######## mem_arbiter ########
**src/rtl/mem_arb_pkg.sv**
```systemverilog
// Shared definitions for the two-requester RAM arbiter: FSM encoding,
// default widths and requester identifiers.
package mem_arb_pkg;

  localparam int ADDR_W_DEF = 9;
  localparam int DATA_W_DEF = 32;

  localparam logic REQ_IF = 1'b0;
  localparam logic REQ_D  = 1'b1;

  typedef enum logic [1:0] {
    IDLE    = 2'd0,
    ACCESS  = 2'd1,
    CAPTURE = 2'd2
  } state_t;

endpackage

```
**src/rtl/mem_arbiter_rr_arb2.sv**
```systemverilog
// Two-input picker: round-robin (or D-wins-ties when FIXED_PRI != 0) with a
// last_grant register that only advances when a request is accepted.
module rr_arb2
  import mem_arb_pkg::*;
#(
  parameter int FIXED_PRI = 0
) (
  input  logic clock,
  input  logic clear,
  input  logic en,
  input  logic req_if,
  input  logic req_d,
  output logic any,
  output logic winner
);

  logic last_grant;

  always_comb begin
    any    = req_if | req_d;
    winner = REQ_IF;
    if (req_if && req_d) begin
      // The requester that did not win last time takes the tie.
      winner = (FIXED_PRI != 0) ? REQ_D : ~last_grant;
    end else if (req_d) begin
      winner = REQ_D;
    end
  end

  always_ff @(posedge clock) begin
    if (clear) begin
      last_grant <= REQ_IF;
    end else if (en && any) begin
      last_grant <= winner;
    end
  end

endmodule

```
**src/rtl/mem_arbiter.sv**
```systemverilog
// Arbitrates the single-port RAM between instruction fetch (IF) and the data
// port (D); every output is registered and only one RAM strobe is ever high.
module mem_arbiter
  import mem_arb_pkg::*;
#(
  parameter int ADDR_W    = ADDR_W_DEF,
  parameter int DATA_W    = DATA_W_DEF,
  parameter int FIXED_PRI = 0
) (
  input  logic              clock,
  input  logic              clear,
  input  logic              if_req,
  input  logic [ADDR_W-1:0] if_addr,
  output logic              if_gnt,
  output logic              if_rvalid,
  output logic [DATA_W-1:0] if_rdata,
  input  logic              d_req,
  input  logic              d_we,
  input  logic [ADDR_W-1:0] d_addr,
  input  logic [DATA_W-1:0] d_wdata,
  output logic              d_gnt,
  output logic              d_rvalid,
  output logic [DATA_W-1:0] d_rdata,
  output logic              mem_read,
  output logic              mem_write,
  output logic [ADDR_W-1:0] mem_addr,
  output logic [DATA_W-1:0] mem_wdata,
  input  logic [DATA_W-1:0] mem_rdata
);

  state_t state_q, state_nxt;
  logic   win_p0, win_nxt;
  logic   we_p0, we_nxt;
  logic   arb_en, arb_any, arb_win;

  logic              if_gnt_nxt, d_gnt_nxt, if_rvalid_nxt, d_rvalid_nxt;
  logic              mem_read_nxt, mem_write_nxt;
  logic [ADDR_W-1:0] mem_addr_nxt;
  logic [DATA_W-1:0] mem_wdata_nxt, if_rdata_nxt, d_rdata_nxt;

  assign arb_en = (state_q == IDLE);

  rr_arb2 #(
    .FIXED_PRI(FIXED_PRI)
  ) u_arb (
    .clock (clock),
    .clear (clear),
    .en    (arb_en),
    .req_if(if_req),
    .req_d (d_req),
    .any   (arb_any),
    .winner(arb_win)
  );

  always_comb begin
    state_nxt     = state_q;
    win_nxt       = win_p0;
    we_nxt        = we_p0;
    if_gnt_nxt    = 1'b0;
    d_gnt_nxt     = 1'b0;
    if_rvalid_nxt = 1'b0;
    d_rvalid_nxt  = 1'b0;
    mem_read_nxt  = 1'b0;
    mem_write_nxt = 1'b0;
    mem_addr_nxt  = mem_addr;
    mem_wdata_nxt = mem_wdata;
    if_rdata_nxt  = if_rdata;
    d_rdata_nxt   = d_rdata;
    case (state_q)
      // Accept: latch winner and set up the RAM strobes for the next cycle.
      IDLE: begin
        if (arb_any) begin
          win_nxt       = arb_win;
          we_nxt        = (arb_win == REQ_D) && d_we;
          mem_addr_nxt  = (arb_win == REQ_D) ? d_addr : if_addr;
          if (arb_win == REQ_D) begin
            mem_wdata_nxt = d_wdata;
          end
          mem_read_nxt  = ~we_nxt;
          mem_write_nxt = we_nxt;
          if_gnt_nxt    = (arb_win == REQ_IF);
          d_gnt_nxt     = (arb_win == REQ_D);
          state_nxt     = ACCESS;
        end
      end
      // RAM sees the strobe this cycle; writes are done after it.
      ACCESS: begin
        state_nxt = we_p0 ? IDLE : CAPTURE;
      end
      // Registered RAM data is valid now.
      CAPTURE: begin
        if (win_p0 == REQ_D) begin
          d_rdata_nxt  = mem_rdata;
          d_rvalid_nxt = 1'b1;
        end else begin
          if_rdata_nxt  = mem_rdata;
          if_rvalid_nxt = 1'b1;
        end
        state_nxt = IDLE;
      end
      default: state_nxt = IDLE;
    endcase
  end

  always_ff @(posedge clock) begin
    if (clear) begin
      state_q   <= IDLE;
      win_p0    <= REQ_IF;
      we_p0     <= 1'b0;
      if_gnt    <= 1'b0;
      d_gnt     <= 1'b0;
      if_rvalid <= 1'b0;
      d_rvalid  <= 1'b0;
      mem_read  <= 1'b0;
      mem_write <= 1'b0;
      mem_addr  <= '0;
      mem_wdata <= '0;
      if_rdata  <= '0;
      d_rdata   <= '0;
    end else begin
      state_q   <= state_nxt;
      win_p0    <= win_nxt;
      we_p0     <= we_nxt;
      if_gnt    <= if_gnt_nxt;
      d_gnt     <= d_gnt_nxt;
      if_rvalid <= if_rvalid_nxt;
      d_rvalid  <= d_rvalid_nxt;
      mem_read  <= mem_read_nxt;
      mem_write <= mem_write_nxt;
      mem_addr  <= mem_addr_nxt;
      mem_wdata <= mem_wdata_nxt;
      if_rdata  <= if_rdata_nxt;
      d_rdata   <= d_rdata_nxt;
    end
  end

endmodule

```
**config.mk**
```make
export PLATFORM = sky130hd
export DESIGN_NAME = mem_arbiter
export DESIGN_NICKNAME = d
export VERILOG_FILES = /design/src/rtl/mem_arb_pkg.sv /design/src/rtl/mem_arbiter_rr_arb2.sv /design/src/rtl/mem_arbiter.sv
export SDC_FILE = /design/constraint.sdc
export NUM_CORES = 1
export LEC_CHECK = 0
export CORE_MARGIN = 4
export CORE_UTILIZATION = 44
export DETAILED_ROUTE_END_ITERATION = 8
export PLACE_DENSITY = 0.84
export SYNTH_ARGS = -nofsm -noshare
export SYNTH_HDL_FRONTEND = slang
export SYNTH_SLANG_ARGS = --single-unit
```
**constraint.sdc**
```tcl
create_clock -name clock -period 3.46 [get_ports clock]
set_input_delay 0.346 -clock clock [delete_from_list [all_inputs] [get_ports clock]]
set_output_delay 0.346 -clock clock [all_outputs]
set_load 0.005 [all_outputs]
```
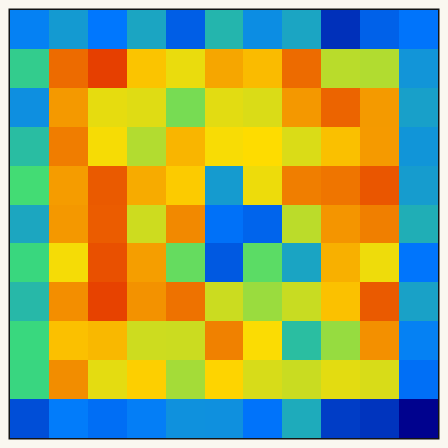
Figure 1: mem_arbiter, cell area per tile.
11 x 11 tiles, from dark blue (low) to red (high), 0 to 100% covered.
- emptiest ninth of the die: bottom right
- densest ninth of the die: left middle
- tiles over 75% full: 35%
- nearly empty tiles: 0.80%
- fullest tile: 93%
area of the core: 0.00924 sq mm
Core Util at FP: 45.2%
post-layout util: 72.9%

==> impl_metrics.ini <==
; generated from flow reports
[yosys]
common_cells = 149 x nand2_1, 115 x dfxtp_1, 107 x a21oi_1
ys_sh_simple_pct = 20.0
synthCells = 511
top_cell_area_share_pct = 55.1
async_reset_ff_share_pct = 0

[cts]
clk_latency_ps = 500
clk_transition_reported_paths_ps = 60
cts_buffers = 17
ctsResizeCount = 0
cts_max_path_buffers = 2

[drt]
wl_met3_mm = 1.31
drt-met1-wl_mm = 4.88
ant_nets = 0
firstDrtPassIters = 4
drc = 0

[power]
power_leader = clock
sw_frac_of_total_pct = 23.3
switchingPower_uw = 834

[finish]
lay_top_count = clkdlybuf4s50_1
seq_area_share_pct = 34.2
clkCellAreaFrac_pct = 8.80
largest_class = registers

[hold_path]
hold_end = d_rvalid$_SDFF_PP0_
min_path_cells = 2

[placement]
port_buffers = 197

[status]
status = completed

[worst_setup_path]
cp.depth = 3
startpoint_type = flop
crit_arrival_ps = 2360
endpoint_kind = flop

[sta]
setup_violations = 0

######## matrix_unit_arbiter_flat ########
`src/rtl/matrix_unit_arbiter_if.sv`:
```
// Handshake bundle between requesters, the shared matrix unit and matrix_unit_arbiter.
// The arbiter connects to the slave modport; requesters and the unit model connect to master.
interface matrix_unit_arbiter_if #(
    parameter int unsigned NUM_REQ = 4
);
    logic [NUM_REQ-1:0] req;
    logic [NUM_REQ-1:0] grant;
    logic [1:0]         sel;
    logic               unit_en;
    logic               unit_busy;
    logic [NUM_REQ-1:0] done;
    logic               result_valid;
    logic [NUM_REQ-1:0] err;
    logic               active;

    modport slave (
        input  req, unit_busy,
        output grant, sel, unit_en, done, result_valid, err, active
    );

    modport master (
        output req, unit_busy,
        input  grant, sel, unit_en, done, result_valid, err, active
    );
endinterface

```
`src/rtl/matrix_unit_arbiter.sv`:
```
// Round-robin arbiter/sequencer sharing one matrix unit among up to four requesters.
// Optional launch/run timeout abort is compiled in with ARB_TIMEOUT_EN.
module matrix_unit_arbiter #(
    parameter int unsigned NUM_REQ = 4
`ifdef ARB_TIMEOUT_EN
    , parameter int unsigned TIMEOUT_CYCLES = 64
`endif
) (
    input  logic                  clk,
    input  logic                  reset_n,
    matrix_unit_arbiter_if.slave  bus
);
    typedef enum logic [2:0] {
        S_IDLE, S_LAUNCH, S_RUN, S_HOLD, S_RELEASE
    } state_t;

    state_t             state_q, state_d;
    logic [NUM_REQ-1:0] grant_q, grant_d;
    logic [NUM_REQ-1:0] done_q, done_d;
    logic [1:0]         sel_q, sel_d;
    logic [1:0]         rr_ptr_q, rr_ptr_d;
    logic               unit_en_q, unit_en_d;
    logic               rv_q, rv_d;
    logic               active_q;
    logic               pick_found;
    logic [1:0]         pick_idx;
    logic [2:0]         scan_idx;
    logic               req_held;
    logic               timeout_fire;

    // Granted requester still holding its request
    assign req_held = |(bus.req & grant_q);

    // First set request at or above rr_ptr, wrapping within NUM_REQ
    always_comb begin
        pick_found = 1'b0;
        pick_idx   = '0;
        scan_idx   = '0;
        for (int unsigned i = 0; i < NUM_REQ; i++) begin
            scan_idx = 3'(rr_ptr_q) + 3'(i);
            if (scan_idx >= 3'(NUM_REQ)) begin
                scan_idx = scan_idx - 3'(NUM_REQ);
            end
            if (!pick_found && bus.req[scan_idx[1:0]]) begin
                pick_found = 1'b1;
                pick_idx   = scan_idx[1:0];
            end
        end
    end

`ifdef ARB_TIMEOUT_EN
    logic [7:0]         cnt_q;
    logic [NUM_REQ-1:0] err_q;

    // Completion in RUN takes priority over an expiring counter
    assign timeout_fire = (cnt_q == 8'(TIMEOUT_CYCLES - 1)) &&
                          ((state_q == S_LAUNCH) || (state_q == S_RUN && bus.unit_busy));

    always_ff @(posedge clk or negedge reset_n) begin
        if (!reset_n) begin
            cnt_q <= '0;
            err_q <= '0;
        end else begin
            err_q <= timeout_fire ? grant_q : '0;
            if (state_q == S_LAUNCH || state_q == S_RUN) begin
                cnt_q <= cnt_q + 8'd1;
            end else begin
                cnt_q <= '0;
            end
        end
    end

    assign bus.err = err_q;
`else
    assign timeout_fire = 1'b0;
    assign bus.err      = '0;
`endif

    always_ff @(posedge clk or negedge reset_n) begin
        if (!reset_n) begin
            state_q   <= S_IDLE;
            grant_q   <= '0;
            done_q    <= '0;
            sel_q     <= '0;
            rr_ptr_q  <= '0;
            unit_en_q <= 1'b0;
            rv_q      <= 1'b0;
            active_q  <= 1'b0;
        end else begin
            state_q   <= state_d;
            grant_q   <= grant_d;
            done_q    <= done_d;
            sel_q     <= sel_d;
            rr_ptr_q  <= rr_ptr_d;
            unit_en_q <= unit_en_d;
            rv_q      <= rv_d;
            active_q  <= (state_d != S_IDLE);
        end
    end

    always_comb begin
        state_d   = state_q;
        grant_d   = grant_q;
        done_d    = '0;
        sel_d     = sel_q;
        rr_ptr_d  = rr_ptr_q;
        unit_en_d = unit_en_q;
        rv_d      = rv_q;
        unique case (state_q)
            S_IDLE: begin
                if (pick_found) begin
                    state_d   = S_LAUNCH;
                    grant_d   = NUM_REQ'(1) << pick_idx;
                    sel_d     = pick_idx;
                    unit_en_d = 1'b1;
                    rr_ptr_d  = (pick_idx == 2'(NUM_REQ - 1)) ? 2'd0 : pick_idx + 2'd1;
                end
            end
            S_LAUNCH: begin
                if (timeout_fire) begin
                    state_d   = S_RELEASE;
                    grant_d   = '0;
                    unit_en_d = 1'b0;
                end else if (bus.unit_busy) begin
                    state_d = S_RUN;
                end
            end
            S_RUN: begin
                if (!bus.unit_busy) begin
                    state_d = S_HOLD;
                    done_d  = grant_q;
                    rv_d    = 1'b1;
                end else if (timeout_fire) begin
                    state_d   = S_RELEASE;
                    grant_d   = '0;
                    unit_en_d = 1'b0;
                end
            end
            S_HOLD: begin
                if (!req_held) begin
                    state_d   = S_RELEASE;
                    grant_d   = '0;
                    unit_en_d = 1'b0;
                    rv_d      = 1'b0;
                end
            end
            S_RELEASE: begin
                state_d = S_IDLE;
            end
            default: begin
                state_d = S_IDLE;
            end
        endcase
    end

    assign bus.grant        = grant_q;
    assign bus.sel          = sel_q;
    assign bus.unit_en      = unit_en_q;
    assign bus.done         = done_q;
    assign bus.result_valid = rv_q;
    assign bus.active       = active_q;
endmodule
```
`src/flat_wrapper.sv`:
```
// flat-port wrapper written by rule: the top's interface ports become plain ports
module matrix_unit_arbiter_flat 
#(
    parameter int unsigned NUM_REQ = 4

)
  (clk, reset_n, bus_req, bus_unit_busy, bus_grant, bus_sel, bus_unit_en, bus_done, bus_result_valid, bus_err, bus_active);
  matrix_unit_arbiter_if #(.NUM_REQ(NUM_REQ)) bus_i ();
  input  logic clk;
  input  logic reset_n;
  input wire logic [$bits(bus_i.req)-1:0] bus_req;
  input wire logic [$bits(bus_i.unit_busy)-1:0] bus_unit_busy;
  output wire logic [$bits(bus_i.grant)-1:0] bus_grant;
  output wire logic [$bits(bus_i.sel)-1:0] bus_sel;
  output wire logic [$bits(bus_i.unit_en)-1:0] bus_unit_en;
  output wire logic [$bits(bus_i.done)-1:0] bus_done;
  output wire logic [$bits(bus_i.result_valid)-1:0] bus_result_valid;
  output wire logic [$bits(bus_i.err)-1:0] bus_err;
  output wire logic [$bits(bus_i.active)-1:0] bus_active;
  assign bus_i.req = bus_req;
  assign bus_i.unit_busy = bus_unit_busy;
  assign bus_grant = bus_i.grant;
  assign bus_sel = bus_i.sel;
  assign bus_unit_en = bus_i.unit_en;
  assign bus_done = bus_i.done;
  assign bus_result_valid = bus_i.result_valid;
  assign bus_err = bus_i.err;
  assign bus_active = bus_i.active;
  matrix_unit_arbiter #(.NUM_REQ(NUM_REQ)) u_core (.clk(clk), .reset_n(reset_n), .bus(bus_i));
endmodule
```
`config.mk`:
```
export PLATFORM = sky130hd
export DESIGN_NAME = matrix_unit_arbiter_flat
export DESIGN_NICKNAME = d
export VERILOG_FILES = /design/src/rtl/matrix_unit_arbiter_if.sv /design/src/rtl/matrix_unit_arbiter.sv /design/src/flat_wrapper.sv
export SDC_FILE = /design/constraint.sdc
export NUM_CORES = 1
export LEC_CHECK = 0
export ABC_AREA = 1
export CELL_PAD_IN_SITES_DETAIL_PLACEMENT = 1
export CELL_PAD_IN_SITES_GLOBAL_PLACEMENT = 1
export CORE_ASPECT_RATIO = 0.8
export CORE_UTILIZATION = 39
export CTS_CLUSTER_SIZE = 28
export DETAILED_ROUTE_END_ITERATION = 6
export DONT_BUFFER_PORTS = 1
export PLACE_DENSITY = 0.83
export SETUP_SLACK_MARGIN = 0.1
export SYNTH_ARGS = -nofsm -noshare
export SYNTH_HDL_FRONTEND = slang
export SYNTH_SLANG_ARGS = --single-unit
export TNS_END_PERCENT = 10
```
`constraint.sdc`:
```
create_clock -name clk -period 1.75 [get_ports clk]
set_clock_uncertainty 0.05 [all_clocks]
set_input_delay 0.2625 -clock clk [delete_from_list [all_inputs] [get_ports clk]]
set_output_delay 0.2625 -clock clk [all_outputs]
set_load 0.02 [all_outputs]
```
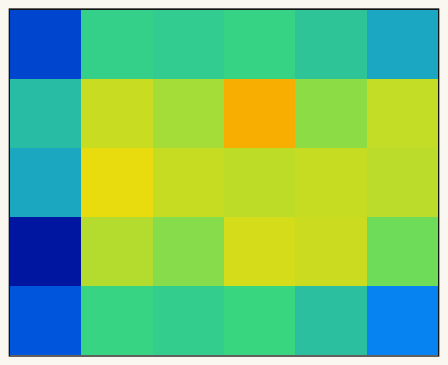
Figure 2: matrix_unit_arbiter_flat, cell area per tile.
6 x 5 tiles, from dark blue (low) to red (high), 0 to 100% covered.
- emptiest ninth of the die: bottom left
- fullest tile: 80%
- mean over tiles: 52%
post-layout util: 62.6%
Core Util at FP: 42.7%
area of the core: 0.00254 sq mm

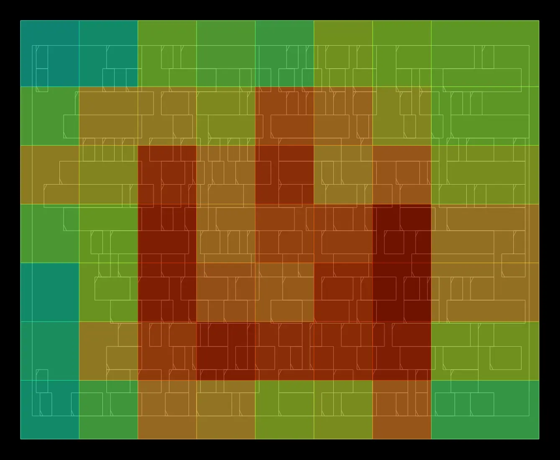
Figure 3: matrix_unit_arbiter_flat, routing congestion map.
met1 usage: 35.0%
Global Route Usage Sum: 30.7%

==> impl_metrics.ini <==
; generated from flow reports
[drt]
ant_nets = 0
drt-met1-wl_mm = 1.70
drtIter0Drc = 78
avgViaCountPerCell = 5.54
top_layer_used = met4
firstDrtPassIters = 5

[sta]
timing.setup.tns_ps = -1400
setup_violations = 10
slew_viol_final = 0
timing.final.ws_setup_ps = -245

[placement]
gp_routability_congestion = 0.882

[yosys]
xor_area_share_pct = 0
async_reset_ff_share_pct = 100
synthCells = 143
edf_count = 0

[finish]
fill_cells = 301
ff_latch_area_sq_um = 453
nets = 185
layout_top_cells = 22 x nand2_1, 21 x buf_4, 18 x inv_1

[worst_setup_path]
slowest_delay_ps = 450
r2r_setup_slack_ps = -250
critPathKind = reg2reg
endpoint = u_core.bus.grant[0]$_DFFE_PN0P_

[cts]
cts.sinks = 18
clk_transition_reported_paths_ps = 110
clk_latency_ps = 310
tritoncts = done

[status]
violations = negative setup slack
status = finished with violations

[hold_path]
min_from = bus_unit_busy

[global_route]
grt_util_met3_pct = 8.75

[die]
num_rows = 16
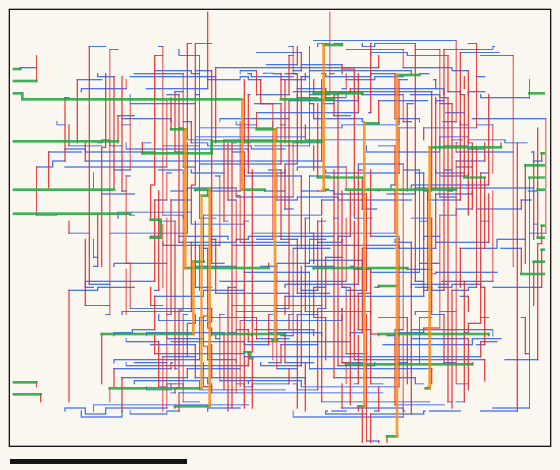
Figure 4: matrix_unit_arbiter_flat, signal wires by layer.
The bar under the picture is 20 microns long.
- metal 3: green (wire length 250 microns)
- metal 1: blue (wire length 1700 microns)
- metal 2: red (wire length 2140 microns)
- metal 4: orange (wire length 220 microns)
routed len/inst: 20.6 microns
WL final: 4.31 mm
via count: 1157


######## multi_ch_data_sampler ########
Figure 5. Signal wires by layer (multi_ch_data_sampler).
The bar under the picture is 100 microns long.
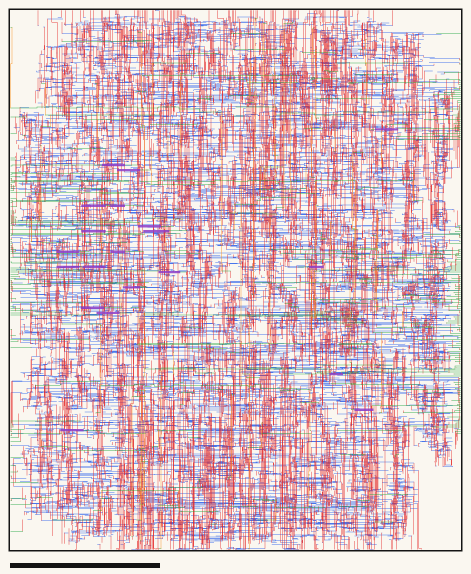
Figure 6. Cell area per tile (multi_ch_data_sampler).
30 x 36 tiles, from dark blue (low) to red (high), 0 to 100% covered.
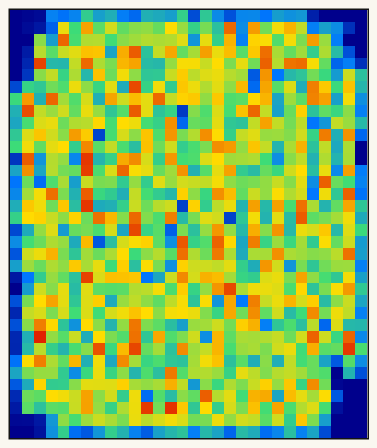
`config.mk`:
```
export PLATFORM = sky130hd
export DESIGN_NAME = multi_ch_data_sampler
export DESIGN_NICKNAME = d
export VERILOG_FILES = /design/src/rtl/data_sampler_pkg.sv /design/src/rtl/sampler_fifo.sv /design/src/rtl/multi_ch_data_sampler.sv
export SDC_FILE = /design/constraint.sdc
export NUM_CORES = 2
export LEC_CHECK = 0
export CAP_MARGIN = 25
export CORE_ASPECT_RATIO = 1.2
export CORE_MARGIN = 2
export CORE_UTILIZATION = 50
export DETAILED_ROUTE_END_ITERATION = 6
export PLACE_DENSITY_LB_ADDON = 0.05
export REMOVE_ABC_BUFFERS = 1
export SYNTH_ARGS = -nofsm -noshare
export SYNTH_HDL_FRONTEND = slang
export SYNTH_HIERARCHICAL = 1
export SYNTH_SLANG_ARGS = --single-unit
```
`constraint.sdc`:
```
create_clock -name fast_clk -period 15.1 [get_ports fast_clk]
set_input_delay 3.02 -clock fast_clk [delete_from_list [all_inputs] [get_ports fast_clk]]
set_output_delay 3.02 -clock fast_clk [all_outputs]
set_load 0.02 [all_outputs]
```
`src/rtl/data_sampler_pkg.sv`:
```
// data_sampler_pkg: full-buffer policy type and round-robin channel pick shared by the sampler.
package data_sampler_pkg;
  typedef enum logic {DROP_NEW = 1'b0, OVERWRITE_OLDEST = 1'b1} mode_e;
  localparam int MAX_CH = 16;
  typedef struct packed {
    logic       found;
    logic [3:0] idx;
  } pick_t;
  // Scan from farthest to nearest so the first requester after `last` wins.
  function automatic pick_t rr_pick(input logic [MAX_CH-1:0] req, input logic [3:0] last, input int n);
    pick_t p;
    p = '0;
    for (int i = MAX_CH; i >= 1; i--) begin
      logic [3:0] k;
      k = 4'((int'(last) + i) % n);
      if (i <= n && req[k]) begin
        p.found = 1'b1;
        p.idx   = k;
      end
    end
    return p;
  endfunction
endpackage

```
`src/rtl/sampler_fifo.sv`:
```
// sampler_fifo: one channel's sample buffer; overwrite retires the oldest entry to admit a new one.
module sampler_fifo #(
  parameter int DATA_W = 64,
  parameter int DEPTH  = 4
) (
  input  logic              clk,
  input  logic              rst,
  input  logic              push,
  input  logic              pop,
  input  logic              overwrite,
  input  logic [DATA_W-1:0] din,
  output logic              full,
  output logic              empty,
  output logic [DATA_W-1:0] head
);
  localparam int AW = $clog2(DEPTH);
  logic [AW-1:0]     rd_q, rd_d, wr_q, wr_d;
  logic [AW:0]       cnt_q, cnt_d;
  logic [DATA_W-1:0] mem_q [DEPTH];
  logic [DATA_W-1:0] mem_d [DEPTH];
  logic              wr_en, rd_en;
  assign full  = cnt_q == (AW+1)'(DEPTH);
  assign empty = cnt_q == '0;
  assign head  = mem_q[rd_q];
  always_comb begin
    wr_en = push & (~full | pop | overwrite);
    rd_en = pop | overwrite;
    wr_d  = wr_q + AW'(wr_en);
    rd_d  = rd_q + AW'(rd_en);
    cnt_d = cnt_q + (AW+1)'(wr_en) - (AW+1)'(rd_en);
    mem_d = mem_q;
    if (wr_en) mem_d[wr_q] = din;
  end
  always_ff @(posedge clk or posedge rst) begin
    if (rst) begin
      rd_q  <= '0;
      wr_q  <= '0;
      cnt_q <= '0;
      mem_q <= '{default: '0};
    end else begin
      rd_q  <= rd_d;
      wr_q  <= wr_d;
      cnt_q <= cnt_d;
      mem_q <= mem_d;
    end
  end
endmodule

```
`src/rtl/multi_ch_data_sampler.sv`:
```
// multi_ch_data_sampler: buffers per-channel samples and emits them round-robin, one per sample tick,
// counting samples lost to full buffers.
module multi_ch_data_sampler
  import data_sampler_pkg::*;
#(
  parameter int DATA_W = 64,
  parameter int NUM_CH = 4,
  parameter int DEPTH  = 4,
  parameter int CNT_W  = 16
) (
  input  logic                       fast_clk,
  input  logic                       rst,
  input  logic                       mode_i,
  input  logic [NUM_CH-1:0]          valid_i,
  input  logic [NUM_CH*DATA_W-1:0]   data_i,
  input  logic                       sample_tick_i,
  input  logic                       clr_cnt_i,
  output logic                       valid_o,
  output logic [DATA_W-1:0]          data_o,
  output logic [$clog2(NUM_CH)-1:0]  ch_o,
  output logic [NUM_CH*CNT_W-1:0]    drop_cnt_o
);
  localparam int CW = $clog2(NUM_CH);
  logic [NUM_CH-1:0] full, empty, req, pop, ovw, drop;
  logic [DATA_W-1:0] head [NUM_CH];
  logic [CNT_W-1:0]  cnt_q [NUM_CH];
  logic [CNT_W-1:0]  cnt_d [NUM_CH];
  logic              valid_q, valid_d, grant, ovw_mode;
  logic [DATA_W-1:0] data_q, data_d;
  logic [CW-1:0]     ch_q, ch_d, last_q, last_d, sel;
  pick_t             pick;
  genvar i;
  for (i = 0; i < NUM_CH; i++) begin : g_ch
    sampler_fifo #(.DATA_W(DATA_W), .DEPTH(DEPTH)) u_fifo (
      .clk       (fast_clk),
      .rst       (rst),
      .push      (valid_i[i]),
      .pop       (pop[i]),
      .overwrite (ovw[i]),
      .din       (data_i[i*DATA_W +: DATA_W]),
      .full      (full[i]),
      .empty     (empty[i]),
      .head      (head[i])
    );
    assign drop_cnt_o[i*CNT_W +: CNT_W] = cnt_q[i];
  end
  // Arbitration sees only registered occupancy, so a same-cycle push is never bypassed to the output.
  always_comb begin
    req      = ~empty;
    pick     = rr_pick(MAX_CH'(req), 4'(last_q), NUM_CH);
    sel      = CW'(pick.idx);
    grant    = sample_tick_i & pick.found;
    pop      = grant ? NUM_CH'(1) << sel : '0;
    valid_d  = grant;
    data_d   = grant ? head[sel] : data_q;
    ch_d     = grant ? sel : ch_q;
    last_d   = grant ? sel : last_q;
    ovw_mode = mode_e'(mode_i) == OVERWRITE_OLDEST;
    drop     = valid_i & full & ~pop;
    ovw      = ovw_mode ? drop : '0;
    for (int c = 0; c < NUM_CH; c++)
      cnt_d[c] = clr_cnt_i ? CNT_W'(drop[c]) : cnt_q[c] + CNT_W'(drop[c] && cnt_q[c] != '1);
  end
  always_ff @(posedge fast_clk or posedge rst) begin
    if (rst) begin
      valid_q <= 1'b0;
      data_q  <= '0;
      ch_q    <= '0;
      last_q  <= CW'(NUM_CH - 1);
      cnt_q   <= '{default: '0};
    end else begin
      valid_q <= valid_d;
      data_q  <= data_d;
      ch_q    <= ch_d;
      last_q  <= last_d;
      cnt_q   <= cnt_d;
    end
  end
  assign valid_o = valid_q;
  assign data_o  = data_q;
  assign ch_o    = ch_q;
endmodule

```
==> impl_metrics.ini <==
; generated from flow reports
[flow_run]
warning_count = 42
cap_violations = 0

[yosys]
yosys.cell_types.count = 50
common_cells = 1183 x dfrtp_1, 993 x mux2_2, 256 x mux4_2
syn_area_sq_mm = 0.0528
yosys_cells = 3297
top_cell_area_share_pct = 56.0
ys_sh_aoi_pct = 1.91
yosysWarningCount = 6
synthCells = 3297
synth.comb.largest_family = multiplexers

[power]
pwr-share-clk_pct = 21.2
clk-power_uw = 3150
pg_seq_uw = 5830
p_total_uw = 14800
power.leakage_uw = 0.0257
p_comb_uw = 5850
power_leader = combinational logic

[cts]
htree_levels = 3
cts_buffers = 120
cts_hold_buf = 0
clk_latency_ps = 700
ctsResizeCount = 0
clk_transition_reported_paths_ps = 60

[worst_setup_path]
critPathRequiredTime_ps = 15660
cp.depth = 11
crit_start = sample_tick_i
cp_common_cell = buf_4
critPathMaxFanout = 66
critical-path-slowest-cell = a21o_4
r2r_setup_slack_ps = 8740

[global_route]
grt_pass1_vias = 34142
busiest_layer = met2
grt_overflow = 0
grt_first_pass_wirelength_mm = 218

[sta]
relSlewSlack_pct = 33.2
setup_violations = 0
max_freq_mhz = 132
fin_skew_ps = 27.4

[placement]
port_buffers = 395

[finish]
ff_latch_area_sq_mm = 0.0297
stdcell_area_sq_mm = 0.0624
bufAreaShareNonClock_pct = 7.23
clkbuf_count = 193
lay_top_count = dfrtp_1
nMultiInputCombCells = 1877
comb_area_sq_mm = 0.0220
largest_class = registers
nets = 3964
antenna_cells = 16
fill_cells = 7945
regMostFlops = g_ch.u_fifo/mem_q

[die]
die_h_microns = 360
n_tap_cell = 1386
ios = 396

[drt]
drc = 0
top_layer_used = met5
met2_length_mm = 71.4

[hold_path]
hold_end = g_ch[2].u_fifo/mem_q[241]$_DFFE_PP0P_

[status]
status = completed
## Picture notes: Figure 5
- metal 1: blue (wire length 60.2 mm)
- metal 3: green (wire length 7910 microns)
- metal 2: red (wire length 71.4 mm)
- metal 5: purple (wire length 249 microns)
- metal 4: orange (wire length 3340 microns)
routed len/inst: 27.7 microns
via count: 30873
WL final: 143 mm

## Picture notes: Figure 6
- nearly empty tiles: 3.4%
- mean over tiles: 56%
- tiles over 75% full: 18%
- fullest tile: 96%
Core Util at FP: 50.4%
area of the core: 0.105 sq mm
post-layout util: 59.5%


######## cache_miss_sequencer ########
Figure 7. Routing congestion map (cache_miss_sequencer).
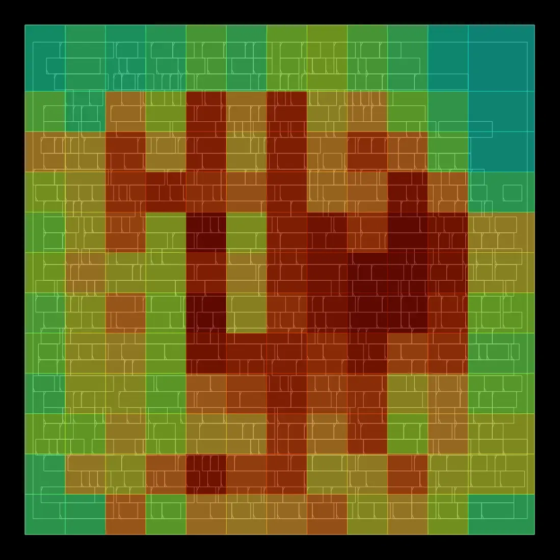
Figure 8. Signal wires by layer (cache_miss_sequencer).
The bar under the picture is 20 microns long.
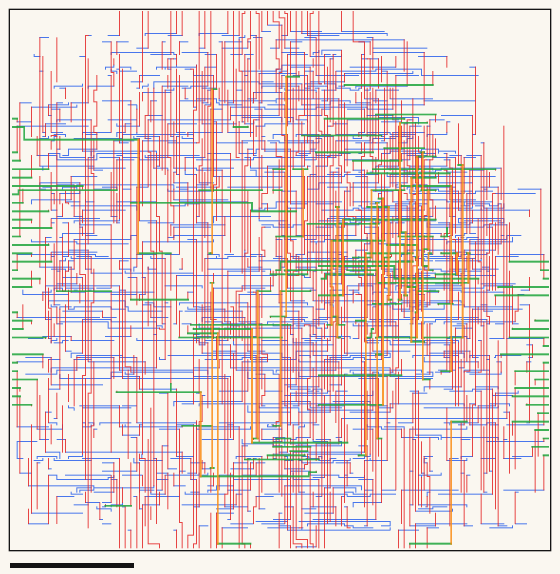
**config.mk**
```make
export PLATFORM = sky130hd
export DESIGN_NAME = cache_miss_sequencer
export DESIGN_NICKNAME = d
export VERILOG_FILES = /design/src/rtl/cache_ctrl_pkg.sv /design/src/rtl/way_priority_select.sv /design/src/rtl/cache_miss_sequencer.sv
export SDC_FILE = /design/constraint.sdc
export NUM_CORES = 1
export LEC_CHECK = 0
export CAP_MARGIN = 20
export CORE_MARGIN = 1
export CORE_UTILIZATION = 40
export CTS_CLUSTER_DIAMETER = 200
export DETAILED_ROUTE_END_ITERATION = 6
export MAX_ROUTING_LAYER = met4
export PLACE_DENSITY = 0.88
export SETUP_SLACK_MARGIN = 0.2
export SLEW_MARGIN = 5
export SYNTH_ARGS = -nofsm -noshare
export SYNTH_HDL_FRONTEND = slang
export SYNTH_HIERARCHICAL = 1
export SYNTH_SLANG_ARGS = --single-unit
```
**constraint.sdc**
```tcl
create_clock -name clk -period 1.61 [get_ports clk]
set_input_delay 0.2415 -clock clk [delete_from_list [all_inputs] [get_ports clk]]
set_output_delay 0.2415 -clock clk [all_outputs]
set_load 0.005 [all_outputs]
```
**src/rtl/cache_ctrl_pkg.sv**
```systemverilog
// rtl/cache_ctrl_pkg.sv - shared state type, timeout default and one-hot helpers
package cache_ctrl_pkg;

    // Helpers work on a fixed wide vector; callers zero-extend their way vectors.
    localparam int MAX_WAYS               = 32;
    localparam int DEFAULT_TIMEOUT_CYCLES = 16;

    typedef enum logic [2:0] {
        IDLE,
        SELECT,
        WRITEBACK,
        FILL,
        ALLOC
    } seqState_t;

    function automatic logic isOneHot(input logic [MAX_WAYS-1:0] v);
        return (v != '0) && ((v & (v - MAX_WAYS'(1))) == '0);
    endfunction

    function automatic logic [MAX_WAYS-1:0] lowestSetOneHot(input logic [MAX_WAYS-1:0] v);
        return v & (~v + MAX_WAYS'(1));
    endfunction

endpackage

```
**src/rtl/way_priority_select.sv**
```systemverilog
// rtl/way_priority_select.sv - combinational lowest-index way selector
module way_priority_select
    import cache_ctrl_pkg::*;
#(
    parameter int NUM_WAYS = 4
) (
    input  logic [NUM_WAYS-1:0] candidates,
    output logic [NUM_WAYS-1:0] selected
);

    always_comb begin
        selected = NUM_WAYS'(lowestSetOneHot(MAX_WAYS'(candidates)));
    end

endmodule

```
**src/rtl/cache_miss_sequencer.sv**
```systemverilog
// rtl/cache_miss_sequencer.sv - hit notification, victim choice, writeback and line-fill sequencing
module cache_miss_sequencer
    import cache_ctrl_pkg::*;
#(
    parameter int NUM_WAYS       = 4,
    parameter int ADDRESS_WIDTH  = 32,
    parameter int TIMEOUT_CYCLES = DEFAULT_TIMEOUT_CYCLES
) (
    input  logic                     clk,
    input  logic                     reset_n,
    input  logic                     reqValid,
    output logic                     reqReady,
    input  logic [ADDRESS_WIDTH-1:0] reqAddr,
    input  logic [NUM_WAYS-1:0]      reqHitWay,
    input  logic [NUM_WAYS-1:0]      validWays,
    input  logic [NUM_WAYS-1:0]      dirtyWays,
    output logic [NUM_WAYS-1:0]      hitWay,
    output logic [NUM_WAYS-1:0]      allocateWay,
    input  logic [NUM_WAYS-1:0]      evictionTarget,
    input  logic                     evictionReady,
    output logic [NUM_WAYS-1:0]      victimWay,
    output logic                     wbValid,
    input  logic                     wbReady,
    output logic                     fillValid,
    output logic [ADDRESS_WIDTH-1:0] fillAddr,
    input  logic                     fillDone,
    output logic                     respValid,
    output logic                     respHit,
    output logic [NUM_WAYS-1:0]      respWay,
    output logic [2:0]               errFlags
);

    localparam int RR_W  = (NUM_WAYS > 1) ? $clog2(NUM_WAYS) : 1;
    localparam int CNT_W = $clog2(TIMEOUT_CYCLES + 1);

    seqState_t state, nextState;

    logic [ADDRESS_WIDTH-1:0] addrQ;
    logic [NUM_WAYS-1:0]      dirtyQ;
    logic [NUM_WAYS-1:0]      victimQ;
    logic [NUM_WAYS-1:0]      hitQ;
    logic [CNT_W-1:0]         waitCnt;
    logic [RR_W-1:0]          rrPtr;
    logic [2:0]               errQ;

    logic                accept;
    logic                isHit;
    logic                hitMulti;
    logic                anyInvalid;
    logic                targetOk;
    logic                timedOut;
    logic                selDone;
    logic [NUM_WAYS-1:0] hitSel;
    logic [NUM_WAYS-1:0] invalidSel;
    logic [NUM_WAYS-1:0] rrWay;
    logic [NUM_WAYS-1:0] selVictim;

    way_priority_select #(.NUM_WAYS(NUM_WAYS)) uHitSel (
        .candidates (reqHitWay),
        .selected   (hitSel)
    );

    way_priority_select #(.NUM_WAYS(NUM_WAYS)) uInvalidSel (
        .candidates (~validWays),
        .selected   (invalidSel)
    );

    always_comb begin
        accept     = reqValid && (state == IDLE);
        isHit      = (reqHitWay != '0);
        hitMulti   = isHit && !isOneHot(MAX_WAYS'(reqHitWay));
        anyInvalid = (invalidSel != '0);
        rrWay      = NUM_WAYS'(1) << rrPtr;
        targetOk   = evictionReady && isOneHot(MAX_WAYS'(evictionTarget));
        // A valid policy answer on the last wait cycle still wins over the fallback.
        timedOut   = !targetOk && (waitCnt == CNT_W'(TIMEOUT_CYCLES - 1));
        selDone    = targetOk || timedOut;
        selVictim  = targetOk ? evictionTarget : rrWay;
    end

    always_ff @(posedge clk or negedge reset_n) begin
        if (!reset_n) begin
            state <= IDLE;
        end else begin
            state <= nextState;
        end
    end

    always_comb begin
        nextState = state;
        case (state)
            IDLE: begin
                if (accept && !isHit) begin
                    nextState = anyInvalid ? FILL : SELECT;
                end
            end
            SELECT: begin
                if (selDone) begin
                    nextState = ((dirtyQ & selVictim) != '0) ? WRITEBACK : FILL;
                end
            end
            WRITEBACK: begin
                if (wbReady) begin
                    nextState = FILL;
                end
            end
            FILL: begin
                if (fillDone) begin
                    nextState = ALLOC;
                end
            end
            ALLOC:   nextState = IDLE;
            default: nextState = IDLE;
        endcase
    end

    always_ff @(posedge clk or negedge reset_n) begin
        if (!reset_n) begin
            addrQ   <= '0;
            dirtyQ  <= '0;
            victimQ <= '0;
            hitQ    <= '0;
            waitCnt <= '0;
            rrPtr   <= '0;
            errQ    <= '0;
        end else begin
            hitQ <= '0;
            if (accept) begin
                addrQ   <= reqAddr;
                dirtyQ  <= dirtyWays;
                waitCnt <= '0;
                if (isHit) begin
                    hitQ <= hitSel;
                    if (hitMulti) begin
                        errQ[0] <= 1'b1;
                    end
                end else if (anyInvalid) begin
                    victimQ <= invalidSel;
                end
            end
            if (state == SELECT) begin
                if (evictionReady && !targetOk) begin
                    errQ[1] <= 1'b1;
                end
                if (selDone) begin
                    victimQ <= selVictim;
                end else begin
                    waitCnt <= waitCnt + CNT_W'(1);
                end
                if (timedOut) begin
                    errQ[2] <= 1'b1;
                    rrPtr   <= (rrPtr == RR_W'(NUM_WAYS - 1)) ? '0 : rrPtr + RR_W'(1);
                end
            end
        end
    end

    always_comb begin
        reqReady    = (state == IDLE);
        wbValid     = (state == WRITEBACK);
        fillValid   = (state == FILL);
        allocateWay = (state == ALLOC) ? victimQ : '0;
        hitWay      = hitQ;
        respValid   = (hitQ != '0) || (state == ALLOC);
        respHit     = (hitQ != '0);
        respWay     = (state == ALLOC) ? victimQ : hitQ;
    end

    assign fillAddr  = addrQ;
    assign victimWay = victimQ;
    assign errFlags  = errQ;

endmodule
```
==> impl_metrics.ini <==
; generated from flow reports
[finish]
signal_buffers = 210
lay_top_count = nand2_1
largest_reg_flops = 32
comb_area_share_pct = 30.8
utilization_pct = 82.9
ff_latch_area_sq_mm = 0.00143
clkCellAreaFrac_pct = 3.04
stdcell_area_sq_mm = 0.00573

[die]
die_w_microns = 87.3
fp_util_pct = 42.1
die_area_sq_mm = 0.00761
core_area_sq_mm = 0.00691

[flow_run]
cap_violations = 0

[placement]
port_buffers = 109
dp_hpwl_mm = 5.62

[sta]
hold_violations = 0
fin_crit_ps = 1930
setup_violations = 67
timing.setup.tns_ps = -11350
rsz0062_at_grt = yes
period_used_pct = 120
timing.final.ws_setup_ps = -323

[yosys]
edf_count = 0
yosys.cell_types.count = 50
syn_area_sq_mm = 0.00291
top_area_cell = dfrtp_1
ys_seq_share_pct = 49.1
syn_area_per_cell_sq_um = 8.84
top_cell_area_share_pct = 49.1
ys_ff = 57
flop_cell = dfrtp_1
ys_sh_simple_pct = 29.0
synth_nets = 389
synthCells = 329
async_reset_ff_share_pct = 100
topCellsByArea = dfrtp_1 49%, nand2_1 16%, mux2i_1 2.8%

[power]
powerDensity_mw_per_mm2 = 1490
clk-power_uw = 1220
pwr-share-clk_pct = 14.3
power.leakage_uw = 0.00276
internal_power_uw = 5380
power_leader = combinational logic
p_total_uw = 8510

[drt]
avgViaCountPerCell = 5.44
top_layer_used = met4
drc = 0
ant_nets = 0
met2_length_mm = 6.29

[cts]
cts_buffers = 9
cts.sinks = 57

[global_route]
grt.met1_usage_pct = 35.4
grt_overflow = 0
grt_util_met3_pct = 5.69
busiest_layer = met2
antenna_found_initial = 0

[status]
status = finished with violations
violations = negative setup slack

[hold_path]
min_path_cells = 3
hold_end = fillAddr[22]$_DFFE_PN0P_

[worst_setup_path]
r2r-end = victimWay[3]$_DFF_PN0_
r2r_start = state[1]$_DFFE_PN0P_
slowest_delay_ps = 440
reg2regPathDepth = 8
cp.depth = 5
About Figure 7:
Global Route Usage Sum: 31.9%
GR Layer Usage met2: 54.8%

About Figure 8:
- metal 1: blue (wire length 4430 microns)
- metal 4: orange (wire length 642 microns)
- metal 3: green (wire length 829 microns)
- metal 2: red (wire length 6290 microns)
routed len/inst: 19.3 microns
via count: 3430
WL final: 12.2 mm


######## health_award_ctrl_flat ########
Figure 9. Gate-type map (health_award_ctrl_flat).
The bar under the picture is 20 microns long.
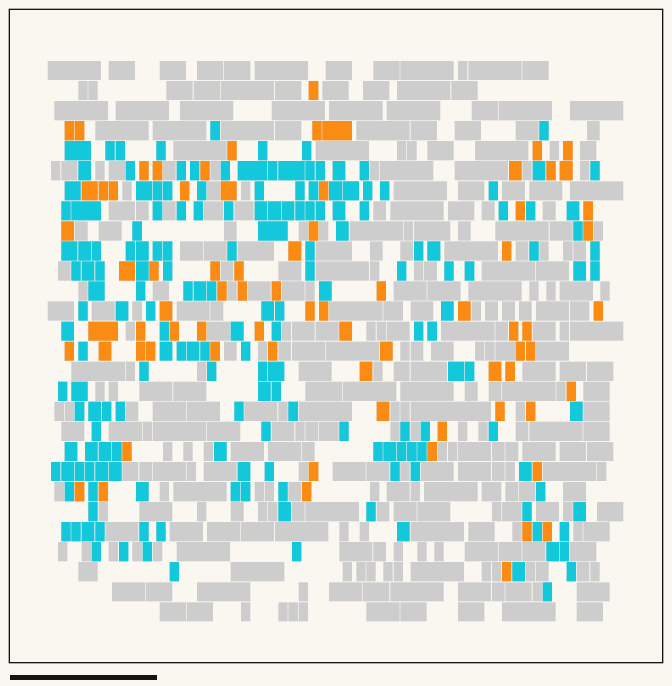
Figure 10. Signal wires by layer (health_award_ctrl_flat).
The bar under the picture is 20 microns long.
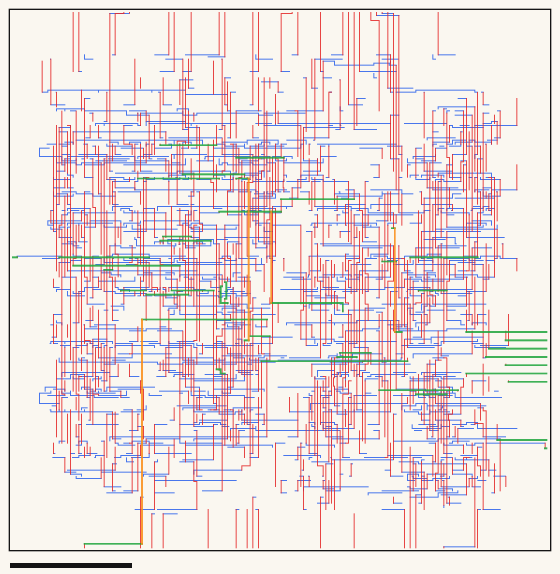
Figure 11. Clock wires, drivers and flops (health_award_ctrl_flat).
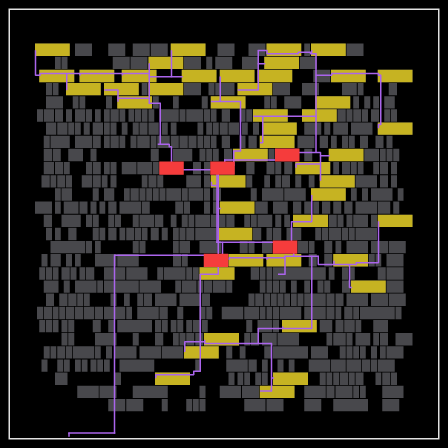
## src/rtl/game_pkg.sv

```systemverilog
// Shared types and defaults for the health/award control path.
package game_pkg;

    typedef logic [6:0]  health_t;
    typedef logic [26:0] rate_t;

    typedef enum logic [1:0] {
        IDLE  = 2'd0,
        PULSE = 2'd1,
        GAP   = 2'd2,
        DEAD  = 2'd3
    } award_state_e;

    localparam rate_t DEFAULT_BASE_RATE = 27'd50_000_000;
    localparam rate_t DEFAULT_MIN_RATE  = 27'd10_000_000;

endpackage

```

## src/rtl/health_award_ctrl_if.sv

```systemverilog
// Answer-checker and health-counter signals seen by the award controller.
interface health_award_ctrl_if;
    import game_pkg::*;

    logic       answer_valid;
    logic       answer_correct;
    health_t    current_health;
    logic       no_health;
    logic       add_health;
    rate_t      health_rate;
    logic [3:0] level;
    logic [3:0] pending;
    logic       game_over;

    modport master (
        output answer_valid, answer_correct, current_health, no_health,
        input  add_health, health_rate, level, pending, game_over
    );

    modport slave (
        input  answer_valid, answer_correct, current_health, no_health,
        output add_health, health_rate, level, pending, game_over
    );

endinterface

```

## src/rtl/award_pulse_gen.sv

```systemverilog
// Pending-point queue and the pulse sequencer that spaces add_health pulses.
//   state | meaning
//   IDLE  | nothing queued
//   PULSE | add_health high this cycle, one point leaves the queue
//   GAP   | PULSE_GAP quiet cycles before the next pulse may fire
//   DEAD  | health exhausted; queue flushed, held until reset
module award_pulse_gen
    import game_pkg::*;
#(
    parameter int unsigned PULSE_GAP = 4
) (
    input  logic       clk,
    input  logic       reset,
    input  logic [3:0] grant,
    input  logic       kill,
    output logic       add_health,
    output logic [3:0] pending,
    output logic       dead
);

    localparam logic [1:0] ST_IDLE  = IDLE;
    localparam logic [1:0] ST_PULSE = PULSE;
    localparam logic [1:0] ST_GAP   = GAP;
    localparam logic [1:0] ST_DEAD  = DEAD;
    localparam logic [7:0] GAP_LOAD = (PULSE_GAP > 0) ? 8'(PULSE_GAP - 1) : 8'd0;

    logic [1:0] state_q, state_d;
    logic [3:0] pending_q, pending_d;
    logic [7:0] gap_cnt_q, gap_cnt_d;
    logic [4:0] net;

    always_comb begin
        add_health = (state_q == ST_PULSE);
        net        = 5'(pending_q) + 5'(grant) - 5'(add_health);
        pending_d  = (net > 5'd15) ? 4'd15 : net[3:0];
        state_d    = state_q;
        gap_cnt_d  = gap_cnt_q;

        // Decisions look at pending_d so a same-cycle grant can fire next cycle.
        case (state_q)
            ST_IDLE: begin
                if (pending_d != 4'd0) state_d = ST_PULSE;
            end
            ST_PULSE: begin
                if (PULSE_GAP > 0) begin
                    state_d   = ST_GAP;
                    gap_cnt_d = GAP_LOAD;
                end else begin
                    state_d = (pending_d != 4'd0) ? ST_PULSE : ST_IDLE;
                end
            end
            ST_GAP: begin
                if (gap_cnt_q != 8'd0) gap_cnt_d = gap_cnt_q - 8'd1;
                else state_d = (pending_d != 4'd0) ? ST_PULSE : ST_IDLE;
            end
            default: begin
                pending_d = 4'd0;
            end
        endcase

        if (kill) begin
            state_d   = ST_DEAD;
            pending_d = 4'd0;
        end
    end

    always_ff @(posedge clk) begin
        if (reset) begin
            state_q   <= ST_IDLE;
            pending_q <= 4'd0;
            gap_cnt_q <= 8'd0;
        end else begin
            state_q   <= state_d;
            pending_q <= pending_d;
            gap_cnt_q <= gap_cnt_d;
        end
    end

    assign pending = pending_q;
    assign dead    = (state_q == ST_DEAD);

endmodule

```

## src/rtl/health_award_ctrl.sv

```systemverilog
// Turns graded answers into spaced health pulses and a level-driven decay rate.
// Optional STREAK_BONUS_EN: every third consecutive correct answer earns one extra point.
module health_award_ctrl
    import game_pkg::*;
#(
    parameter int unsigned REWARD_HP  = 3,
    parameter int unsigned MAX_HEALTH = 99,
    parameter int unsigned PULSE_GAP  = 4,
    parameter rate_t       BASE_RATE  = DEFAULT_BASE_RATE,
    parameter int unsigned RATE_STEP  = 4_000_000,
    parameter rate_t       MIN_RATE   = DEFAULT_MIN_RATE,
    parameter int unsigned LEVEL_STEP = 5,
    parameter int unsigned MAX_LEVEL  = 10
) (
    input  logic                clk,
    input  logic                reset,
    health_award_ctrl_if.slave  bus
);

    logic [3:0] pending, grant, level_q, level_d;
    logic       add_health, add_health_q, dead, accept, bonus;
    logic [7:0] correct_cnt_q, correct_cnt_d, used, headroom, reward;
    rate_t      health_rate_q, health_rate_d;
    logic [31:0] rate_dec, rate_raw;

    assign accept = bus.answer_valid & ~bus.no_health & ~dead;

`ifdef STREAK_BONUS_EN
    logic [1:0] streak_q, streak_d;

    always_comb begin
        streak_d = streak_q;
        bonus    = 1'b0;
        if (accept) begin
            if (!bus.answer_correct) begin
                streak_d = 2'd0;
            end else if (streak_q == 2'd2) begin
                streak_d = 2'd0;
                bonus    = 1'b1;
            end else begin
                streak_d = streak_q + 2'd1;
            end
        end
    end

    always_ff @(posedge clk) begin
        if (reset) streak_q <= 2'd0;
        else       streak_q <= streak_d;
    end
`else
    assign bonus = 1'b0;
`endif

    // The counter lags a pulse by one cycle, so last cycle's pulse still counts as used.
    always_comb begin
        used          = 8'(bus.current_health) + 8'(pending) + 8'(add_health_q);
        headroom      = (8'(MAX_HEALTH) > used) ? 8'(MAX_HEALTH) - used : 8'd0;
        reward        = 8'(REWARD_HP) + 8'(bonus);
        grant         = 4'd0;
        correct_cnt_d = correct_cnt_q;
        level_d       = level_q;
        if (accept && bus.answer_correct) begin
            grant = (reward < headroom) ? 4'(reward) : 4'(headroom);
            if (correct_cnt_q + 8'd1 >= 8'(LEVEL_STEP)) begin
                correct_cnt_d = 8'd0;
                if (level_q < 4'(MAX_LEVEL)) level_d = level_q + 4'd1;
            end else begin
                correct_cnt_d = correct_cnt_q + 8'd1;
            end
        end
    end

    always_comb begin
        rate_dec      = 32'(level_q) * 32'(RATE_STEP);
        rate_raw      = (rate_dec < 32'(BASE_RATE)) ? 32'(BASE_RATE) - rate_dec : 32'd0;
        health_rate_d = (rate_raw > 32'(MIN_RATE)) ? rate_t'(rate_raw) : MIN_RATE;
    end

    always_ff @(posedge clk) begin
        if (reset) begin
            add_health_q  <= 1'b0;
            correct_cnt_q <= 8'd0;
            level_q       <= 4'd0;
            health_rate_q <= BASE_RATE;
        end else begin
            add_health_q  <= add_health;
            correct_cnt_q <= correct_cnt_d;
            level_q       <= level_d;
            health_rate_q <= health_rate_d;
        end
    end

    award_pulse_gen #(
        .PULSE_GAP (PULSE_GAP)
    ) u_pulse_gen (
        .clk        (clk),
        .reset      (reset),
        .grant      (grant),
        .kill       (bus.no_health),
        .add_health (add_health),
        .pending    (pending),
        .dead       (dead)
    );

    assign bus.add_health  = add_health;
    assign bus.pending     = pending;
    assign bus.level       = level_q;
    assign bus.health_rate = health_rate_q;
    assign bus.game_over   = dead;

endmodule

```

## src/flat_wrapper.sv

```systemverilog
// flat-port wrapper written by rule: the top's interface ports become plain ports
module health_award_ctrl_flat import game_pkg::*;
#(
    parameter int unsigned REWARD_HP  = 3,
    parameter int unsigned MAX_HEALTH = 99,
    parameter int unsigned PULSE_GAP  = 4,
    parameter rate_t       BASE_RATE  = DEFAULT_BASE_RATE,
    parameter int unsigned RATE_STEP  = 4_000_000,
    parameter rate_t       MIN_RATE   = DEFAULT_MIN_RATE,
    parameter int unsigned LEVEL_STEP = 5,
    parameter int unsigned MAX_LEVEL  = 10
)
  (clk, reset, bus_answer_valid, bus_answer_correct, bus_current_health, bus_no_health, bus_add_health, bus_health_rate, bus_level, bus_pending, bus_game_over);
  health_award_ctrl_if bus_i ();
  input  logic clk;
  input  logic reset;
  input wire logic [$bits(bus_i.answer_valid)-1:0] bus_answer_valid;
  input wire logic [$bits(bus_i.answer_correct)-1:0] bus_answer_correct;
  input wire logic [$bits(bus_i.current_health)-1:0] bus_current_health;
  input wire logic [$bits(bus_i.no_health)-1:0] bus_no_health;
  output wire logic [$bits(bus_i.add_health)-1:0] bus_add_health;
  output wire logic [$bits(bus_i.health_rate)-1:0] bus_health_rate;
  output wire logic [$bits(bus_i.level)-1:0] bus_level;
  output wire logic [$bits(bus_i.pending)-1:0] bus_pending;
  output wire logic [$bits(bus_i.game_over)-1:0] bus_game_over;
  assign bus_i.answer_valid = bus_answer_valid;
  assign bus_i.answer_correct = bus_answer_correct;
  assign bus_i.current_health = bus_current_health;
  assign bus_i.no_health = bus_no_health;
  assign bus_add_health = bus_i.add_health;
  assign bus_health_rate = bus_i.health_rate;
  assign bus_level = bus_i.level;
  assign bus_pending = bus_i.pending;
  assign bus_game_over = bus_i.game_over;
  health_award_ctrl #(.REWARD_HP(REWARD_HP), .MAX_HEALTH(MAX_HEALTH), .PULSE_GAP(PULSE_GAP), .BASE_RATE(BASE_RATE), .RATE_STEP(RATE_STEP), .MIN_RATE(MIN_RATE), .LEVEL_STEP(LEVEL_STEP), .MAX_LEVEL(MAX_LEVEL)) u_core (.clk(clk), .reset(reset), .bus(bus_i));
endmodule
```

## config.mk

```make
export PLATFORM = sky130hd
export DESIGN_NAME = health_award_ctrl_flat
export DESIGN_NICKNAME = d
export VERILOG_FILES = /design/src/rtl/game_pkg.sv /design/src/rtl/health_award_ctrl_if.sv /design/src/rtl/award_pulse_gen.sv /design/src/rtl/health_award_ctrl.sv /design/src/flat_wrapper.sv
export SDC_FILE = /design/constraint.sdc
export NUM_CORES = 1
export LEC_CHECK = 0
export ABC_AREA = 1
export ABC_CLOCK_PERIOD_IN_PS = 7500
export CORE_MARGIN = 5
export CORE_UTILIZATION = 60
export CTS_CLUSTER_DIAMETER = 60
export DETAILED_ROUTE_END_ITERATION = 16
export PLACE_DENSITY_LB_ADDON = 0.2
export SLEW_MARGIN = 20
export SYNTH_ARGS = -nofsm -noshare
export SYNTH_HDL_FRONTEND = slang
export SYNTH_SLANG_ARGS = --single-unit
```

## constraint.sdc

```tcl
create_clock -name clk -period 7.5 [get_ports clk]
set_input_delay 0.75 -clock clk [delete_from_list [all_inputs] [get_ports clk]]
set_output_delay 0.75 -clock clk [all_outputs]
set_load 0.05 [all_outputs]
```

==> impl_metrics.ini <==
; generated from flow reports
[finish]
bufAreaShareNonClock_pct = 9.61
largest_reg_flops = 20
comb_area_sq_mm = 0.00235
fill_cells = 515
nMultiInputCombCells = 397
layout_top_cells = 121 x nand2_1, 95 x inv_1, 58 x nor2_1
stdcell_area_sq_mm = 0.00427
nets = 648

[yosys]
syn_area_per_cell_sq_um = 6.81
ys_ff = 47
top_cell_area_share_pct = 25.5
xor_area_share_pct = 4.98
synthCells = 542
ys_area_sq_mm = 0.00369
adder_share_pct = 17.9
ys_sh_simple_pct = 30.9
yosys.cell_types.count = 39
common_cells = 121 x nand2_1, 95 x inv_1, 58 x nor2_1
syn_area_sq_mm = 0.00369
yosysWarningCount = 0

[power]
p_total_uw = 823
switchingPower_uw = 322
power_leader = combinational logic
pwr-share-clk_pct = 23.1
seqPwrFrac_pct = 35.8
p_comb_uw = 338
sw_frac_of_total_pct = 39.2

[status]
status = completed

[cts]
cts_hold_buf = 0
cts.sinks = 47
tritoncts = done
htree_levels = 2

[drt]
ant_nets = 0
met2_length_mm = 4.24

[sta]
setup_violations = 0

[worst_setup_path]
crit_start = bus_current_health[0]
critPathKind = in2reg

[global_route]
grt_util_met3_pct = 2.98
grt_max_degree = 17
grt.met1_usage_pct = 24.8
busiest_layer = met2

[placement]
port_buffers = 41
gp_routability_congestion = 0.859
place_inst = 656
Notes on Figure 9 above:
- nand cells: cyan (cells 179)
- nor cells: orange (cells 75)
combinational share of cell area: 55.0%
Non-Filler Instances: 664
most frequent logic cell in the layout: nand2_1

Notes on Figure 10 above:
- metal 4: orange (wire length 95.2 microns)
- metal 1: blue (wire length 3420 microns)
- metal 2: red (wire length 4240 microns)
- metal 3: green (wire length 329 microns)
via count: 3457
routed len/inst: 12.2 microns

Notes on Figure 11 above:
- flip-flops: yellow (count 47)
- clock wires: purple (length 553 microns)
- clock drivers: red (count 5)
- routed clock nets: 6
clock skew: 12.1 ps
clk latency late pin: 300 ps


######## wb_stage_p ########
===== config.mk =====
export PLATFORM = sky130hd
export DESIGN_NAME = wb_stage_p
export DESIGN_NICKNAME = d
export VERILOG_FILES = /design/src/rtl/wb_stage_p.sv
export SDC_FILE = /design/constraint.sdc
export NUM_CORES = 1
export LEC_CHECK = 0
export ABC_AREA = 1
export CAP_MARGIN = 20
export CORE_AREA = 2 2 174 176
export CTS_BUF_LIST = sky130_fd_sc_hd__clkbuf_16
export CTS_CLUSTER_SIZE = 20
export DETAILED_ROUTE_END_ITERATION = 7
export DIE_AREA = 0 0 176 178
export GPL_TIMING_DRIVEN = 0
export SLEW_MARGIN = 20
export SYNTH_ARGS = -nofsm -noshare
export SYNTH_HDL_FRONTEND = slang
export SYNTH_SLANG_ARGS = --single-unit

===== constraint.sdc =====
create_clock -name clk -period 2.9 [get_ports clk]
set_clock_uncertainty 0.1 [all_clocks]
set_input_delay 0.58 -clock clk [delete_from_list [all_inputs] [get_ports clk]]
set_output_delay 0.58 -clock clk [all_outputs]
set_load 0.005 [all_outputs]

===== src/rtl/wb_stage_p.sv =====
// wb_stage_p: MEM/WB pipeline register fused with writeback (load extraction, GRF write, MTC0 hold)
// Ports: clk/rst_n (async active-low), stall_i/flush_i stage control,
//   *_MemWb incoming MEM-stage results, pc_Id/grfWa_Id/grfWd_Id/ifWrGrf_Id GRF write port,
//   ifMtc0_If MTC0 hazard hold toward IF, wbBusy_o stage occupancy.
// Optional macro WB_RETIRE_CNT_EN adds retireClr_i / retireCnt_o (saturating retire counter).
module wb_stage_p #(
  parameter int DATA_W    = 32,
  parameter int PC_W      = 32,
  parameter int GRF_AW    = 5,
  parameter int MTC0_HOLD = 2
) (
  input  logic              clk,
  input  logic              rst_n,
  input  logic              stall_i,
  input  logic              flush_i,
  input  logic              valid_MemWb,
  input  logic [PC_W-1:0]   pc_MemWb,
  input  logic [GRF_AW-1:0] grfWa_MemWb,
  input  logic              wrEn_MemWb,
  input  logic [1:0]        wdSel_MemWb,
  input  logic [2:0]        ldType_MemWb,
  input  logic [DATA_W-1:0] aluRes_MemWb,
  input  logic [DATA_W-1:0] memRd_MemWb,
  input  logic              ifMtc0_MemWb,
`ifdef WB_RETIRE_CNT_EN
  input  logic              retireClr_i,
  output logic [31:0]       retireCnt_o,
`endif
  output logic [PC_W-1:0]   pc_Id,
  output logic [GRF_AW-1:0] grfWa_Id,
  output logic [DATA_W-1:0] grfWd_Id,
  output logic              ifWrGrf_Id,
  output logic              ifMtc0_If,
  output logic              wbBusy_o
);
  localparam int CW = ($clog2(MTC0_HOLD + 1) < 1) ? 1 : $clog2(MTC0_HOLD + 1);
  typedef struct packed {
    logic              valid;
    logic [PC_W-1:0]   pc;
    logic [GRF_AW-1:0] wa;
    logic              we;
    logic [1:0]        sel;
    logic [2:0]        ld;
    logic [DATA_W-1:0] alu;
    logic [DATA_W-1:0] rd;
    logic              mtc0;
  } stage_t;
  stage_t stage_q, stage_d;
  logic [CW-1:0] cnt_q, cnt_d;
  logic retire, wr;
  logic [7:0] ld_b;
  logic [15:0] ld_h;
  logic [DATA_W-1:0] ld_v, wd;
  always_comb begin
    stage_d = stage_q;
    if (flush_i) stage_d.valid = 1'b0;
    else if (!stall_i) stage_d = '{valid_MemWb, pc_MemWb, grfWa_MemWb, wrEn_MemWb, wdSel_MemWb,
                                   ldType_MemWb, aluRes_MemWb, memRd_MemWb, ifMtc0_MemWb};
  end
  assign retire = stage_q.valid & ~stall_i & ~flush_i;
  // a retiring MTC0 reloads (never accumulates); a running hold ignores flush
  assign cnt_d = (retire & stage_q.mtc0) ? CW'(MTC0_HOLD) : (cnt_q != '0) ? cnt_q - CW'(1) : cnt_q;
  always_ff @(posedge clk or negedge rst_n)
    if (!rst_n) begin
      stage_q <= '0;
      cnt_q   <= '0;
    end else begin
      stage_q <= stage_d;
      cnt_q   <= cnt_d;
    end
  // halfword lane uses alu[1] only; misaligned halfwords are not trapped here
  assign ld_b = stage_q.rd[{stage_q.alu[1:0], 3'b000} +: 8];
  assign ld_h = stage_q.rd[{stage_q.alu[1], 4'b0000} +: 16];
  assign ld_v = (stage_q.ld == 3'd1) ? {{(DATA_W-8){ld_b[7]}}, ld_b} :
                (stage_q.ld == 3'd2) ? {{(DATA_W-8){1'b0}}, ld_b} :
                (stage_q.ld == 3'd3) ? {{(DATA_W-16){ld_h[15]}}, ld_h} :
                (stage_q.ld == 3'd4) ? {{(DATA_W-16){1'b0}}, ld_h} : stage_q.rd;
  assign wd = (stage_q.sel == 2'd1) ? ld_v :
              (stage_q.sel == 2'd2) ? DATA_W'(stage_q.pc) + DATA_W'(8) : stage_q.alu;
  assign wr         = stage_q.valid & stage_q.we & (stage_q.wa != '0);
  assign ifWrGrf_Id = wr;
  assign grfWa_Id   = wr ? stage_q.wa : '0;
  assign grfWd_Id   = wr ? wd : '0;
  assign pc_Id      = stage_q.valid ? stage_q.pc : '0;
  assign wbBusy_o   = stage_q.valid;
  assign ifMtc0_If  = (stage_q.valid & stage_q.mtc0) | (cnt_q != '0);
`ifdef WB_RETIRE_CNT_EN
  logic [31:0] rcnt_q, rcnt_d;
  assign rcnt_d = retireClr_i ? '0 :
                  (retire & (stage_q.we | stage_q.mtc0) & (rcnt_q != '1)) ? rcnt_q + 32'd1 : rcnt_q;
  always_ff @(posedge clk or negedge rst_n)
    if (!rst_n) rcnt_q <= '0;
    else rcnt_q <= rcnt_d;
  assign retireCnt_o = rcnt_q;
`endif
endmodule

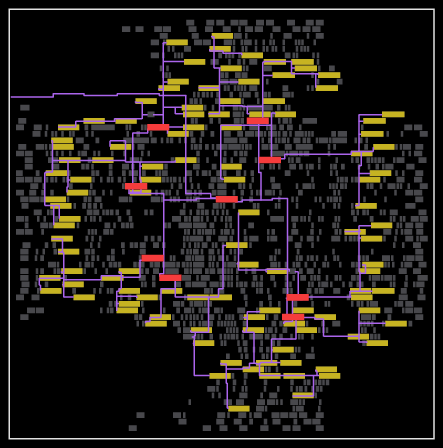
Figure 12: wb_stage_p, clock wires, drivers and flops.
- clock drivers: red (count 9)
- flip-flops: yellow (count 111)
- clock wires: purple (length 1620 microns)
- flops lie: spread over the die
Clock group: 1440 uW
Clock Power Share: 28.5%
clk latency late pin: 370 ps

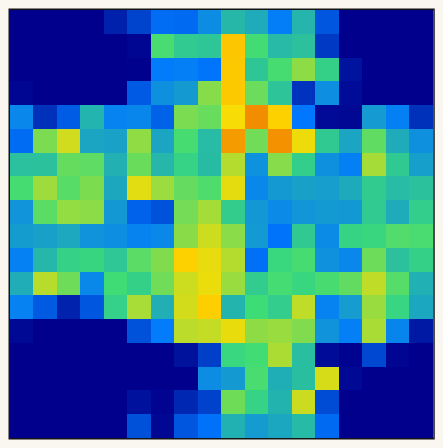
Figure 13: wb_stage_p, cell area per tile.
18 x 18 tiles, from dark blue (low) to red (high), 0 to 100% covered.
- tiles over 75% full: 2.8%
- mean over tiles: 32%
- nearly empty tiles: 26%
- fullest tile: 84%
post-layout util: 35.4%
area of the core: 0.0294 sq mm
Core Util at FP: 23.7%

==> impl_metrics.ini <==
; generated from flow reports
[cts]
cts_buffers = 9
ctsResizeCount = 139
cts_root_buf = clkbuf_16
clk_transition_reported_paths_ps = 80
tritoncts = done

[finish]
clkbuf_count = 9
bufAreaShareNonClock_pct = 23.1
drive_above_1_share_pct = 16.6
stdcell_area_sq_mm = 0.0104
largest_class = logic gates
comb_area_share_pct = 36.1
ff_count = 111
layout_top_cells = 379 x nand2_1, 153 x inv_1, 151 x clkdlybuf4s50_1
antenna_cells = 0
clkCellAreaFrac_pct = 3.24
nets = 1429
nMultiInputCombCells = 757
lay_top_count = nand2_1

[die]
ios = 185
n_tap_cell = 390
num_rows = 63
die_w_microns = 176
die_area_sq_mm = 0.0313

[yosys]
adder_share_pct = 0.359
ys_sh_mux_pct = 0
ys_sh_aoi_pct = 16.4
yosys_cells = 1083
xor_area_share_pct = 0.502
top_area_cell = dfrtp_1
ys_seq_share_pct = 39.8
edf_count = 0

[placement]
placed_area_sq_mm = 0.00934

[global_route]
grt.total_usage_pct = 18.5
grt.met1_usage_pct = 24.7
grt_util_met3_pct = 3.54
busiest_layer = met2

[worst_setup_path]
crit_arrival_ps = 2200
endpoint = grfWd_Id[21]
r2r_setup_slack_ps = 1680
critPathRequiredTime_ps = 2220
slowest_delay_ps = 430
critPathKind = reg2out
critPathMaxFanout = 4
r2r-end = stage_q[33]$_DFFE_PN0P_
r2r_start = stage_q[33]$_DFFE_PN0P_

[sta]
fin_crit_ps = 2880
timing.setup.tns_ps = 0
relSlewSlack_pct = 30.3
hold_slack_ps = 60.4
max_freq_mhz = 347
hold_violations = 0

[power]
power.leakage_uw = 0.00505
switchingPower_uw = 1830
p_comb_uw = 1670
power_leader = sequential cells
p_total_uw = 5060

[status]
status = completed

[drt]
routedWlPerCell_microns = 17.0
wl_met3_mm = 1.77
avgViaCountPerCell = 4.48

[flow_run]
warning_count = 28
cap_violations = 0

######## lcd_value_display ########
Figure 14. Gate-type map (lcd_value_display).
The bar under the picture is 20 microns long.
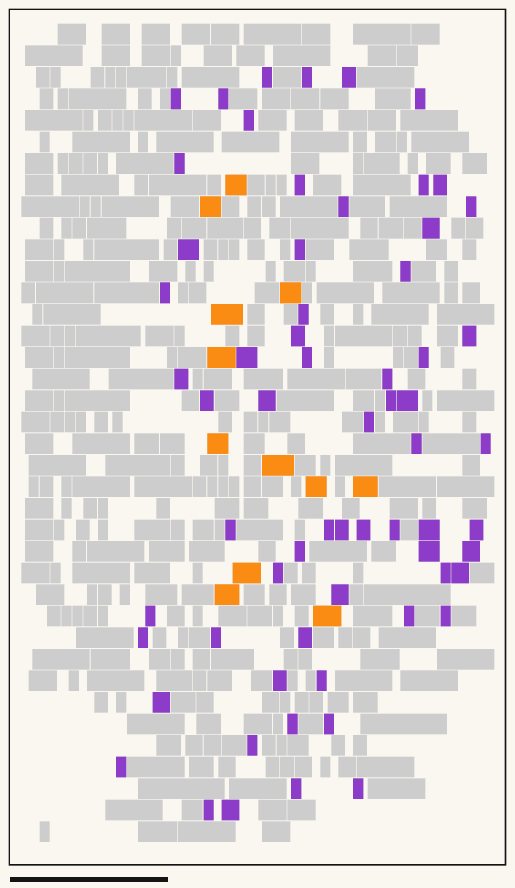
<file path="config.mk">
export PLATFORM = sky130hd
export DESIGN_NAME = lcd_value_display
export DESIGN_NICKNAME = d
export VERILOG_FILES = /design/src/rtl/lcd_pkg.sv /design/src/rtl/lcd_write_strobe.sv /design/src/rtl/lcd_value_display.sv
export SDC_FILE = /design/constraint.sdc
export NUM_CORES = 1
export LEC_CHECK = 0
export CAP_MARGIN = 20
export CORE_ASPECT_RATIO = 1.75
export CORE_UTILIZATION = 55
export CTS_CLUSTER_DIAMETER = 40
export DETAILED_ROUTE_END_ITERATION = 12
export PLACE_DENSITY_LB_ADDON = 0.3
export SLEW_MARGIN = 20
export SYNTH_ARGS = -nofsm -noshare
export SYNTH_HDL_FRONTEND = slang
export SYNTH_HIERARCHICAL = 1
export SYNTH_SLANG_ARGS = --single-unit
export TNS_END_PERCENT = 50
</file>
<file path="constraint.sdc">
create_clock -name clk -period 8.5 [get_ports clk]
set_clock_uncertainty 0.2 [all_clocks]
set_input_delay 1.7 -clock clk [delete_from_list [all_inputs] [get_ports clk]]
set_output_delay 1.7 -clock clk [all_outputs]
set_load 0.01 [all_outputs]
</file>
<file path="src/rtl/lcd_pkg.sv">
// Shared constants, FSM states and digit encoding for the HD44780 value display.
package lcd_pkg;

    localparam logic [7:0] CMD_DISP_ON = 8'h0E;
    localparam logic [7:0] CMD_ENTRY   = 8'h06;
    localparam logic [7:0] CMD_CLEAR   = 8'h01;
    localparam logic [7:0] CMD_HOME    = 8'h02;
    localparam logic [7:0] CMD_LINE0   = 8'h80;
    localparam logic [7:0] CMD_LINE1   = 8'hC0;

    localparam logic [7:0] ASCII_ZERO  = 8'h30;
    localparam logic [7:0] ASCII_A     = 8'h41;

    typedef enum logic [2:0] {INIT, IDLE, ADDR, CHAR, WRAP, DONE} state_e;

    function automatic logic [7:0] digit_ascii(input logic [3:0] d);
        if (d < 4'd10) return ASCII_ZERO + {4'd0, d};
        return ASCII_A + {4'd0, d} - 8'd10;
    endfunction

endpackage

</file>
<file path="src/rtl/lcd_write_strobe.sv">
// One HD44780 byte write: setup cycle, PULSE_CYC cycles of en high, hold cycle.
// A new go may be accepted in the hold cycle so writes can run back to back.
module lcd_write_strobe #(
    parameter int PULSE_CYC = 2
) (
    input  logic       clk,
    input  logic       rst,
    input  logic       go,
    input  logic [7:0] wr_byte,
    input  logic       rs,
    output logic [7:0] lcd_data,
    output logic       lcd_rs,
    output logic       lcd_en,
    output logic       last
);

    localparam int LAST_CYC = PULSE_CYC + 1;
    localparam int CW       = $clog2(LAST_CYC + 1);

    logic [CW-1:0] cyc_q, cyc_d;
    logic          act_q, act_d;
    logic [7:0]    data_q, data_d;
    logic          rs_q, rs_d;

    always_comb begin
        cyc_d  = cyc_q;
        act_d  = act_q;
        data_d = data_q;
        rs_d   = rs_q;
        if (act_q) begin
            if (cyc_q == CW'(LAST_CYC)) begin
                act_d = 1'b0;
                cyc_d = '0;
            end else begin
                cyc_d = cyc_q + CW'(1);
            end
        end
        if (go) begin
            act_d  = 1'b1;
            cyc_d  = '0;
            data_d = wr_byte;
            rs_d   = rs;
        end
    end

    always_ff @(posedge clk) begin
        if (rst) begin
            cyc_q  <= '0;
            act_q  <= 1'b0;
            data_q <= 8'h00;
            rs_q   <= 1'b0;
        end else begin
            cyc_q  <= cyc_d;
            act_q  <= act_d;
            data_q <= data_d;
            rs_q   <= rs_d;
        end
    end

    assign lcd_data = data_q;
    assign lcd_rs   = rs_q;
    assign lcd_en   = act_q && (cyc_q != '0) && (cyc_q != CW'(LAST_CYC));
    assign last     = act_q && (cyc_q == CW'(LAST_CYC));

endmodule

</file>
<file path="src/rtl/lcd_value_display.sv">
// Prints a binary or hex number on a 2x16 HD44780 display, wrapping to the
// other line after 16 characters.
module lcd_value_display #(
    parameter int DATA_W     = 18,
    parameter int PULSE_CYC  = 2,
    parameter int CLEAR_WAIT = 4
) (
    input  logic              clk,
    input  logic              rst,
    input  logic              start,
    input  logic [DATA_W-1:0] value,
    input  logic              line,
    input  logic              radix,
    output logic              busy,
    output logic              done,
    output logic [7:0]        lcd_data,
    output logic              lcd_rs,
    output logic              lcd_rw,
    output logic              lcd_en
);

    import lcd_pkg::*;

    localparam logic [5:0] NCH_BIN = 6'(DATA_W);
    localparam logic [5:0] NCH_HEX = 6'((DATA_W + 3) / 4);

    state_e            state_q, state_d;
    logic              sent_q, sent_d;
    logic [1:0]        step_q, step_d;
    logic [15:0]       wait_q, wait_d;
    logic [5:0]        idx_q, idx_d;
    logic [DATA_W-1:0] val_q, val_d;
    logic              line_q, line_d;
    logic              radix_q, radix_d;

    logic              go, wr_last, wr_rs;
    logic [7:0]        wr_byte;
    logic [5:0]        nchars, idx_inc, pos;
    logic [31:0]       val_ext;
    logic [3:0]        digit;

    assign nchars  = radix_q ? NCH_HEX : NCH_BIN;
    assign idx_inc = idx_q + 6'd1;

    // sent_q marks that the current state's byte is already in the strobe;
    // every follow-on byte is launched in the hold cycle of the previous one.
    always_comb begin
        state_d = state_q;
        sent_d  = sent_q;
        step_d  = step_q;
        wait_d  = wait_q;
        idx_d   = idx_q;
        val_d   = val_q;
        line_d  = line_q;
        radix_d = radix_q;
        go      = 1'b0;
        case (state_q)
            INIT: begin
                if (!sent_q) begin
                    if (wait_q == 16'd0) begin
                        go     = 1'b1;
                        sent_d = 1'b1;
                    end else begin
                        wait_d = wait_q - 16'd1;
                    end
                end else if (wr_last) begin
                    if (step_q == 2'd3) begin
                        state_d = IDLE;
                        sent_d  = 1'b0;
                    end else begin
                        step_d = step_q + 2'd1;
                        if (step_q == 2'd2 && CLEAR_WAIT > 0) begin
                            sent_d = 1'b0;
                            wait_d = 16'(CLEAR_WAIT - 1);
                        end else begin
                            go = 1'b1;
                        end
                    end
                end
            end
            IDLE, DONE: begin
                state_d = IDLE;
                sent_d  = 1'b0;
                if (start) begin
                    state_d = ADDR;
                    val_d   = value;
                    line_d  = line;
                    radix_d = radix;
                end
            end
            ADDR: begin
                if (!sent_q) begin
                    go     = 1'b1;
                    sent_d = 1'b1;
                end else if (wr_last) begin
                    state_d = CHAR;
                    idx_d   = 6'd0;
                    go      = 1'b1;
                end
            end
            CHAR: begin
                if (wr_last) begin
                    if (idx_inc == nchars) begin
                        state_d = DONE;
                        sent_d  = 1'b0;
                    end else begin
                        idx_d = idx_inc;
                        go    = 1'b1;
                        if (idx_inc == 6'd16) state_d = WRAP;
                    end
                end
            end
            WRAP: begin
                if (wr_last) begin
                    state_d = CHAR;
                    go      = 1'b1;
                end
            end
            default: state_d = INIT;
        endcase
    end

    // Byte for the write being launched, chosen from the state it belongs to.
    always_comb begin
        val_ext = 32'(val_q);
        pos     = nchars - 6'd1 - idx_d;
        digit   = radix_q ? 4'(val_ext >> {pos, 2'b00}) : {3'b000, 1'(val_ext >> pos)};
        wr_byte = 8'h00;
        wr_rs   = 1'b0;
        case (state_d)
            INIT: begin
                case (step_d)
                    2'd0:    wr_byte = CMD_DISP_ON;
                    2'd1:    wr_byte = CMD_ENTRY;
                    2'd2:    wr_byte = CMD_CLEAR;
                    default: wr_byte = CMD_HOME;
                endcase
            end
            ADDR: wr_byte = line_q ? CMD_LINE1 : CMD_LINE0;
            WRAP: wr_byte = line_q ? CMD_LINE0 : CMD_LINE1;
            CHAR: begin
                wr_byte = digit_ascii(digit);
                wr_rs   = 1'b1;
            end
            default: ;
        endcase
    end

    always_ff @(posedge clk) begin
        if (rst) begin
            state_q <= INIT;
            sent_q  <= 1'b0;
            step_q  <= 2'd0;
            wait_q  <= 16'd0;
            idx_q   <= 6'd0;
            val_q   <= '0;
            line_q  <= 1'b0;
            radix_q <= 1'b0;
        end else begin
            state_q <= state_d;
            sent_q  <= sent_d;
            step_q  <= step_d;
            wait_q  <= wait_d;
            idx_q   <= idx_d;
            val_q   <= val_d;
            line_q  <= line_d;
            radix_q <= radix_d;
        end
    end

    lcd_write_strobe #(.PULSE_CYC(PULSE_CYC)) u_strobe (
        .clk      (clk),
        .rst      (rst),
        .go       (go),
        .wr_byte  (wr_byte),
        .rs       (wr_rs),
        .lcd_data (lcd_data),
        .lcd_rs   (lcd_rs),
        .lcd_en   (lcd_en),
        .last     (wr_last)
    );

    assign lcd_rw = 1'b0;
    assign busy   = !(state_q == IDLE || state_q == DONE);
    assign done   = (state_q == DONE);

endmodule

</file>
==> impl_metrics.ini <==
; generated from flow reports
[status]
status = completed

[sta]
worstMarginPinSlew_ps = 865
fin_crit_ps = 5790
relSlewSlack_pct = 41.9
period_used_pct = 68.1

[worst_setup_path]
endpoint = u_strobe/lcd_data[2]$_SDFFE_PP0P_
critical-path-slowest-cell = fa_1
critPathRequiredTime_ps = 8580
startpoint_type = flop
critPathMaxFanout = 10
reg2regPathDepth = 22
cp.depth = 22

[finish]
nMultiInputCombCells = 326
utilization_pct = 65.9
fill_cells = 531
regMostFlops = val_q
stdcell_area_sq_mm = 0.00407
bufAreaShareNonClock_pct = 8.54

[yosys]
ys_sh_aoi_pct = 18.4
syn_area_per_cell_sq_um = 8.20
async_reset_ff_share_pct = 0
ys_area_sq_mm = 0.00352
flop_cell = dfxtp_1
adder_share_pct = 3.77
ys_sh_mux_pct = 10.4

[drt]
met2_length_mm = 4.46
drtIter0Drc = 144

[placement]
dp_slack_ps = 2800
gp_routability_congestion = 0.911
place_inst = 522

[cts]
clk_latency_ps = 350
cts_max_path_buffers = 2
cts_hold_buf = 0
tritoncts = done

[die]
fp_util_pct = 56.9

[power]
clk-power_uw = 302
ir_drop_v = 0.000119
p_comb_uw = 270

[global_route]
grt_pass1_vias = 3088
grt.met1_usage_pct = 25.3
## Picture notes: Figure 14
- nor cells: purple (cells 64)
- non-inverting ao/oa cells: orange (cells 12)
combinational share of cell area: 51.9%
Non-Filler Instances: 538


######## synapse_seq_array ########
Figure 15. Routing congestion map (synapse_seq_array).
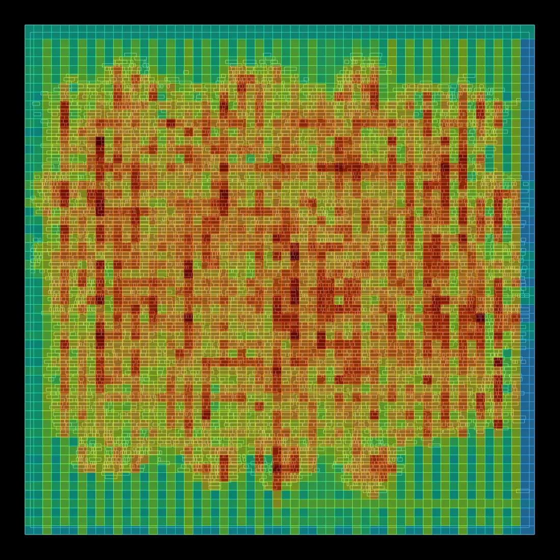
Figure 16. Signal wires by layer (synapse_seq_array).
The bar under the picture is 100 microns long.
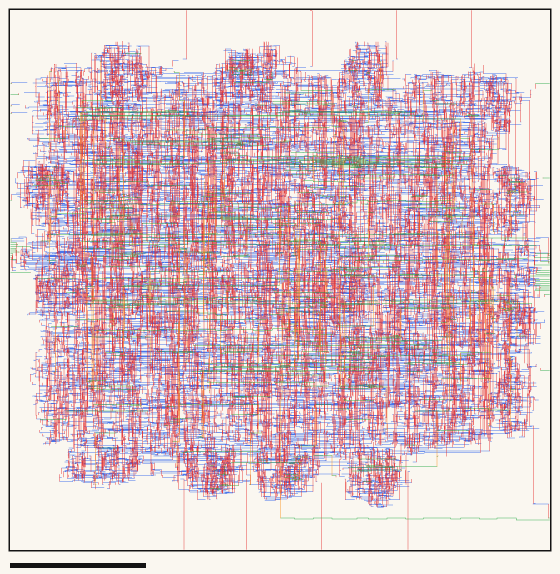
File: src/rtl/synapse_seq_array.sv
// synapse_seq_array: time-multiplexed Hebbian synapse array; nin follows the sign of weighted sums over a nout snapshot
module synapse_seq_array #(
    parameter int NUM_NEURONS  = 15,
    parameter int WEIGHT_WIDTH = 5,
    parameter int ACC_WIDTH    = 10,
    localparam int ADDR_W      = $clog2(NUM_NEURONS)
) (
    input  logic                           clk,
    input  logic                           rst_n,
    input  logic                           start,
    input  logic [NUM_NEURONS-1:0]         nout,
    input  logic                           wr_en,
    input  logic [ADDR_W-1:0]              wr_row,
    input  logic [ADDR_W-1:0]              wr_col,
    input  logic signed [WEIGHT_WIDTH-1:0] wr_data,
    output logic                           busy,
    output logic                           done,
    output logic                           wr_err,
    output logic [NUM_NEURONS-1:0]         nin
);
    typedef enum logic [1:0] {IDLE, ACCUM, RESOLVE} state_t;
    localparam logic signed [ACC_WIDTH-1:0] ACC_MAX = {1'b0, {(ACC_WIDTH-1){1'b1}}};
    localparam logic signed [ACC_WIDTH-1:0] ACC_MIN = {1'b1, {(ACC_WIDTH-1){1'b0}}};

    state_t state_q, state_d;
    logic [ADDR_W-1:0] col_q, col_d;
    logic [NUM_NEURONS-1:0] snap_q, nin_q, nin_d;
    logic done_q, wr_err_q, wr_ok, wr_bad, launch, last_col;
    logic signed [WEIGHT_WIDTH-1:0] w_q [NUM_NEURONS][NUM_NEURONS];
    logic signed [ACC_WIDTH-1:0] acc_q [NUM_NEURONS];
    logic signed [ACC_WIDTH-1:0] acc_d [NUM_NEURONS];
    logic signed [ACC_WIDTH-1:0] term [NUM_NEURONS];
    logic signed [ACC_WIDTH:0] sum [NUM_NEURONS];

    assign launch   = state_q == IDLE && start;
    assign last_col = col_q == ADDR_W'(NUM_NEURONS - 1);
    assign wr_ok    = wr_en && state_q == IDLE && 32'(wr_row) < NUM_NEURONS && 32'(wr_col) < NUM_NEURONS;
    assign wr_bad   = wr_en && !wr_ok;

    // State register
    always_ff @(posedge clk or negedge rst_n) begin
        if (!rst_n) state_q <= IDLE;
        else state_q <= state_d;
    end

    // Next state: one column per ACCUM cycle, a single RESOLVE cycle, then back to IDLE
    always_comb begin
        state_d = state_q == IDLE  ? (start ? ACCUM : IDLE) :
                  state_q == ACCUM ? (last_col ? RESOLVE : ACCUM) : IDLE;
    end

    // Outputs: busy covers ACCUM and RESOLVE, everything else is registered
    always_comb begin
        busy   = state_q != IDLE;
        done   = done_q;
        wr_err = wr_err_q;
        nin    = nin_q;
    end

    // Per-row saturating accumulate of the current column, skipping the diagonal, and sign resolve
    always_comb begin
        col_d = launch ? '0 : state_q == ACCUM ? col_q + ADDR_W'(1) : col_q;
        for (int i = 0; i < NUM_NEURONS; i++) begin
            term[i]  = snap_q[col_q] ? ACC_WIDTH'(w_q[i][col_q]) : -ACC_WIDTH'(w_q[i][col_q]);
            sum[i]   = {acc_q[i][ACC_WIDTH-1], acc_q[i]} + {term[i][ACC_WIDTH-1], term[i]};
            acc_d[i] = launch ? '0 :
                       (state_q == ACCUM && col_q != ADDR_W'(i)) ?
                       ((sum[i][ACC_WIDTH] != sum[i][ACC_WIDTH-1]) ? (sum[i][ACC_WIDTH] ? ACC_MIN : ACC_MAX)
                                                                   : sum[i][ACC_WIDTH-1:0]) :
                       acc_q[i];
            nin_d[i] = (state_q != RESOLVE || acc_q[i] == '0) ? nin_q[i] : !acc_q[i][ACC_WIDTH-1];
        end
    end

    // Datapath registers, weight array and status pulses
    always_ff @(posedge clk or negedge rst_n) begin
        if (!rst_n) begin
            col_q    <= '0;
            snap_q   <= '0;
            nin_q    <= '0;
            done_q   <= 1'b0;
            wr_err_q <= 1'b0;
            for (int i = 0; i < NUM_NEURONS; i++) begin
                acc_q[i] <= '0;
                for (int j = 0; j < NUM_NEURONS; j++) w_q[i][j] <= '0;
            end
        end else begin
            col_q    <= col_d;
            nin_q    <= nin_d;
            acc_q    <= acc_d;
            done_q   <= state_q == RESOLVE;
            wr_err_q <= wr_bad;
            if (launch) snap_q <= nout;
            if (wr_ok) w_q[wr_row][wr_col] <= wr_data;
        end
    end
endmodule
File: config.mk
export PLATFORM = sky130hd
export DESIGN_NAME = synapse_seq_array
export DESIGN_NICKNAME = d
export VERILOG_FILES = /design/src/rtl/synapse_seq_array.sv
export SDC_FILE = /design/constraint.sdc
export NUM_CORES = 2
export LEC_CHECK = 0
export CORE_MARGIN = 4
export CORE_UTILIZATION = 45
export CTS_CLUSTER_SIZE = 16
export DETAILED_ROUTE_END_ITERATION = 8
export GPL_TIMING_DRIVEN = 0
export PLACE_DENSITY_LB_ADDON = 0.3
export REMOVE_ABC_BUFFERS = 1
export SLEW_MARGIN = 20
export SYNTH_ARGS = -nofsm -noshare
export SYNTH_HDL_FRONTEND = slang
export SYNTH_SLANG_ARGS = --single-unit
File: constraint.sdc
create_clock -name clk -period 4.8 [get_ports clk]
set_input_delay 0.96 -clock clk [delete_from_list [all_inputs] [get_ports clk]]
set_output_delay 0.96 -clock clk [all_outputs]
set_load 0.005 [all_outputs]
==> impl_metrics.ini <==
; generated from flow reports
[flow_run]
warning_count = 131

[yosys]
syn_area_per_cell_sq_um = 12.6
ys_seq_share_pct = 48.2
ys_ff = 1313
top_area_cell = dfrtp_1
adder_share_pct = 4.68
top_cell_area_share_pct = 48.2

[drt]
drtIter0Drc = 3421
avgViaCountPerCell = 5.99
wl_met3_mm = 12.4
drt-met1-wl_mm = 85.6

[finish]
comb_area_share_pct = 44.1
clkbuf_count = 200
largest_reg_flops = 1125
largest_class = logic gates
seq_area_share_pct = 40.4
fill_cells = 12258
clkCellAreaFrac_pct = 5.82
reg_top3 = w_q (1125), acc_q (150)
comb_area_sq_mm = 0.0359
regMostFlops = w_q

[die]
num_rows = 142
n_tap_cell = 2016
core_area_sq_mm = 0.150
die_w_microns = 397
ios = 50

[power]
pwr-share-clk_pct = 21.9
clk-power_uw = 11200
switchingPower_uw = 19900
p_total_uw = 51200
p_comb_uw = 26700
seqPwrFrac_pct = 25.9
internal_power_uw = 31300

[placement]
placed_area_sq_mm = 0.0718
place_inst = 7248

[worst_setup_path]
cpLargestDelayFamily = AND-OR/OR-AND gates
r2r-end = acc_q[51]$_DFFE_PN0P_
endpoint = acc_q[51]$_DFFE_PN0P_
slowest_delay_ps = 530

[status]
violations = negative setup slack
status = finished with violations

[cts]
ctsResizeCount = 169
cts_root_buf = clkbuf_16

[global_route]
grt_overflow = 0
grt_pass1_vias = 47595
busiest_layer = met2
grt_util_met3_pct = 4.87

[hold_path]
hp-class = in2async

[sta]
max_freq_mhz = 205
timing.final.ws_setup_ps = -83.1
setup_violations = 40
hold_violations = 0
worstMarginPinSlew_ps = 1140
About Figure 15:
Global Route Usage Sum: 23.8%
routed len/inst: 24.9 microns
met1 usage: 33.8%
post-layout util: 54.2%

About Figure 16:
- metal 3: green (wire length 12400 microns)
- metal 1: blue (wire length 85.6 mm)
- metal 2: red (wire length 89.0 mm)
- metal 4: orange (wire length 5190 microns)
via count: 46339
WL final: 192 mm


######## parity_tx_sequencer_flat ########
Figure 17. Cell area per tile (parity_tx_sequencer_flat).
6 x 6 tiles, from dark blue (low) to red (high), 0 to 100% covered.
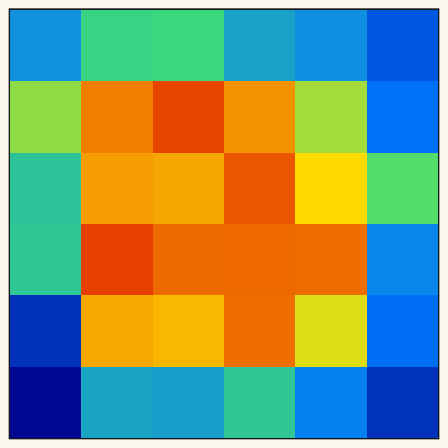
Figure 18. Clock wires, drivers and flops (parity_tx_sequencer_flat).
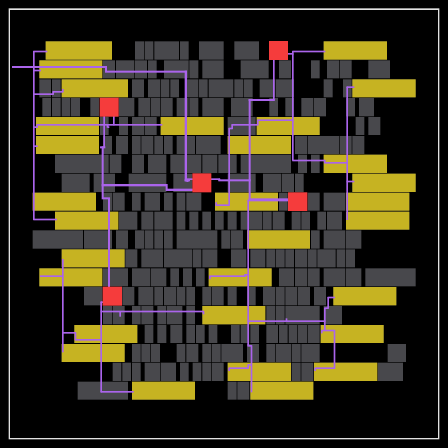
File: src/rtl/parity_tx_sequencer_if.sv
// rtl/parity_tx_sequencer_if.sv - word handshake between producer and parity_tx_sequencer
// The inj_err signal exists only when PARITY_ERR_INJECT_EN is defined.
interface parity_tx_sequencer_if #(
  parameter int DATA_W = 4
);
  logic [DATA_W-1:0] in_data;
  logic              in_valid;
  logic              in_ready;
`ifdef PARITY_ERR_INJECT_EN
  logic              inj_err;

  modport master (output in_data, output in_valid, output inj_err, input in_ready);
  modport slave  (input in_data, input in_valid, input inj_err, output in_ready);
`else
  modport master (output in_data, output in_valid, input in_ready);
  modport slave  (input in_data, input in_valid, output in_ready);
`endif
endinterface

File: src/rtl/parity_tx_sequencer.sv
// rtl/parity_tx_sequencer.sv - serial frame transmitter: start, data LSB first, parity, stop
// Optional feature macro: PARITY_ERR_INJECT_EN (per-frame parity inversion via inj_err).
module parity_tx_sequencer #(
  parameter int DATA_W       = 4,
  parameter int CLKS_PER_BIT = 4,
  parameter int ODD_PARITY   = 0
) (
  input  logic                 clk,
  input  logic                 rst_n,
  parity_tx_sequencer_if.slave in_if,
  output logic                 tx_o,
  output logic                 busy_o,
  output logic                 frame_done_o
);

  localparam logic [2:0] S_IDLE   = 3'd0;
  localparam logic [2:0] S_START  = 3'd1;
  localparam logic [2:0] S_DATA   = 3'd2;
  localparam logic [2:0] S_PARITY = 3'd3;
  localparam logic [2:0] S_STOP   = 3'd4;

  localparam logic [15:0] TICK_LAST = 16'(CLKS_PER_BIT - 1);
  localparam logic [4:0]  BIT_LAST  = 5'(DATA_W - 1);
  localparam logic        ODD_BIT   = (ODD_PARITY != 0);

  logic [2:0]        state_q, state_d;
  logic [15:0]       tick_q, tick_d;
  logic [4:0]        bit_q, bit_d;
  logic [DATA_W-1:0] shift_q, shift_d;
  logic              par_q, par_d;
  logic              tx_q, tx_d;
  logic              accept;
  logic              tick_last;
  logic              inj;

  assign in_if.in_ready = (state_q == S_IDLE);
  assign accept         = in_if.in_valid && (state_q == S_IDLE);
  assign tick_last      = (tick_q == TICK_LAST);

`ifdef PARITY_ERR_INJECT_EN
  assign inj = in_if.inj_err;
`else
  assign inj = 1'b0;
`endif

  assign tx_o         = tx_q;
  assign busy_o       = (state_q != S_IDLE);
  assign frame_done_o = (state_q == S_STOP) && tick_last;

  // Next-state: bit timing, frame sequencing, and the registered line value for the next state
  always_comb begin
    state_d = state_q;
    tick_d  = tick_q;
    bit_d   = bit_q;
    shift_d = shift_q;
    par_d   = par_q;
    tx_d    = 1'b1;

    if (state_q != S_IDLE) begin
      tick_d = tick_last ? 16'd0 : tick_q + 16'd1;
    end

    case (state_q)
      S_IDLE: begin
        if (accept) begin
          state_d = S_START;
          shift_d = in_if.in_data;
          par_d   = (^in_if.in_data) ^ ODD_BIT ^ inj;
          bit_d   = 5'd0;
          tick_d  = 16'd0;
        end
      end
      S_START: begin
        if (tick_last) state_d = S_DATA;
      end
      S_DATA: begin
        if (tick_last) begin
          shift_d = shift_q >> 1;
          if (bit_q == BIT_LAST) begin
            state_d = S_PARITY;
            bit_d   = 5'd0;
          end else begin
            bit_d = bit_q + 5'd1;
          end
        end
      end
      S_PARITY: begin
        if (tick_last) state_d = S_STOP;
      end
      S_STOP: begin
        if (tick_last) state_d = S_IDLE;
      end
      default: state_d = S_IDLE;
    endcase

    // tx is registered, so it is derived from where the FSM is going
    case (state_d)
      S_START:  tx_d = 1'b0;
      S_DATA:   tx_d = shift_d[0];
      S_PARITY: tx_d = par_d;
      default:  tx_d = 1'b1;
    endcase
  end

  // State registers; reset aborts any frame and forces the line idle-high at once
  always_ff @(posedge clk or negedge rst_n) begin
    if (!rst_n) begin
      state_q <= S_IDLE;
      tick_q  <= 16'd0;
      bit_q   <= 5'd0;
      shift_q <= '0;
      par_q   <= 1'b0;
      tx_q    <= 1'b1;
    end else begin
      state_q <= state_d;
      tick_q  <= tick_d;
      bit_q   <= bit_d;
      shift_q <= shift_d;
      par_q   <= par_d;
      tx_q    <= tx_d;
    end
  end

endmodule

File: src/flat_wrapper.sv
// flat-port wrapper written by rule: the top's interface ports become plain ports
module parity_tx_sequencer_flat 
#(
  parameter int DATA_W       = 4,
  parameter int CLKS_PER_BIT = 4,
  parameter int ODD_PARITY   = 0
)
  (clk, rst_n, tx_o, busy_o, frame_done_o, in_if_in_data, in_if_in_valid, in_if_in_ready);
  parity_tx_sequencer_if #(.DATA_W(DATA_W)) in_if_i ();
  input  logic clk;
  input  logic rst_n;
  output logic tx_o;
  output logic busy_o;
  output logic frame_done_o;
  input wire logic [$bits(in_if_i.in_data)-1:0] in_if_in_data;
  input wire logic [$bits(in_if_i.in_valid)-1:0] in_if_in_valid;
  output wire logic [$bits(in_if_i.in_ready)-1:0] in_if_in_ready;
  assign in_if_i.in_data = in_if_in_data;
  assign in_if_i.in_valid = in_if_in_valid;
  assign in_if_in_ready = in_if_i.in_ready;
  parity_tx_sequencer #(.DATA_W(DATA_W), .CLKS_PER_BIT(CLKS_PER_BIT), .ODD_PARITY(ODD_PARITY)) u_core (.clk(clk), .rst_n(rst_n), .in_if(in_if_i), .tx_o(tx_o), .busy_o(busy_o), .frame_done_o(frame_done_o));
endmodule
File: config.mk
export PLATFORM = sky130hd
export DESIGN_NAME = parity_tx_sequencer_flat
export DESIGN_NICKNAME = d
export VERILOG_FILES = /design/src/rtl/parity_tx_sequencer_if.sv /design/src/rtl/parity_tx_sequencer.sv /design/src/flat_wrapper.sv
export SDC_FILE = /design/constraint.sdc
export NUM_CORES = 1
export LEC_CHECK = 0
export ABC_AREA = 1
export CAP_MARGIN = 20
export CORE_MARGIN = 3
export CORE_UTILIZATION = 58
export CTS_CLUSTER_DIAMETER = 80
export DETAILED_ROUTE_END_ITERATION = 16
export PLACE_DENSITY = 0.9
export SLEW_MARGIN = 20
export SYNTH_ARGS = -nofsm -noshare
export SYNTH_HDL_FRONTEND = slang
export SYNTH_SLANG_ARGS = --single-unit
File: constraint.sdc
create_clock -name clk -period 1.93 [get_ports clk]
set_clock_uncertainty 0.1 [all_clocks]
set_input_delay 0.386 -clock clk [delete_from_list [all_inputs] [get_ports clk]]
set_output_delay 0.386 -clock clk [all_outputs]
set_load 0.05 [all_outputs]
==> impl_metrics.ini <==
; generated from flow reports
[status]
status = finished with violations
violations = negative setup slack

[cts]
clk_transition_reported_paths_ps = 100
cts_max_path_buffers = 2
ctsResizeCount = 2
tritoncts = done

[hold_path]
hp-class = in2async

[worst_setup_path]
endpoint_kind = output pin
slowest_delay_ps = 380
r2r_setup_slack_ps = 100
startpoint_type = flop
endpoint = frame_done_o
r2r_start = u_core.tick_q[0]$_DFF_PN0_
r2r-end = u_core.tick_q[13]$_DFF_PN0_
cp_common_cell = nand2_2
critPathKind = reg2out

[finish]
largest_class = logic gates
lay_top_count = nand2_1
regMostFlops = u_core.tick_q
signal_buffers = 22
fin_cells = 294
fill_cells = 206
stdcell_area_sq_mm = 0.00213
nMultiInputCombCells = 165
clkbuf_count = 7
ff_count = 30

[yosys]
top_cell_area_share_pct = 40.5
top_area_cell = dfrtp_1
edf_count = 0
ys_area_sq_mm = 0.00179

[power]
pg_seq_uw = 628
p_comb_uw = 37.2

[flow_run]
warning_count = 29

[sta]
timing.final.ws_setup_ps = -231
setup_violations = 1
worstMarginPinSlew_ps = 376
relSlewSlack_pct = 74.9
period_used_pct = 112

[global_route]
grtUsageMet2_pct = 38.3
grt.total_usage_pct = 24.8
grt_util_met3_pct = 5.87

[drt]
drt-met1-wl_mm = 1.76

[placement]
gp_routability_congestion = 0.825
About Figure 17:
- fullest tile: 93%
- nearly empty tiles: 2.8%
- tiles over 75% full: 39%
- densest ninth of the die: middle
- mean over tiles: 55%
area of the core: 0.00285 sq mm
Core Util at FP: 62.8%
post-layout util: 74.6%

About Figure 18:
- clock wires: purple (length 388 microns)
- flip-flops: yellow (count 30)
- clock drivers: red (count 5)
- routed clock nets: 6
clk latency late pin: 330 ps
Clock group: 392 uW


######## imem_boot_loader ########
[config.mk]
export PLATFORM = sky130hd
export DESIGN_NAME = imem_boot_loader
export DESIGN_NICKNAME = d
export VERILOG_FILES = /design/src/rtl/imem_boot_loader.sv
export SDC_FILE = /design/constraint.sdc
export NUM_CORES = 1
export LEC_CHECK = 0
export CAP_MARGIN = 20
export CORE_MARGIN = 2
export CORE_UTILIZATION = 57
export CTS_BUF_LIST = sky130_fd_sc_hd__clkbuf_8
export CTS_CLUSTER_DIAMETER = 80
export DETAILED_ROUTE_END_ITERATION = 10
export GPL_TIMING_DRIVEN = 1
export PLACE_DENSITY = 0.87
export SYNTH_ARGS = -nofsm -noshare
export SYNTH_HDL_FRONTEND = slang
export SYNTH_SLANG_ARGS = --single-unit
[constraint.sdc]
create_clock -name i_clock -period 2.4 [get_ports i_clock]
set_input_delay 0.24 -clock i_clock [delete_from_list [all_inputs] [get_ports i_clock]]
set_output_delay 0.24 -clock i_clock [all_outputs]
set_load 0.05 [all_outputs]
[src/rtl/imem_boot_loader.sv]
// ---------------------------------------------------------------------------
// imem_boot_loader
// Loads a boot image into instruction memory. The incoming byte stream has
// this layout:
//     count N (0 means 256), then N x {hi, lo} word pairs, then a checksum.
// The checksum is the XOR of the count byte and every data byte.
// Words are written from address 0 upward. The processor is held in reset
// (o_cpu_hold) until a load finishes with a matching checksum.
//
// Ports
//   i_clock        rising-edge clock
//   i_reset        asynchronous, active-high reset
//   i_start        begin a load (honoured in IDLE, DONE and ERROR only)
//   i_rx_data      stream byte
//   i_rx_valid     i_rx_data is valid
//   o_rx_ready     loader accepts a byte; transfer = valid & ready at the edge
//   o_imem_we      one-cycle instruction-memory write strobe
//   o_imem_addr    write word address
//   o_imem_wdata   write word {hi_byte, lo_byte}
//   o_cpu_hold     1 = keep the processor in reset
//   o_load_done    image loaded and checksum good
//   o_load_error   checksum mismatch, oversize count or receive timeout
//   o_words_loaded words written in the current or last load
// ---------------------------------------------------------------------------
module imem_boot_loader #(
    parameter int ADDR_W  = 8,
    parameter int TIMEOUT = 1024
) (
    input  logic              i_clock,
    input  logic              i_reset,
    input  logic              i_start,
    input  logic [7:0]        i_rx_data,
    input  logic              i_rx_valid,
    output logic              o_rx_ready,
    output logic              o_imem_we,
    output logic [ADDR_W-1:0] o_imem_addr,
    output logic [15:0]       o_imem_wdata,
    output logic              o_cpu_hold,
    output logic              o_load_done,
    output logic              o_load_error,
    output logic [ADDR_W:0]   o_words_loaded
);

    localparam int                IDLE_W    = $clog2(TIMEOUT);
    localparam logic [IDLE_W-1:0] IDLE_LAST = IDLE_W'(TIMEOUT - 1);
    localparam logic [8:0]        DEPTH     = 9'(1 << ADDR_W);

    typedef enum logic [2:0] {
        S_IDLE  = 3'd0,
        S_COUNT = 3'd1,
        S_HI    = 3'd2,
        S_LO    = 3'd3,
        S_CSUM  = 3'd4,
        S_DONE  = 3'd5,
        S_ERROR = 3'd6
    } state_t;

    state_t              r_state;
    state_t              w_next;
    logic                r_rx_ready;
    logic                r_we;
    logic [ADDR_W-1:0]   r_addr;
    logic [15:0]         r_wdata;
    logic                r_hold;
    logic                r_done;
    logic                r_error;
    logic [ADDR_W:0]     r_words;
    logic [8:0]          r_count;
    logic [7:0]          r_hi;
    logic [7:0]          r_csum;
    logic [IDLE_W-1:0]   r_idle;

    logic                w_xfer;
    logic                w_rx_state;
    logic                w_start_ok;
    logic                w_idle_expired;
    logic                w_last_word;
    logic [8:0]          w_count_eff;
    logic                w_next_ready;
    logic                w_next_done;
    logic                w_next_error;
    logic                w_next_hold;

    assign w_xfer         = i_rx_valid & r_rx_ready;
    assign w_rx_state     = (r_state == S_COUNT) || (r_state == S_HI) ||
                            (r_state == S_LO)    || (r_state == S_CSUM);
    assign w_start_ok     = i_start && ((r_state == S_IDLE) || (r_state == S_DONE) ||
                                        (r_state == S_ERROR));
    // r_idle counts the idle cycles already seen, so reaching IDLE_LAST on an
    // idle cycle means this is the TIMEOUT-th consecutive idle cycle.
    assign w_idle_expired = (r_idle == IDLE_LAST);
    assign w_count_eff    = (i_rx_data == 8'd0) ? 9'd256 : {1'b0, i_rx_data};
    // The previous word's index increment lands before the next LO byte, so
    // r_words is the index of the word being accepted now.
    assign w_last_word    = ((9'(r_words) + 9'd1) == r_count);

    // State register.
    always_ff @(posedge i_clock or posedge i_reset) begin
        if (i_reset) begin
            r_state <= S_IDLE;
        end else begin
            r_state <= w_next;
        end
    end

    // Next-state logic and next-value decode of the state-derived outputs.
    always_comb begin
        w_next = r_state;
        case (r_state)
            S_IDLE, S_DONE, S_ERROR: begin
                if (w_start_ok) begin
                    w_next = S_COUNT;
                end else begin
                    w_next = r_state;
                end
            end
            S_COUNT: begin
                if (w_xfer) begin
                    w_next = (w_count_eff > DEPTH) ? S_ERROR : S_HI;
                end else if (w_idle_expired) begin
                    w_next = S_ERROR;
                end else begin
                    w_next = S_COUNT;
                end
            end
            S_HI: begin
                if (w_xfer) begin
                    w_next = S_LO;
                end else if (w_idle_expired) begin
                    w_next = S_ERROR;
                end else begin
                    w_next = S_HI;
                end
            end
            S_LO: begin
                if (w_xfer) begin
                    w_next = w_last_word ? S_CSUM : S_HI;
                end else if (w_idle_expired) begin
                    w_next = S_ERROR;
                end else begin
                    w_next = S_LO;
                end
            end
            S_CSUM: begin
                if (w_xfer) begin
                    w_next = (i_rx_data == r_csum) ? S_DONE : S_ERROR;
                end else if (w_idle_expired) begin
                    w_next = S_ERROR;
                end else begin
                    w_next = S_CSUM;
                end
            end
            default: begin
                w_next = S_IDLE;
            end
        endcase

        w_next_ready = (w_next == S_COUNT) || (w_next == S_HI) ||
                       (w_next == S_LO)    || (w_next == S_CSUM);
        w_next_done  = (w_next == S_DONE);
        w_next_error = (w_next == S_ERROR);
        w_next_hold  = (w_next != S_DONE);
    end

    // Status outputs registered from the next state so they align with it.
    always_ff @(posedge i_clock or posedge i_reset) begin
        if (i_reset) begin
            r_rx_ready <= 1'b0;
            r_done     <= 1'b0;
            r_error    <= 1'b0;
            r_hold     <= 1'b1;
        end else begin
            r_rx_ready <= w_next_ready;
            r_done     <= w_next_done;
            r_error    <= w_next_error;
            r_hold     <= w_next_hold;
        end
    end

    // Datapath: count, high byte, checksum, idle timer, write port, word index.
    always_ff @(posedge i_clock or posedge i_reset) begin
        if (i_reset) begin
            r_we    <= 1'b0;
            r_addr  <= '0;
            r_wdata <= 16'h0000;
            r_words <= '0;
            r_count <= 9'd0;
            r_hi    <= 8'h00;
            r_csum  <= 8'h00;
            r_idle  <= '0;
        end else begin
            r_we <= 1'b0;
            if (w_start_ok) begin
                r_words <= '0;
                r_csum  <= 8'h00;
                r_idle  <= '0;
            end else begin
                // Word index advances on the edge that ends the write cycle.
                if (r_we) begin
                    r_words <= r_words + {{ADDR_W{1'b0}}, 1'b1};
                end
                if (w_rx_state) begin
                    r_idle <= w_xfer ? '0 : (r_idle + {{(IDLE_W-1){1'b0}}, 1'b1});
                end
                if (w_xfer) begin
                    case (r_state)
                        S_COUNT: begin
                            r_count <= w_count_eff;
                            r_csum  <= r_csum ^ i_rx_data;
                        end
                        S_HI: begin
                            r_hi   <= i_rx_data;
                            r_csum <= r_csum ^ i_rx_data;
                        end
                        S_LO: begin
                            r_we    <= 1'b1;
                            r_addr  <= r_words[ADDR_W-1:0];
                            r_wdata <= {r_hi, i_rx_data};
                            r_csum  <= r_csum ^ i_rx_data;
                        end
                        default: begin
                            r_csum <= r_csum;
                        end
                    endcase
                end
            end
        end
    end

    assign o_rx_ready     = r_rx_ready;
    assign o_imem_we      = r_we;
    assign o_imem_addr    = r_addr;
    assign o_imem_wdata   = r_wdata;
    assign o_cpu_hold     = r_hold;
    assign o_load_done    = r_done;
    assign o_load_error   = r_error;
    assign o_words_loaded = r_words;

endmodule
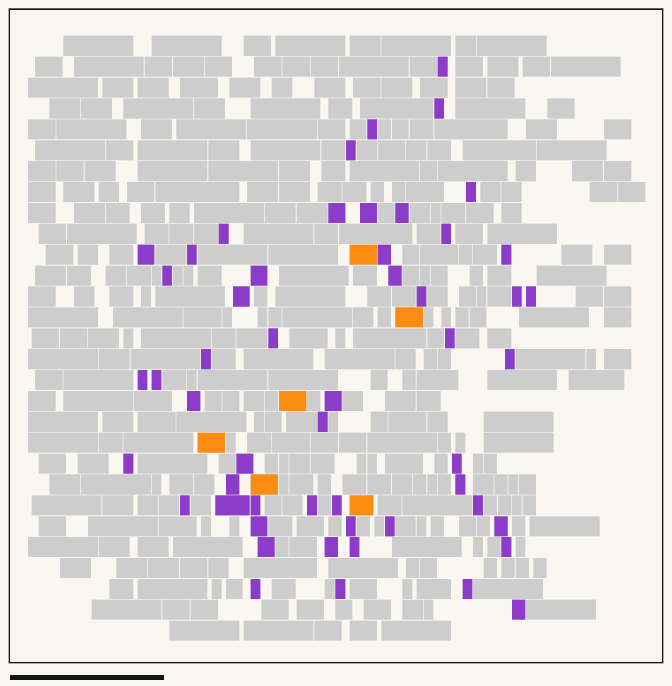
Figure 19: imem_boot_loader, gate-type map.
The bar under the picture is 20 microns long.
- non-inverting ao/oa cells: orange (cells 6)
- nor cells: purple (cells 53)
most frequent logic cell in the layout: dfrtp_1
combinational share of cell area: 37.4%
Non-Filler Instances: 498

==> impl_metrics.ini <==
; generated from flow reports
[yosys]
ys_seq_share_pct = 51.0
syn_area_per_cell_sq_um = 10.8
yosys_cells = 346
ys_sh_aoi_pct = 8.69
synth.comb.largest_family = simple AND/OR/NAND/NOR gates

[finish]
drive_above_1_share_pct = 24.0
signal_buffers = 73
utilization_pct = 73.8
clkbuf_count = 10
nets = 430

[worst_setup_path]
startpoint_type = flop

[sta]
fin_skew_ps = 11.0
max_freq_mhz = 427
worstMarginPinSlew_ps = 848

[drt]
top_layer_used = met4
routedWlPerCell_microns = 16.6
drc = 0

[cts]
ctsResizeCount = 0
cts.sinks = 76

[power]
internal_power_uw = 3330
combPwrFrac_pct = 45.0

[status]
status = completed

[flow_run]
cap_violations = 0

[global_route]
grt.met1_usage_pct = 32.5
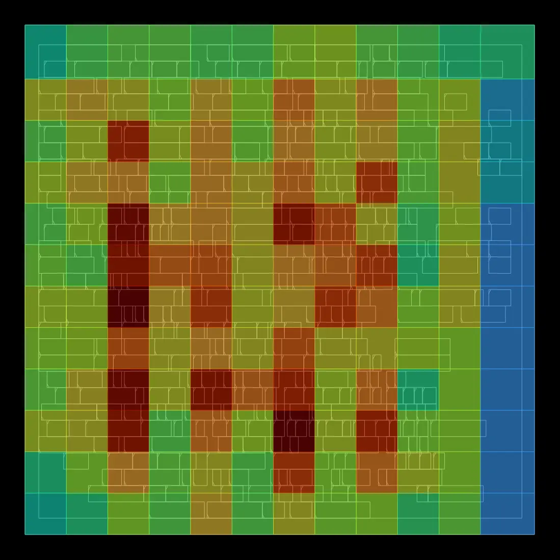
Figure 20: imem_boot_loader, routing congestion map.
Global Route Usage Sum: 24.4%
GR Util met3: 3.89%


######## instruction_encoder_flat ########
File: src/rtl/instruction_encoder_if.sv
// Field-bundle input and encoded-word output channel for instruction_encoder.
// The slave side is the encoder; the master side is the loader that feeds it.
interface instruction_encoder_if #(
  parameter int ERR_CNT_W = 8
);
  logic                 in_valid;
  logic                 in_ready;
  logic [2:0]           format_sel;
  logic [6:0]           opcode;
  logic [4:0]           rd;
  logic [4:0]           rs1;
  logic [4:0]           rs2;
  logic [2:0]           funct3;
  logic [6:0]           funct7;
  logic [31:0]          immediate;
  logic                 addr_load;
  logic [31:0]          addr_value;
  logic                 out_valid;
  logic                 out_ready;
  logic [31:0]          out_instruction;
  logic [31:0]          out_address;
  logic                 out_range_error;
  logic [ERR_CNT_W-1:0] error_count;

  modport master (
    output in_valid, format_sel, opcode, rd, rs1, rs2, funct3, funct7,
           immediate, addr_load, addr_value, out_ready,
    input  in_ready, out_valid, out_instruction, out_address,
           out_range_error, error_count
  );

  modport slave (
    input  in_valid, format_sel, opcode, rd, rs1, rs2, funct3, funct7,
           immediate, addr_load, addr_value, out_ready,
    output in_ready, out_valid, out_instruction, out_address,
           out_range_error, error_count
  );
endinterface

File: src/rtl/instruction_encoder.sv
// Packs RV32I fields and a full immediate into an instruction word, streaming
// it with a running word address through a two-stage valid/ready pipeline.
module instruction_encoder #(
  parameter logic [31:0] BASE_ADDR = 32'h0000_0000,
  parameter int          ERR_CNT_W = 8
) (
  input  logic clk,
  input  logic rst,
  instruction_encoder_if.slave bus
);

  typedef struct packed {
    logic [2:0]  fmt;
    logic [6:0]  opcode;
    logic [4:0]  rd;
    logic [4:0]  rs1;
    logic [4:0]  rs2;
    logic [2:0]  funct3;
    logic [6:0]  funct7;
    logic [31:0] imm;
  } req_t;

  req_t                 r_s1;
  logic [1:0]           r_vld_pipe;   // [0] = S1 occupied, [1] = S2 occupied
  logic [31:0]          r_instr;
  logic                 r_err;
  logic [31:0]          r_addr;
  logic [ERR_CNT_W-1:0] r_err_cnt;

  logic        w_s2_adv;
  logic        w_s1_adv;
  logic        w_out_xfer;
  logic [31:0] w_word;
  logic        w_err;
  logic [31:0] w_imm;

  assign w_s2_adv   = !r_vld_pipe[1] || bus.out_ready;
  assign w_s1_adv   = !r_vld_pipe[0] || w_s2_adv;
  assign w_out_xfer = r_vld_pipe[1] && bus.out_ready;
  assign w_imm      = r_s1.imm;

  assign bus.in_ready        = w_s1_adv;
  assign bus.out_valid       = r_vld_pipe[1];
  assign bus.out_instruction = r_instr;
  assign bus.out_range_error = r_err;
  assign bus.out_address     = r_addr;
  assign bus.error_count     = r_err_cnt;

  // A field is in range when every bit above its top is a sign copy.
  always_comb begin
    w_word = 32'h0000_0000;
    w_err  = 1'b0;
    case (r_s1.fmt)
      3'd0: w_word = {r_s1.funct7, r_s1.rs2, r_s1.rs1, r_s1.funct3, r_s1.rd, r_s1.opcode};
      3'd1: begin
        w_word = {w_imm[11:0], r_s1.rs1, r_s1.funct3, r_s1.rd, r_s1.opcode};
        w_err  = !((&w_imm[31:11]) || !(|w_imm[31:11]));
      end
      3'd2: begin
        w_word = {w_imm[11:5], r_s1.rs2, r_s1.rs1, r_s1.funct3, w_imm[4:0], r_s1.opcode};
        w_err  = !((&w_imm[31:11]) || !(|w_imm[31:11]));
      end
      3'd3: begin
        w_word = {w_imm[12], w_imm[10:5], r_s1.rs2, r_s1.rs1, r_s1.funct3,
                  w_imm[4:1], w_imm[11], r_s1.opcode};
        w_err  = !((&w_imm[31:12]) || !(|w_imm[31:12])) || w_imm[0];
      end
      3'd4: begin
        w_word = {w_imm[31:12], r_s1.rd, r_s1.opcode};
        w_err  = |w_imm[11:0];
      end
      3'd5: begin
        w_word = {w_imm[20], w_imm[10:1], w_imm[11], w_imm[19:12], r_s1.rd, r_s1.opcode};
        w_err  = !((&w_imm[31:20]) || !(|w_imm[31:20])) || w_imm[0];
      end
      default: w_err = 1'b1;
    endcase
  end

  always_ff @(posedge clk or posedge rst) begin
    if (rst) begin
      r_vld_pipe <= 2'b00;
      r_s1       <= '0;
      r_instr    <= 32'h0000_0000;
      r_err      <= 1'b0;
    end else begin
      if (w_s1_adv) begin
        r_vld_pipe[0] <= bus.in_valid;
        if (bus.in_valid)
          r_s1 <= '{fmt: bus.format_sel, opcode: bus.opcode, rd: bus.rd,
                    rs1: bus.rs1, rs2: bus.rs2, funct3: bus.funct3,
                    funct7: bus.funct7, imm: bus.immediate};
      end
      if (w_s2_adv) begin
        r_vld_pipe[1] <= r_vld_pipe[0];
        if (r_vld_pipe[0]) begin
          r_instr <= w_word;
          r_err   <= w_err;
        end
      end
    end
  end

  // A load wins over the increment; the word leaving this cycle already
  // carried the old address.
  always_ff @(posedge clk or posedge rst) begin
    if (rst) begin
      r_addr    <= BASE_ADDR;
      r_err_cnt <= '0;
    end else begin
      if (bus.addr_load)
        r_addr <= bus.addr_value;
      else if (w_out_xfer)
        r_addr <= r_addr + 32'd4;
      if (w_out_xfer && r_err && !(&r_err_cnt))
        r_err_cnt <= r_err_cnt + 1'b1;
    end
  end

endmodule

File: src/flat_wrapper.sv
// flat-port wrapper written by rule: the top's interface ports become plain ports
module instruction_encoder_flat 
#(
  parameter logic [31:0] BASE_ADDR = 32'h0000_0000,
  parameter int          ERR_CNT_W = 8
)
  (clk, rst, bus_in_valid, bus_format_sel, bus_opcode, bus_rd, bus_rs1, bus_rs2, bus_funct3, bus_funct7, bus_immediate, bus_addr_load, bus_addr_value, bus_out_ready, bus_in_ready, bus_out_valid, bus_out_instruction, bus_out_address, bus_out_range_error, bus_error_count);
  instruction_encoder_if #(.ERR_CNT_W(ERR_CNT_W)) bus_i ();
  input  logic clk;
  input  logic rst;
  input wire logic [$bits(bus_i.in_valid)-1:0] bus_in_valid;
  input wire logic [$bits(bus_i.format_sel)-1:0] bus_format_sel;
  input wire logic [$bits(bus_i.opcode)-1:0] bus_opcode;
  input wire logic [$bits(bus_i.rd)-1:0] bus_rd;
  input wire logic [$bits(bus_i.rs1)-1:0] bus_rs1;
  input wire logic [$bits(bus_i.rs2)-1:0] bus_rs2;
  input wire logic [$bits(bus_i.funct3)-1:0] bus_funct3;
  input wire logic [$bits(bus_i.funct7)-1:0] bus_funct7;
  input wire logic [$bits(bus_i.immediate)-1:0] bus_immediate;
  input wire logic [$bits(bus_i.addr_load)-1:0] bus_addr_load;
  input wire logic [$bits(bus_i.addr_value)-1:0] bus_addr_value;
  input wire logic [$bits(bus_i.out_ready)-1:0] bus_out_ready;
  output wire logic [$bits(bus_i.in_ready)-1:0] bus_in_ready;
  output wire logic [$bits(bus_i.out_valid)-1:0] bus_out_valid;
  output wire logic [$bits(bus_i.out_instruction)-1:0] bus_out_instruction;
  output wire logic [$bits(bus_i.out_address)-1:0] bus_out_address;
  output wire logic [$bits(bus_i.out_range_error)-1:0] bus_out_range_error;
  output wire logic [$bits(bus_i.error_count)-1:0] bus_error_count;
  assign bus_i.in_valid = bus_in_valid;
  assign bus_i.format_sel = bus_format_sel;
  assign bus_i.opcode = bus_opcode;
  assign bus_i.rd = bus_rd;
  assign bus_i.rs1 = bus_rs1;
  assign bus_i.rs2 = bus_rs2;
  assign bus_i.funct3 = bus_funct3;
  assign bus_i.funct7 = bus_funct7;
  assign bus_i.immediate = bus_immediate;
  assign bus_i.addr_load = bus_addr_load;
  assign bus_i.addr_value = bus_addr_value;
  assign bus_i.out_ready = bus_out_ready;
  assign bus_in_ready = bus_i.in_ready;
  assign bus_out_valid = bus_i.out_valid;
  assign bus_out_instruction = bus_i.out_instruction;
  assign bus_out_address = bus_i.out_address;
  assign bus_out_range_error = bus_i.out_range_error;
  assign bus_error_count = bus_i.error_count;
  instruction_encoder #(.BASE_ADDR(BASE_ADDR), .ERR_CNT_W(ERR_CNT_W)) u_core (.clk(clk), .rst(rst), .bus(bus_i));
endmodule
File: config.mk
export PLATFORM = sky130hd
export DESIGN_NAME = instruction_encoder_flat
export DESIGN_NICKNAME = d
export VERILOG_FILES = /design/src/rtl/instruction_encoder_if.sv /design/src/rtl/instruction_encoder.sv /design/src/flat_wrapper.sv
export SDC_FILE = /design/constraint.sdc
export NUM_CORES = 1
export LEC_CHECK = 0
export CORE_MARGIN = 2
export CORE_UTILIZATION = 40
export CTS_CLUSTER_DIAMETER = 150
export DETAILED_ROUTE_END_ITERATION = 6
export HOLD_SLACK_MARGIN = 0.12
export PLACE_DENSITY_LB_ADDON = 0.2
export SLEW_MARGIN = 20
export SYNTH_ARGS = -nofsm -noshare
export SYNTH_HDL_FRONTEND = slang
export SYNTH_SLANG_ARGS = --single-unit
File: constraint.sdc
create_clock -name clk -period 4.3 [get_ports clk]
set_input_delay 0.43 -clock clk [delete_from_list [all_inputs] [get_ports clk]]
set_output_delay 0.43 -clock clk [all_outputs]
set_load 0.005 [all_outputs]
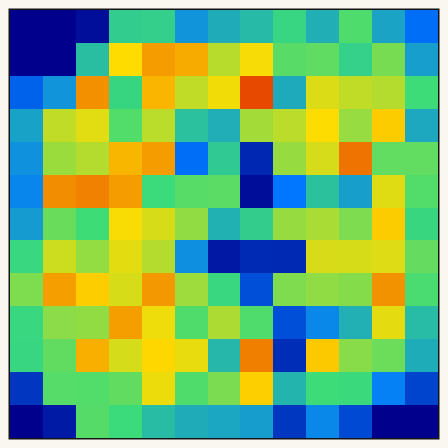
Figure 21: instruction_encoder_flat, cell area per tile.
13 x 13 tiles, from dark blue (low) to red (high), 0 to 100% covered.
- mean over tiles: 51%
- tiles over 75% full: 14%
- fullest tile: 92%
- nearly empty tiles: 4.1%
Core Util at FP: 40.4%
post-layout util: 56.1%
area of the core: 0.0164 sq mm

==> impl_metrics.ini <==
; generated from flow reports
[power]
p_comb_uw = 919
internal_power_uw = 3110
combPwrFrac_pct = 21.6
power.leakage_uw = 0.00376
switchingPower_uw = 1150
sw_frac_of_total_pct = 27.0
ir_drop_v = 0.000262

[die]
num_rows = 47
die_h_microns = 133
n_tap_cell = 220

[worst_setup_path]
endpoint_kind = flop
critPathKind = reg2reg
startpoint_type = flop
critPathRequiredTime_ps = 4620
crit_chain = nor2b_1 -> o21ai_0 -> a21oi_1 -> o211ai_1 -> o2111ai_1
crit_arrival_ps = 2700
reg2regPathDepth = 5
path_buffers = 0
endpoint = u_core.bus.out_range_error$_DFFE_PP0P_

[flow_run]
cap_violations = 0

[sta]
period_used_pct = 55.4
rsz0062_at_grt = no
max_freq_mhz = 420
hold_slack_ps = 477
hold_violations = 0
timing.setup.tns_ps = 0

[yosys]
ys_sh_aoi_pct = 10.5
top_area_cell = dfrtp_1
edf_count = 0
ys_ff = 142
syn_area_per_cell_sq_um = 10.9
ys_area_sq_mm = 0.00663
async_reset_ff_share_pct = 100
ys_sh_simple_pct = 14.6
synth_nets = 714
flop_cell = dfrtp_1
top_cell_area_share_pct = 53.6
yosys.cell_types.count = 45
top_cell = dfrtp_1
xor_area_share_pct = 4.36

[cts]
cts.sinks = 142
cts_max_path_buffers = 2
tritoncts = done
ctsResizeCount = 0
clk_transition_reported_paths_ps = 60
htree_levels = 4

[finish]
signal_buffers = 183
clkCellAreaFrac_pct = 6.72
comb_area_sq_mm = 0.00290
drive_above_1_share_pct = 15.1
area.growth.synth_to_final_pct = 39.0
fill_cells = 1349
nMultiInputCombCells = 423
lay_top_count = clkdlybuf4s50_1

[global_route]
grt_pass1_vias = 5362
grtUsageMet2_pct = 32.3
grt_overflow = 0

[hold_path]
min_path_cells = 2
hp-class = reg2reg
hold_end = u_core.bus.out_instruction[25]$_DFFE_PP0P_

[drt]
drtIter0Drc = 396
firstDrtPassIters = 5
drt-met1-wl_mm = 7.40

[placement]
gp_routability_congestion = 0.849
dp_slack_ps = 1710
placed_area_sq_mm = 0.00859

[status]
status = completed


==> screenshots <==
Routing congestion map.
panel A
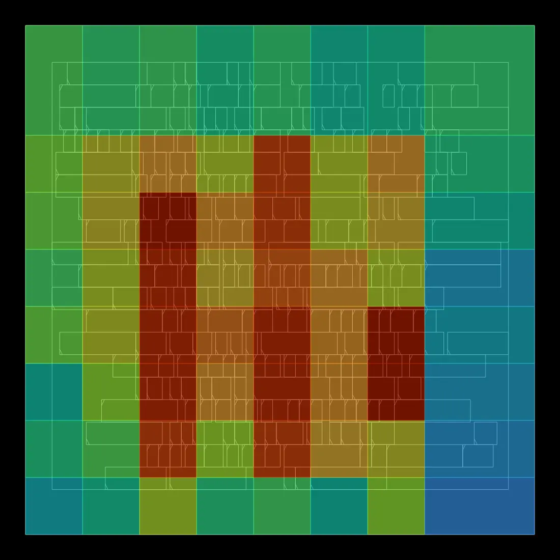
panel B
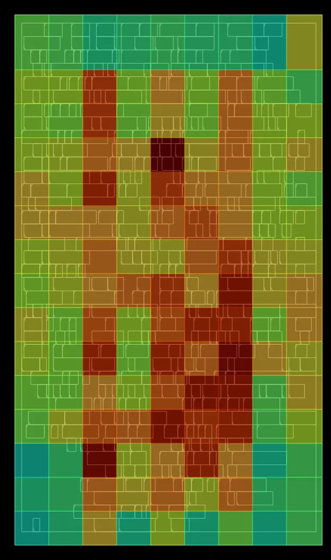
panel C
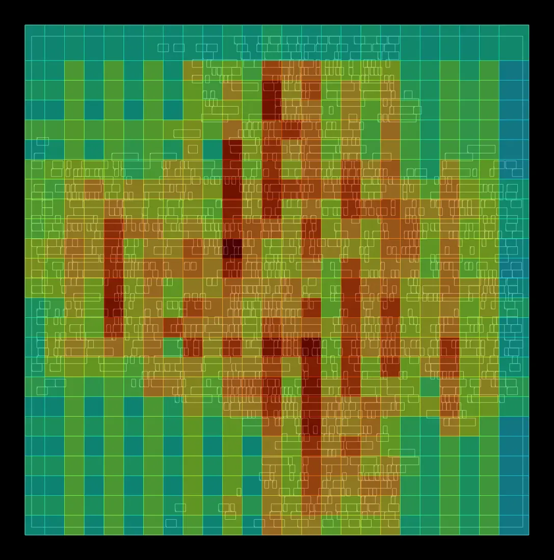
panel D
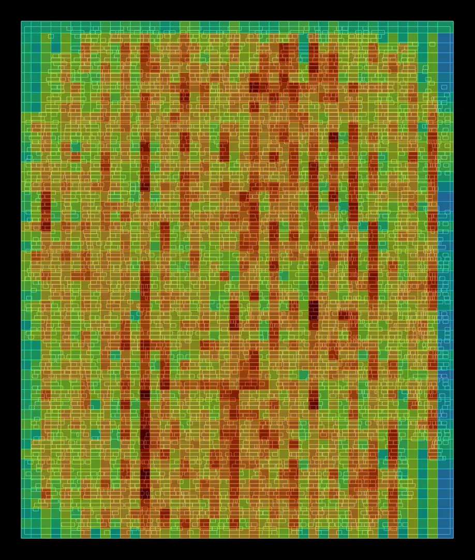
panel E
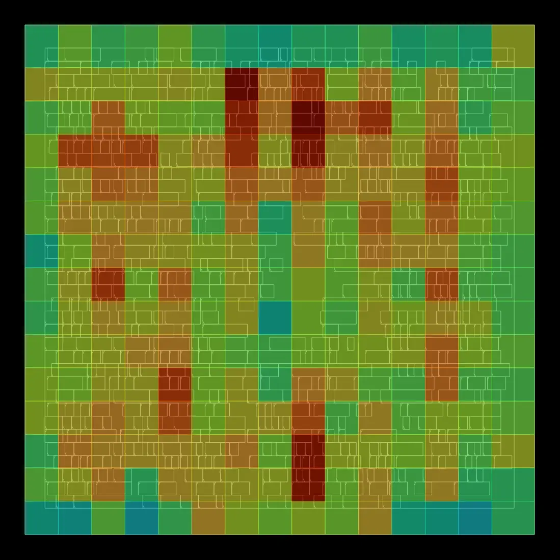
panel F
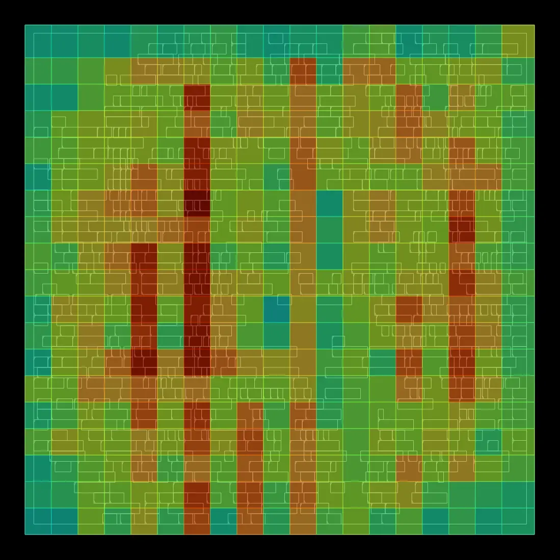
The one with the lowest utilization is panel C.
instruction_encoder_flat: panel F
multi_ch_data_sampler: panel D
wb_stage_p: panel C
parity_tx_sequencer_flat: panel A
lcd_value_display: panel B
mem_arbiter: panel E


## Gallery

Signal wires by layer.
Plate I
The bar under the picture is 20 microns long.
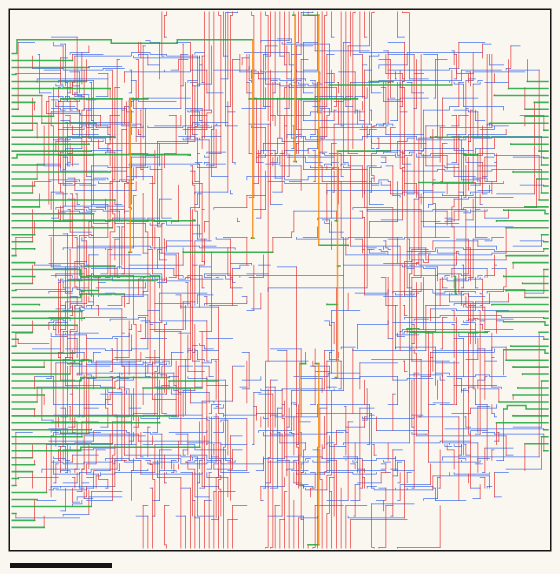
Plate II
The bar under the picture is 50 microns long.
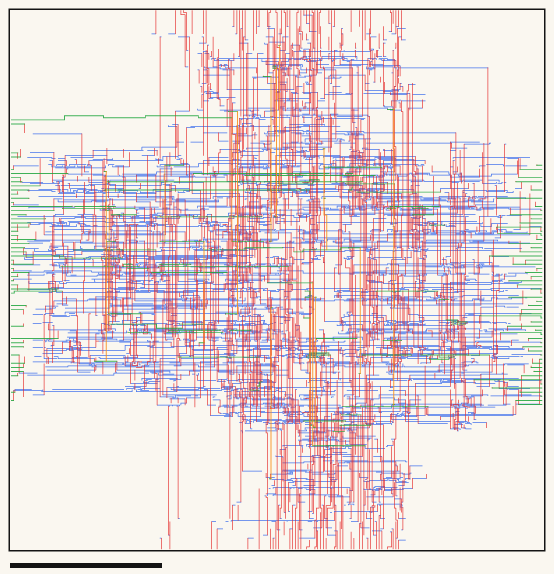
Plate III
The bar under the picture is 20 microns long.
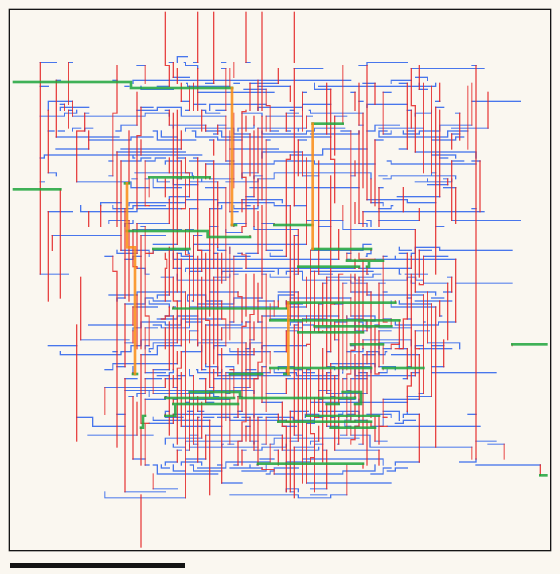
Plate IV
The bar under the picture is 20 microns long.
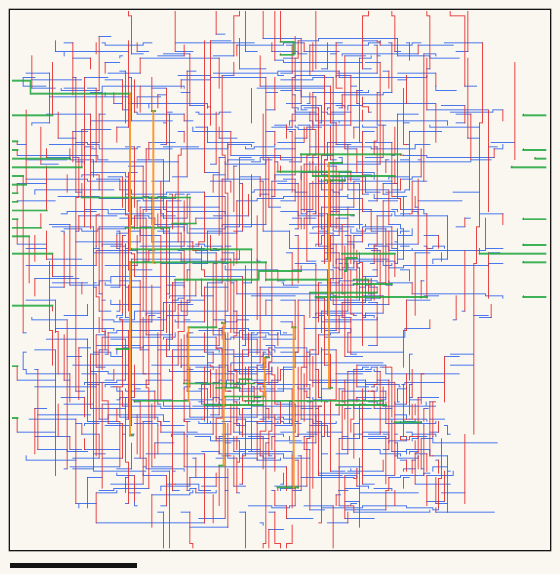
Plate V
The bar under the picture is 20 microns long.
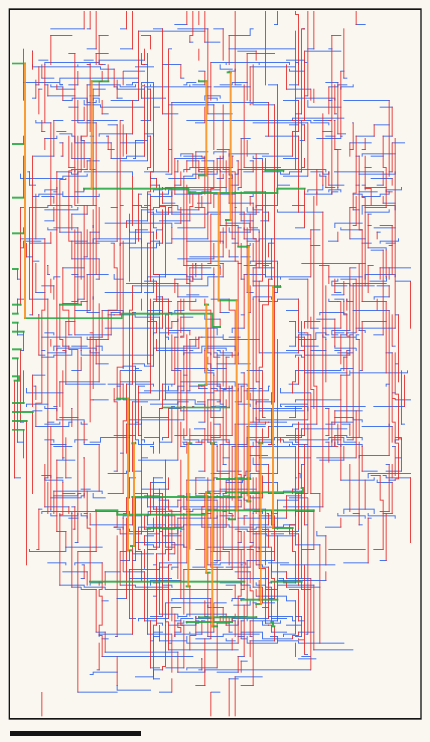
Plate VI
The bar under the picture is 50 microns long.
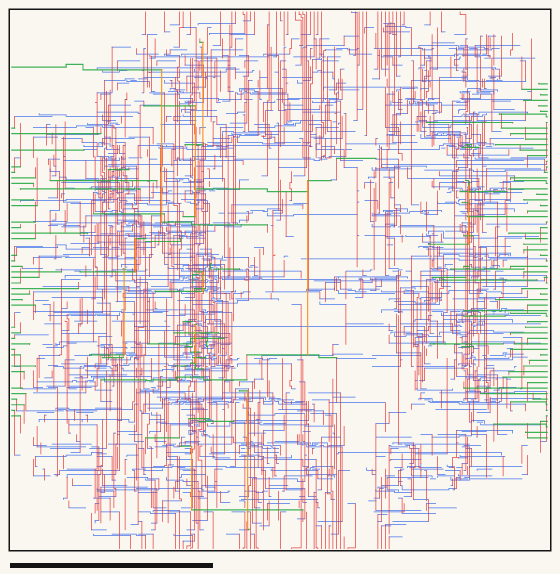
For parity_tx_sequencer_flat, see Plate III.
For lcd_value_display, see Plate V.
For imem_boot_loader, see Plate IV.
For wb_stage_p, see Plate II.
For mem_arbiter, see Plate I.
For instruction_encoder_flat, see Plate VI.
The one with the most wire is Plate II.
The one with the smallest die is Plate III.

Power figures rest on the tool's default switching activity, not on a simulated workload.
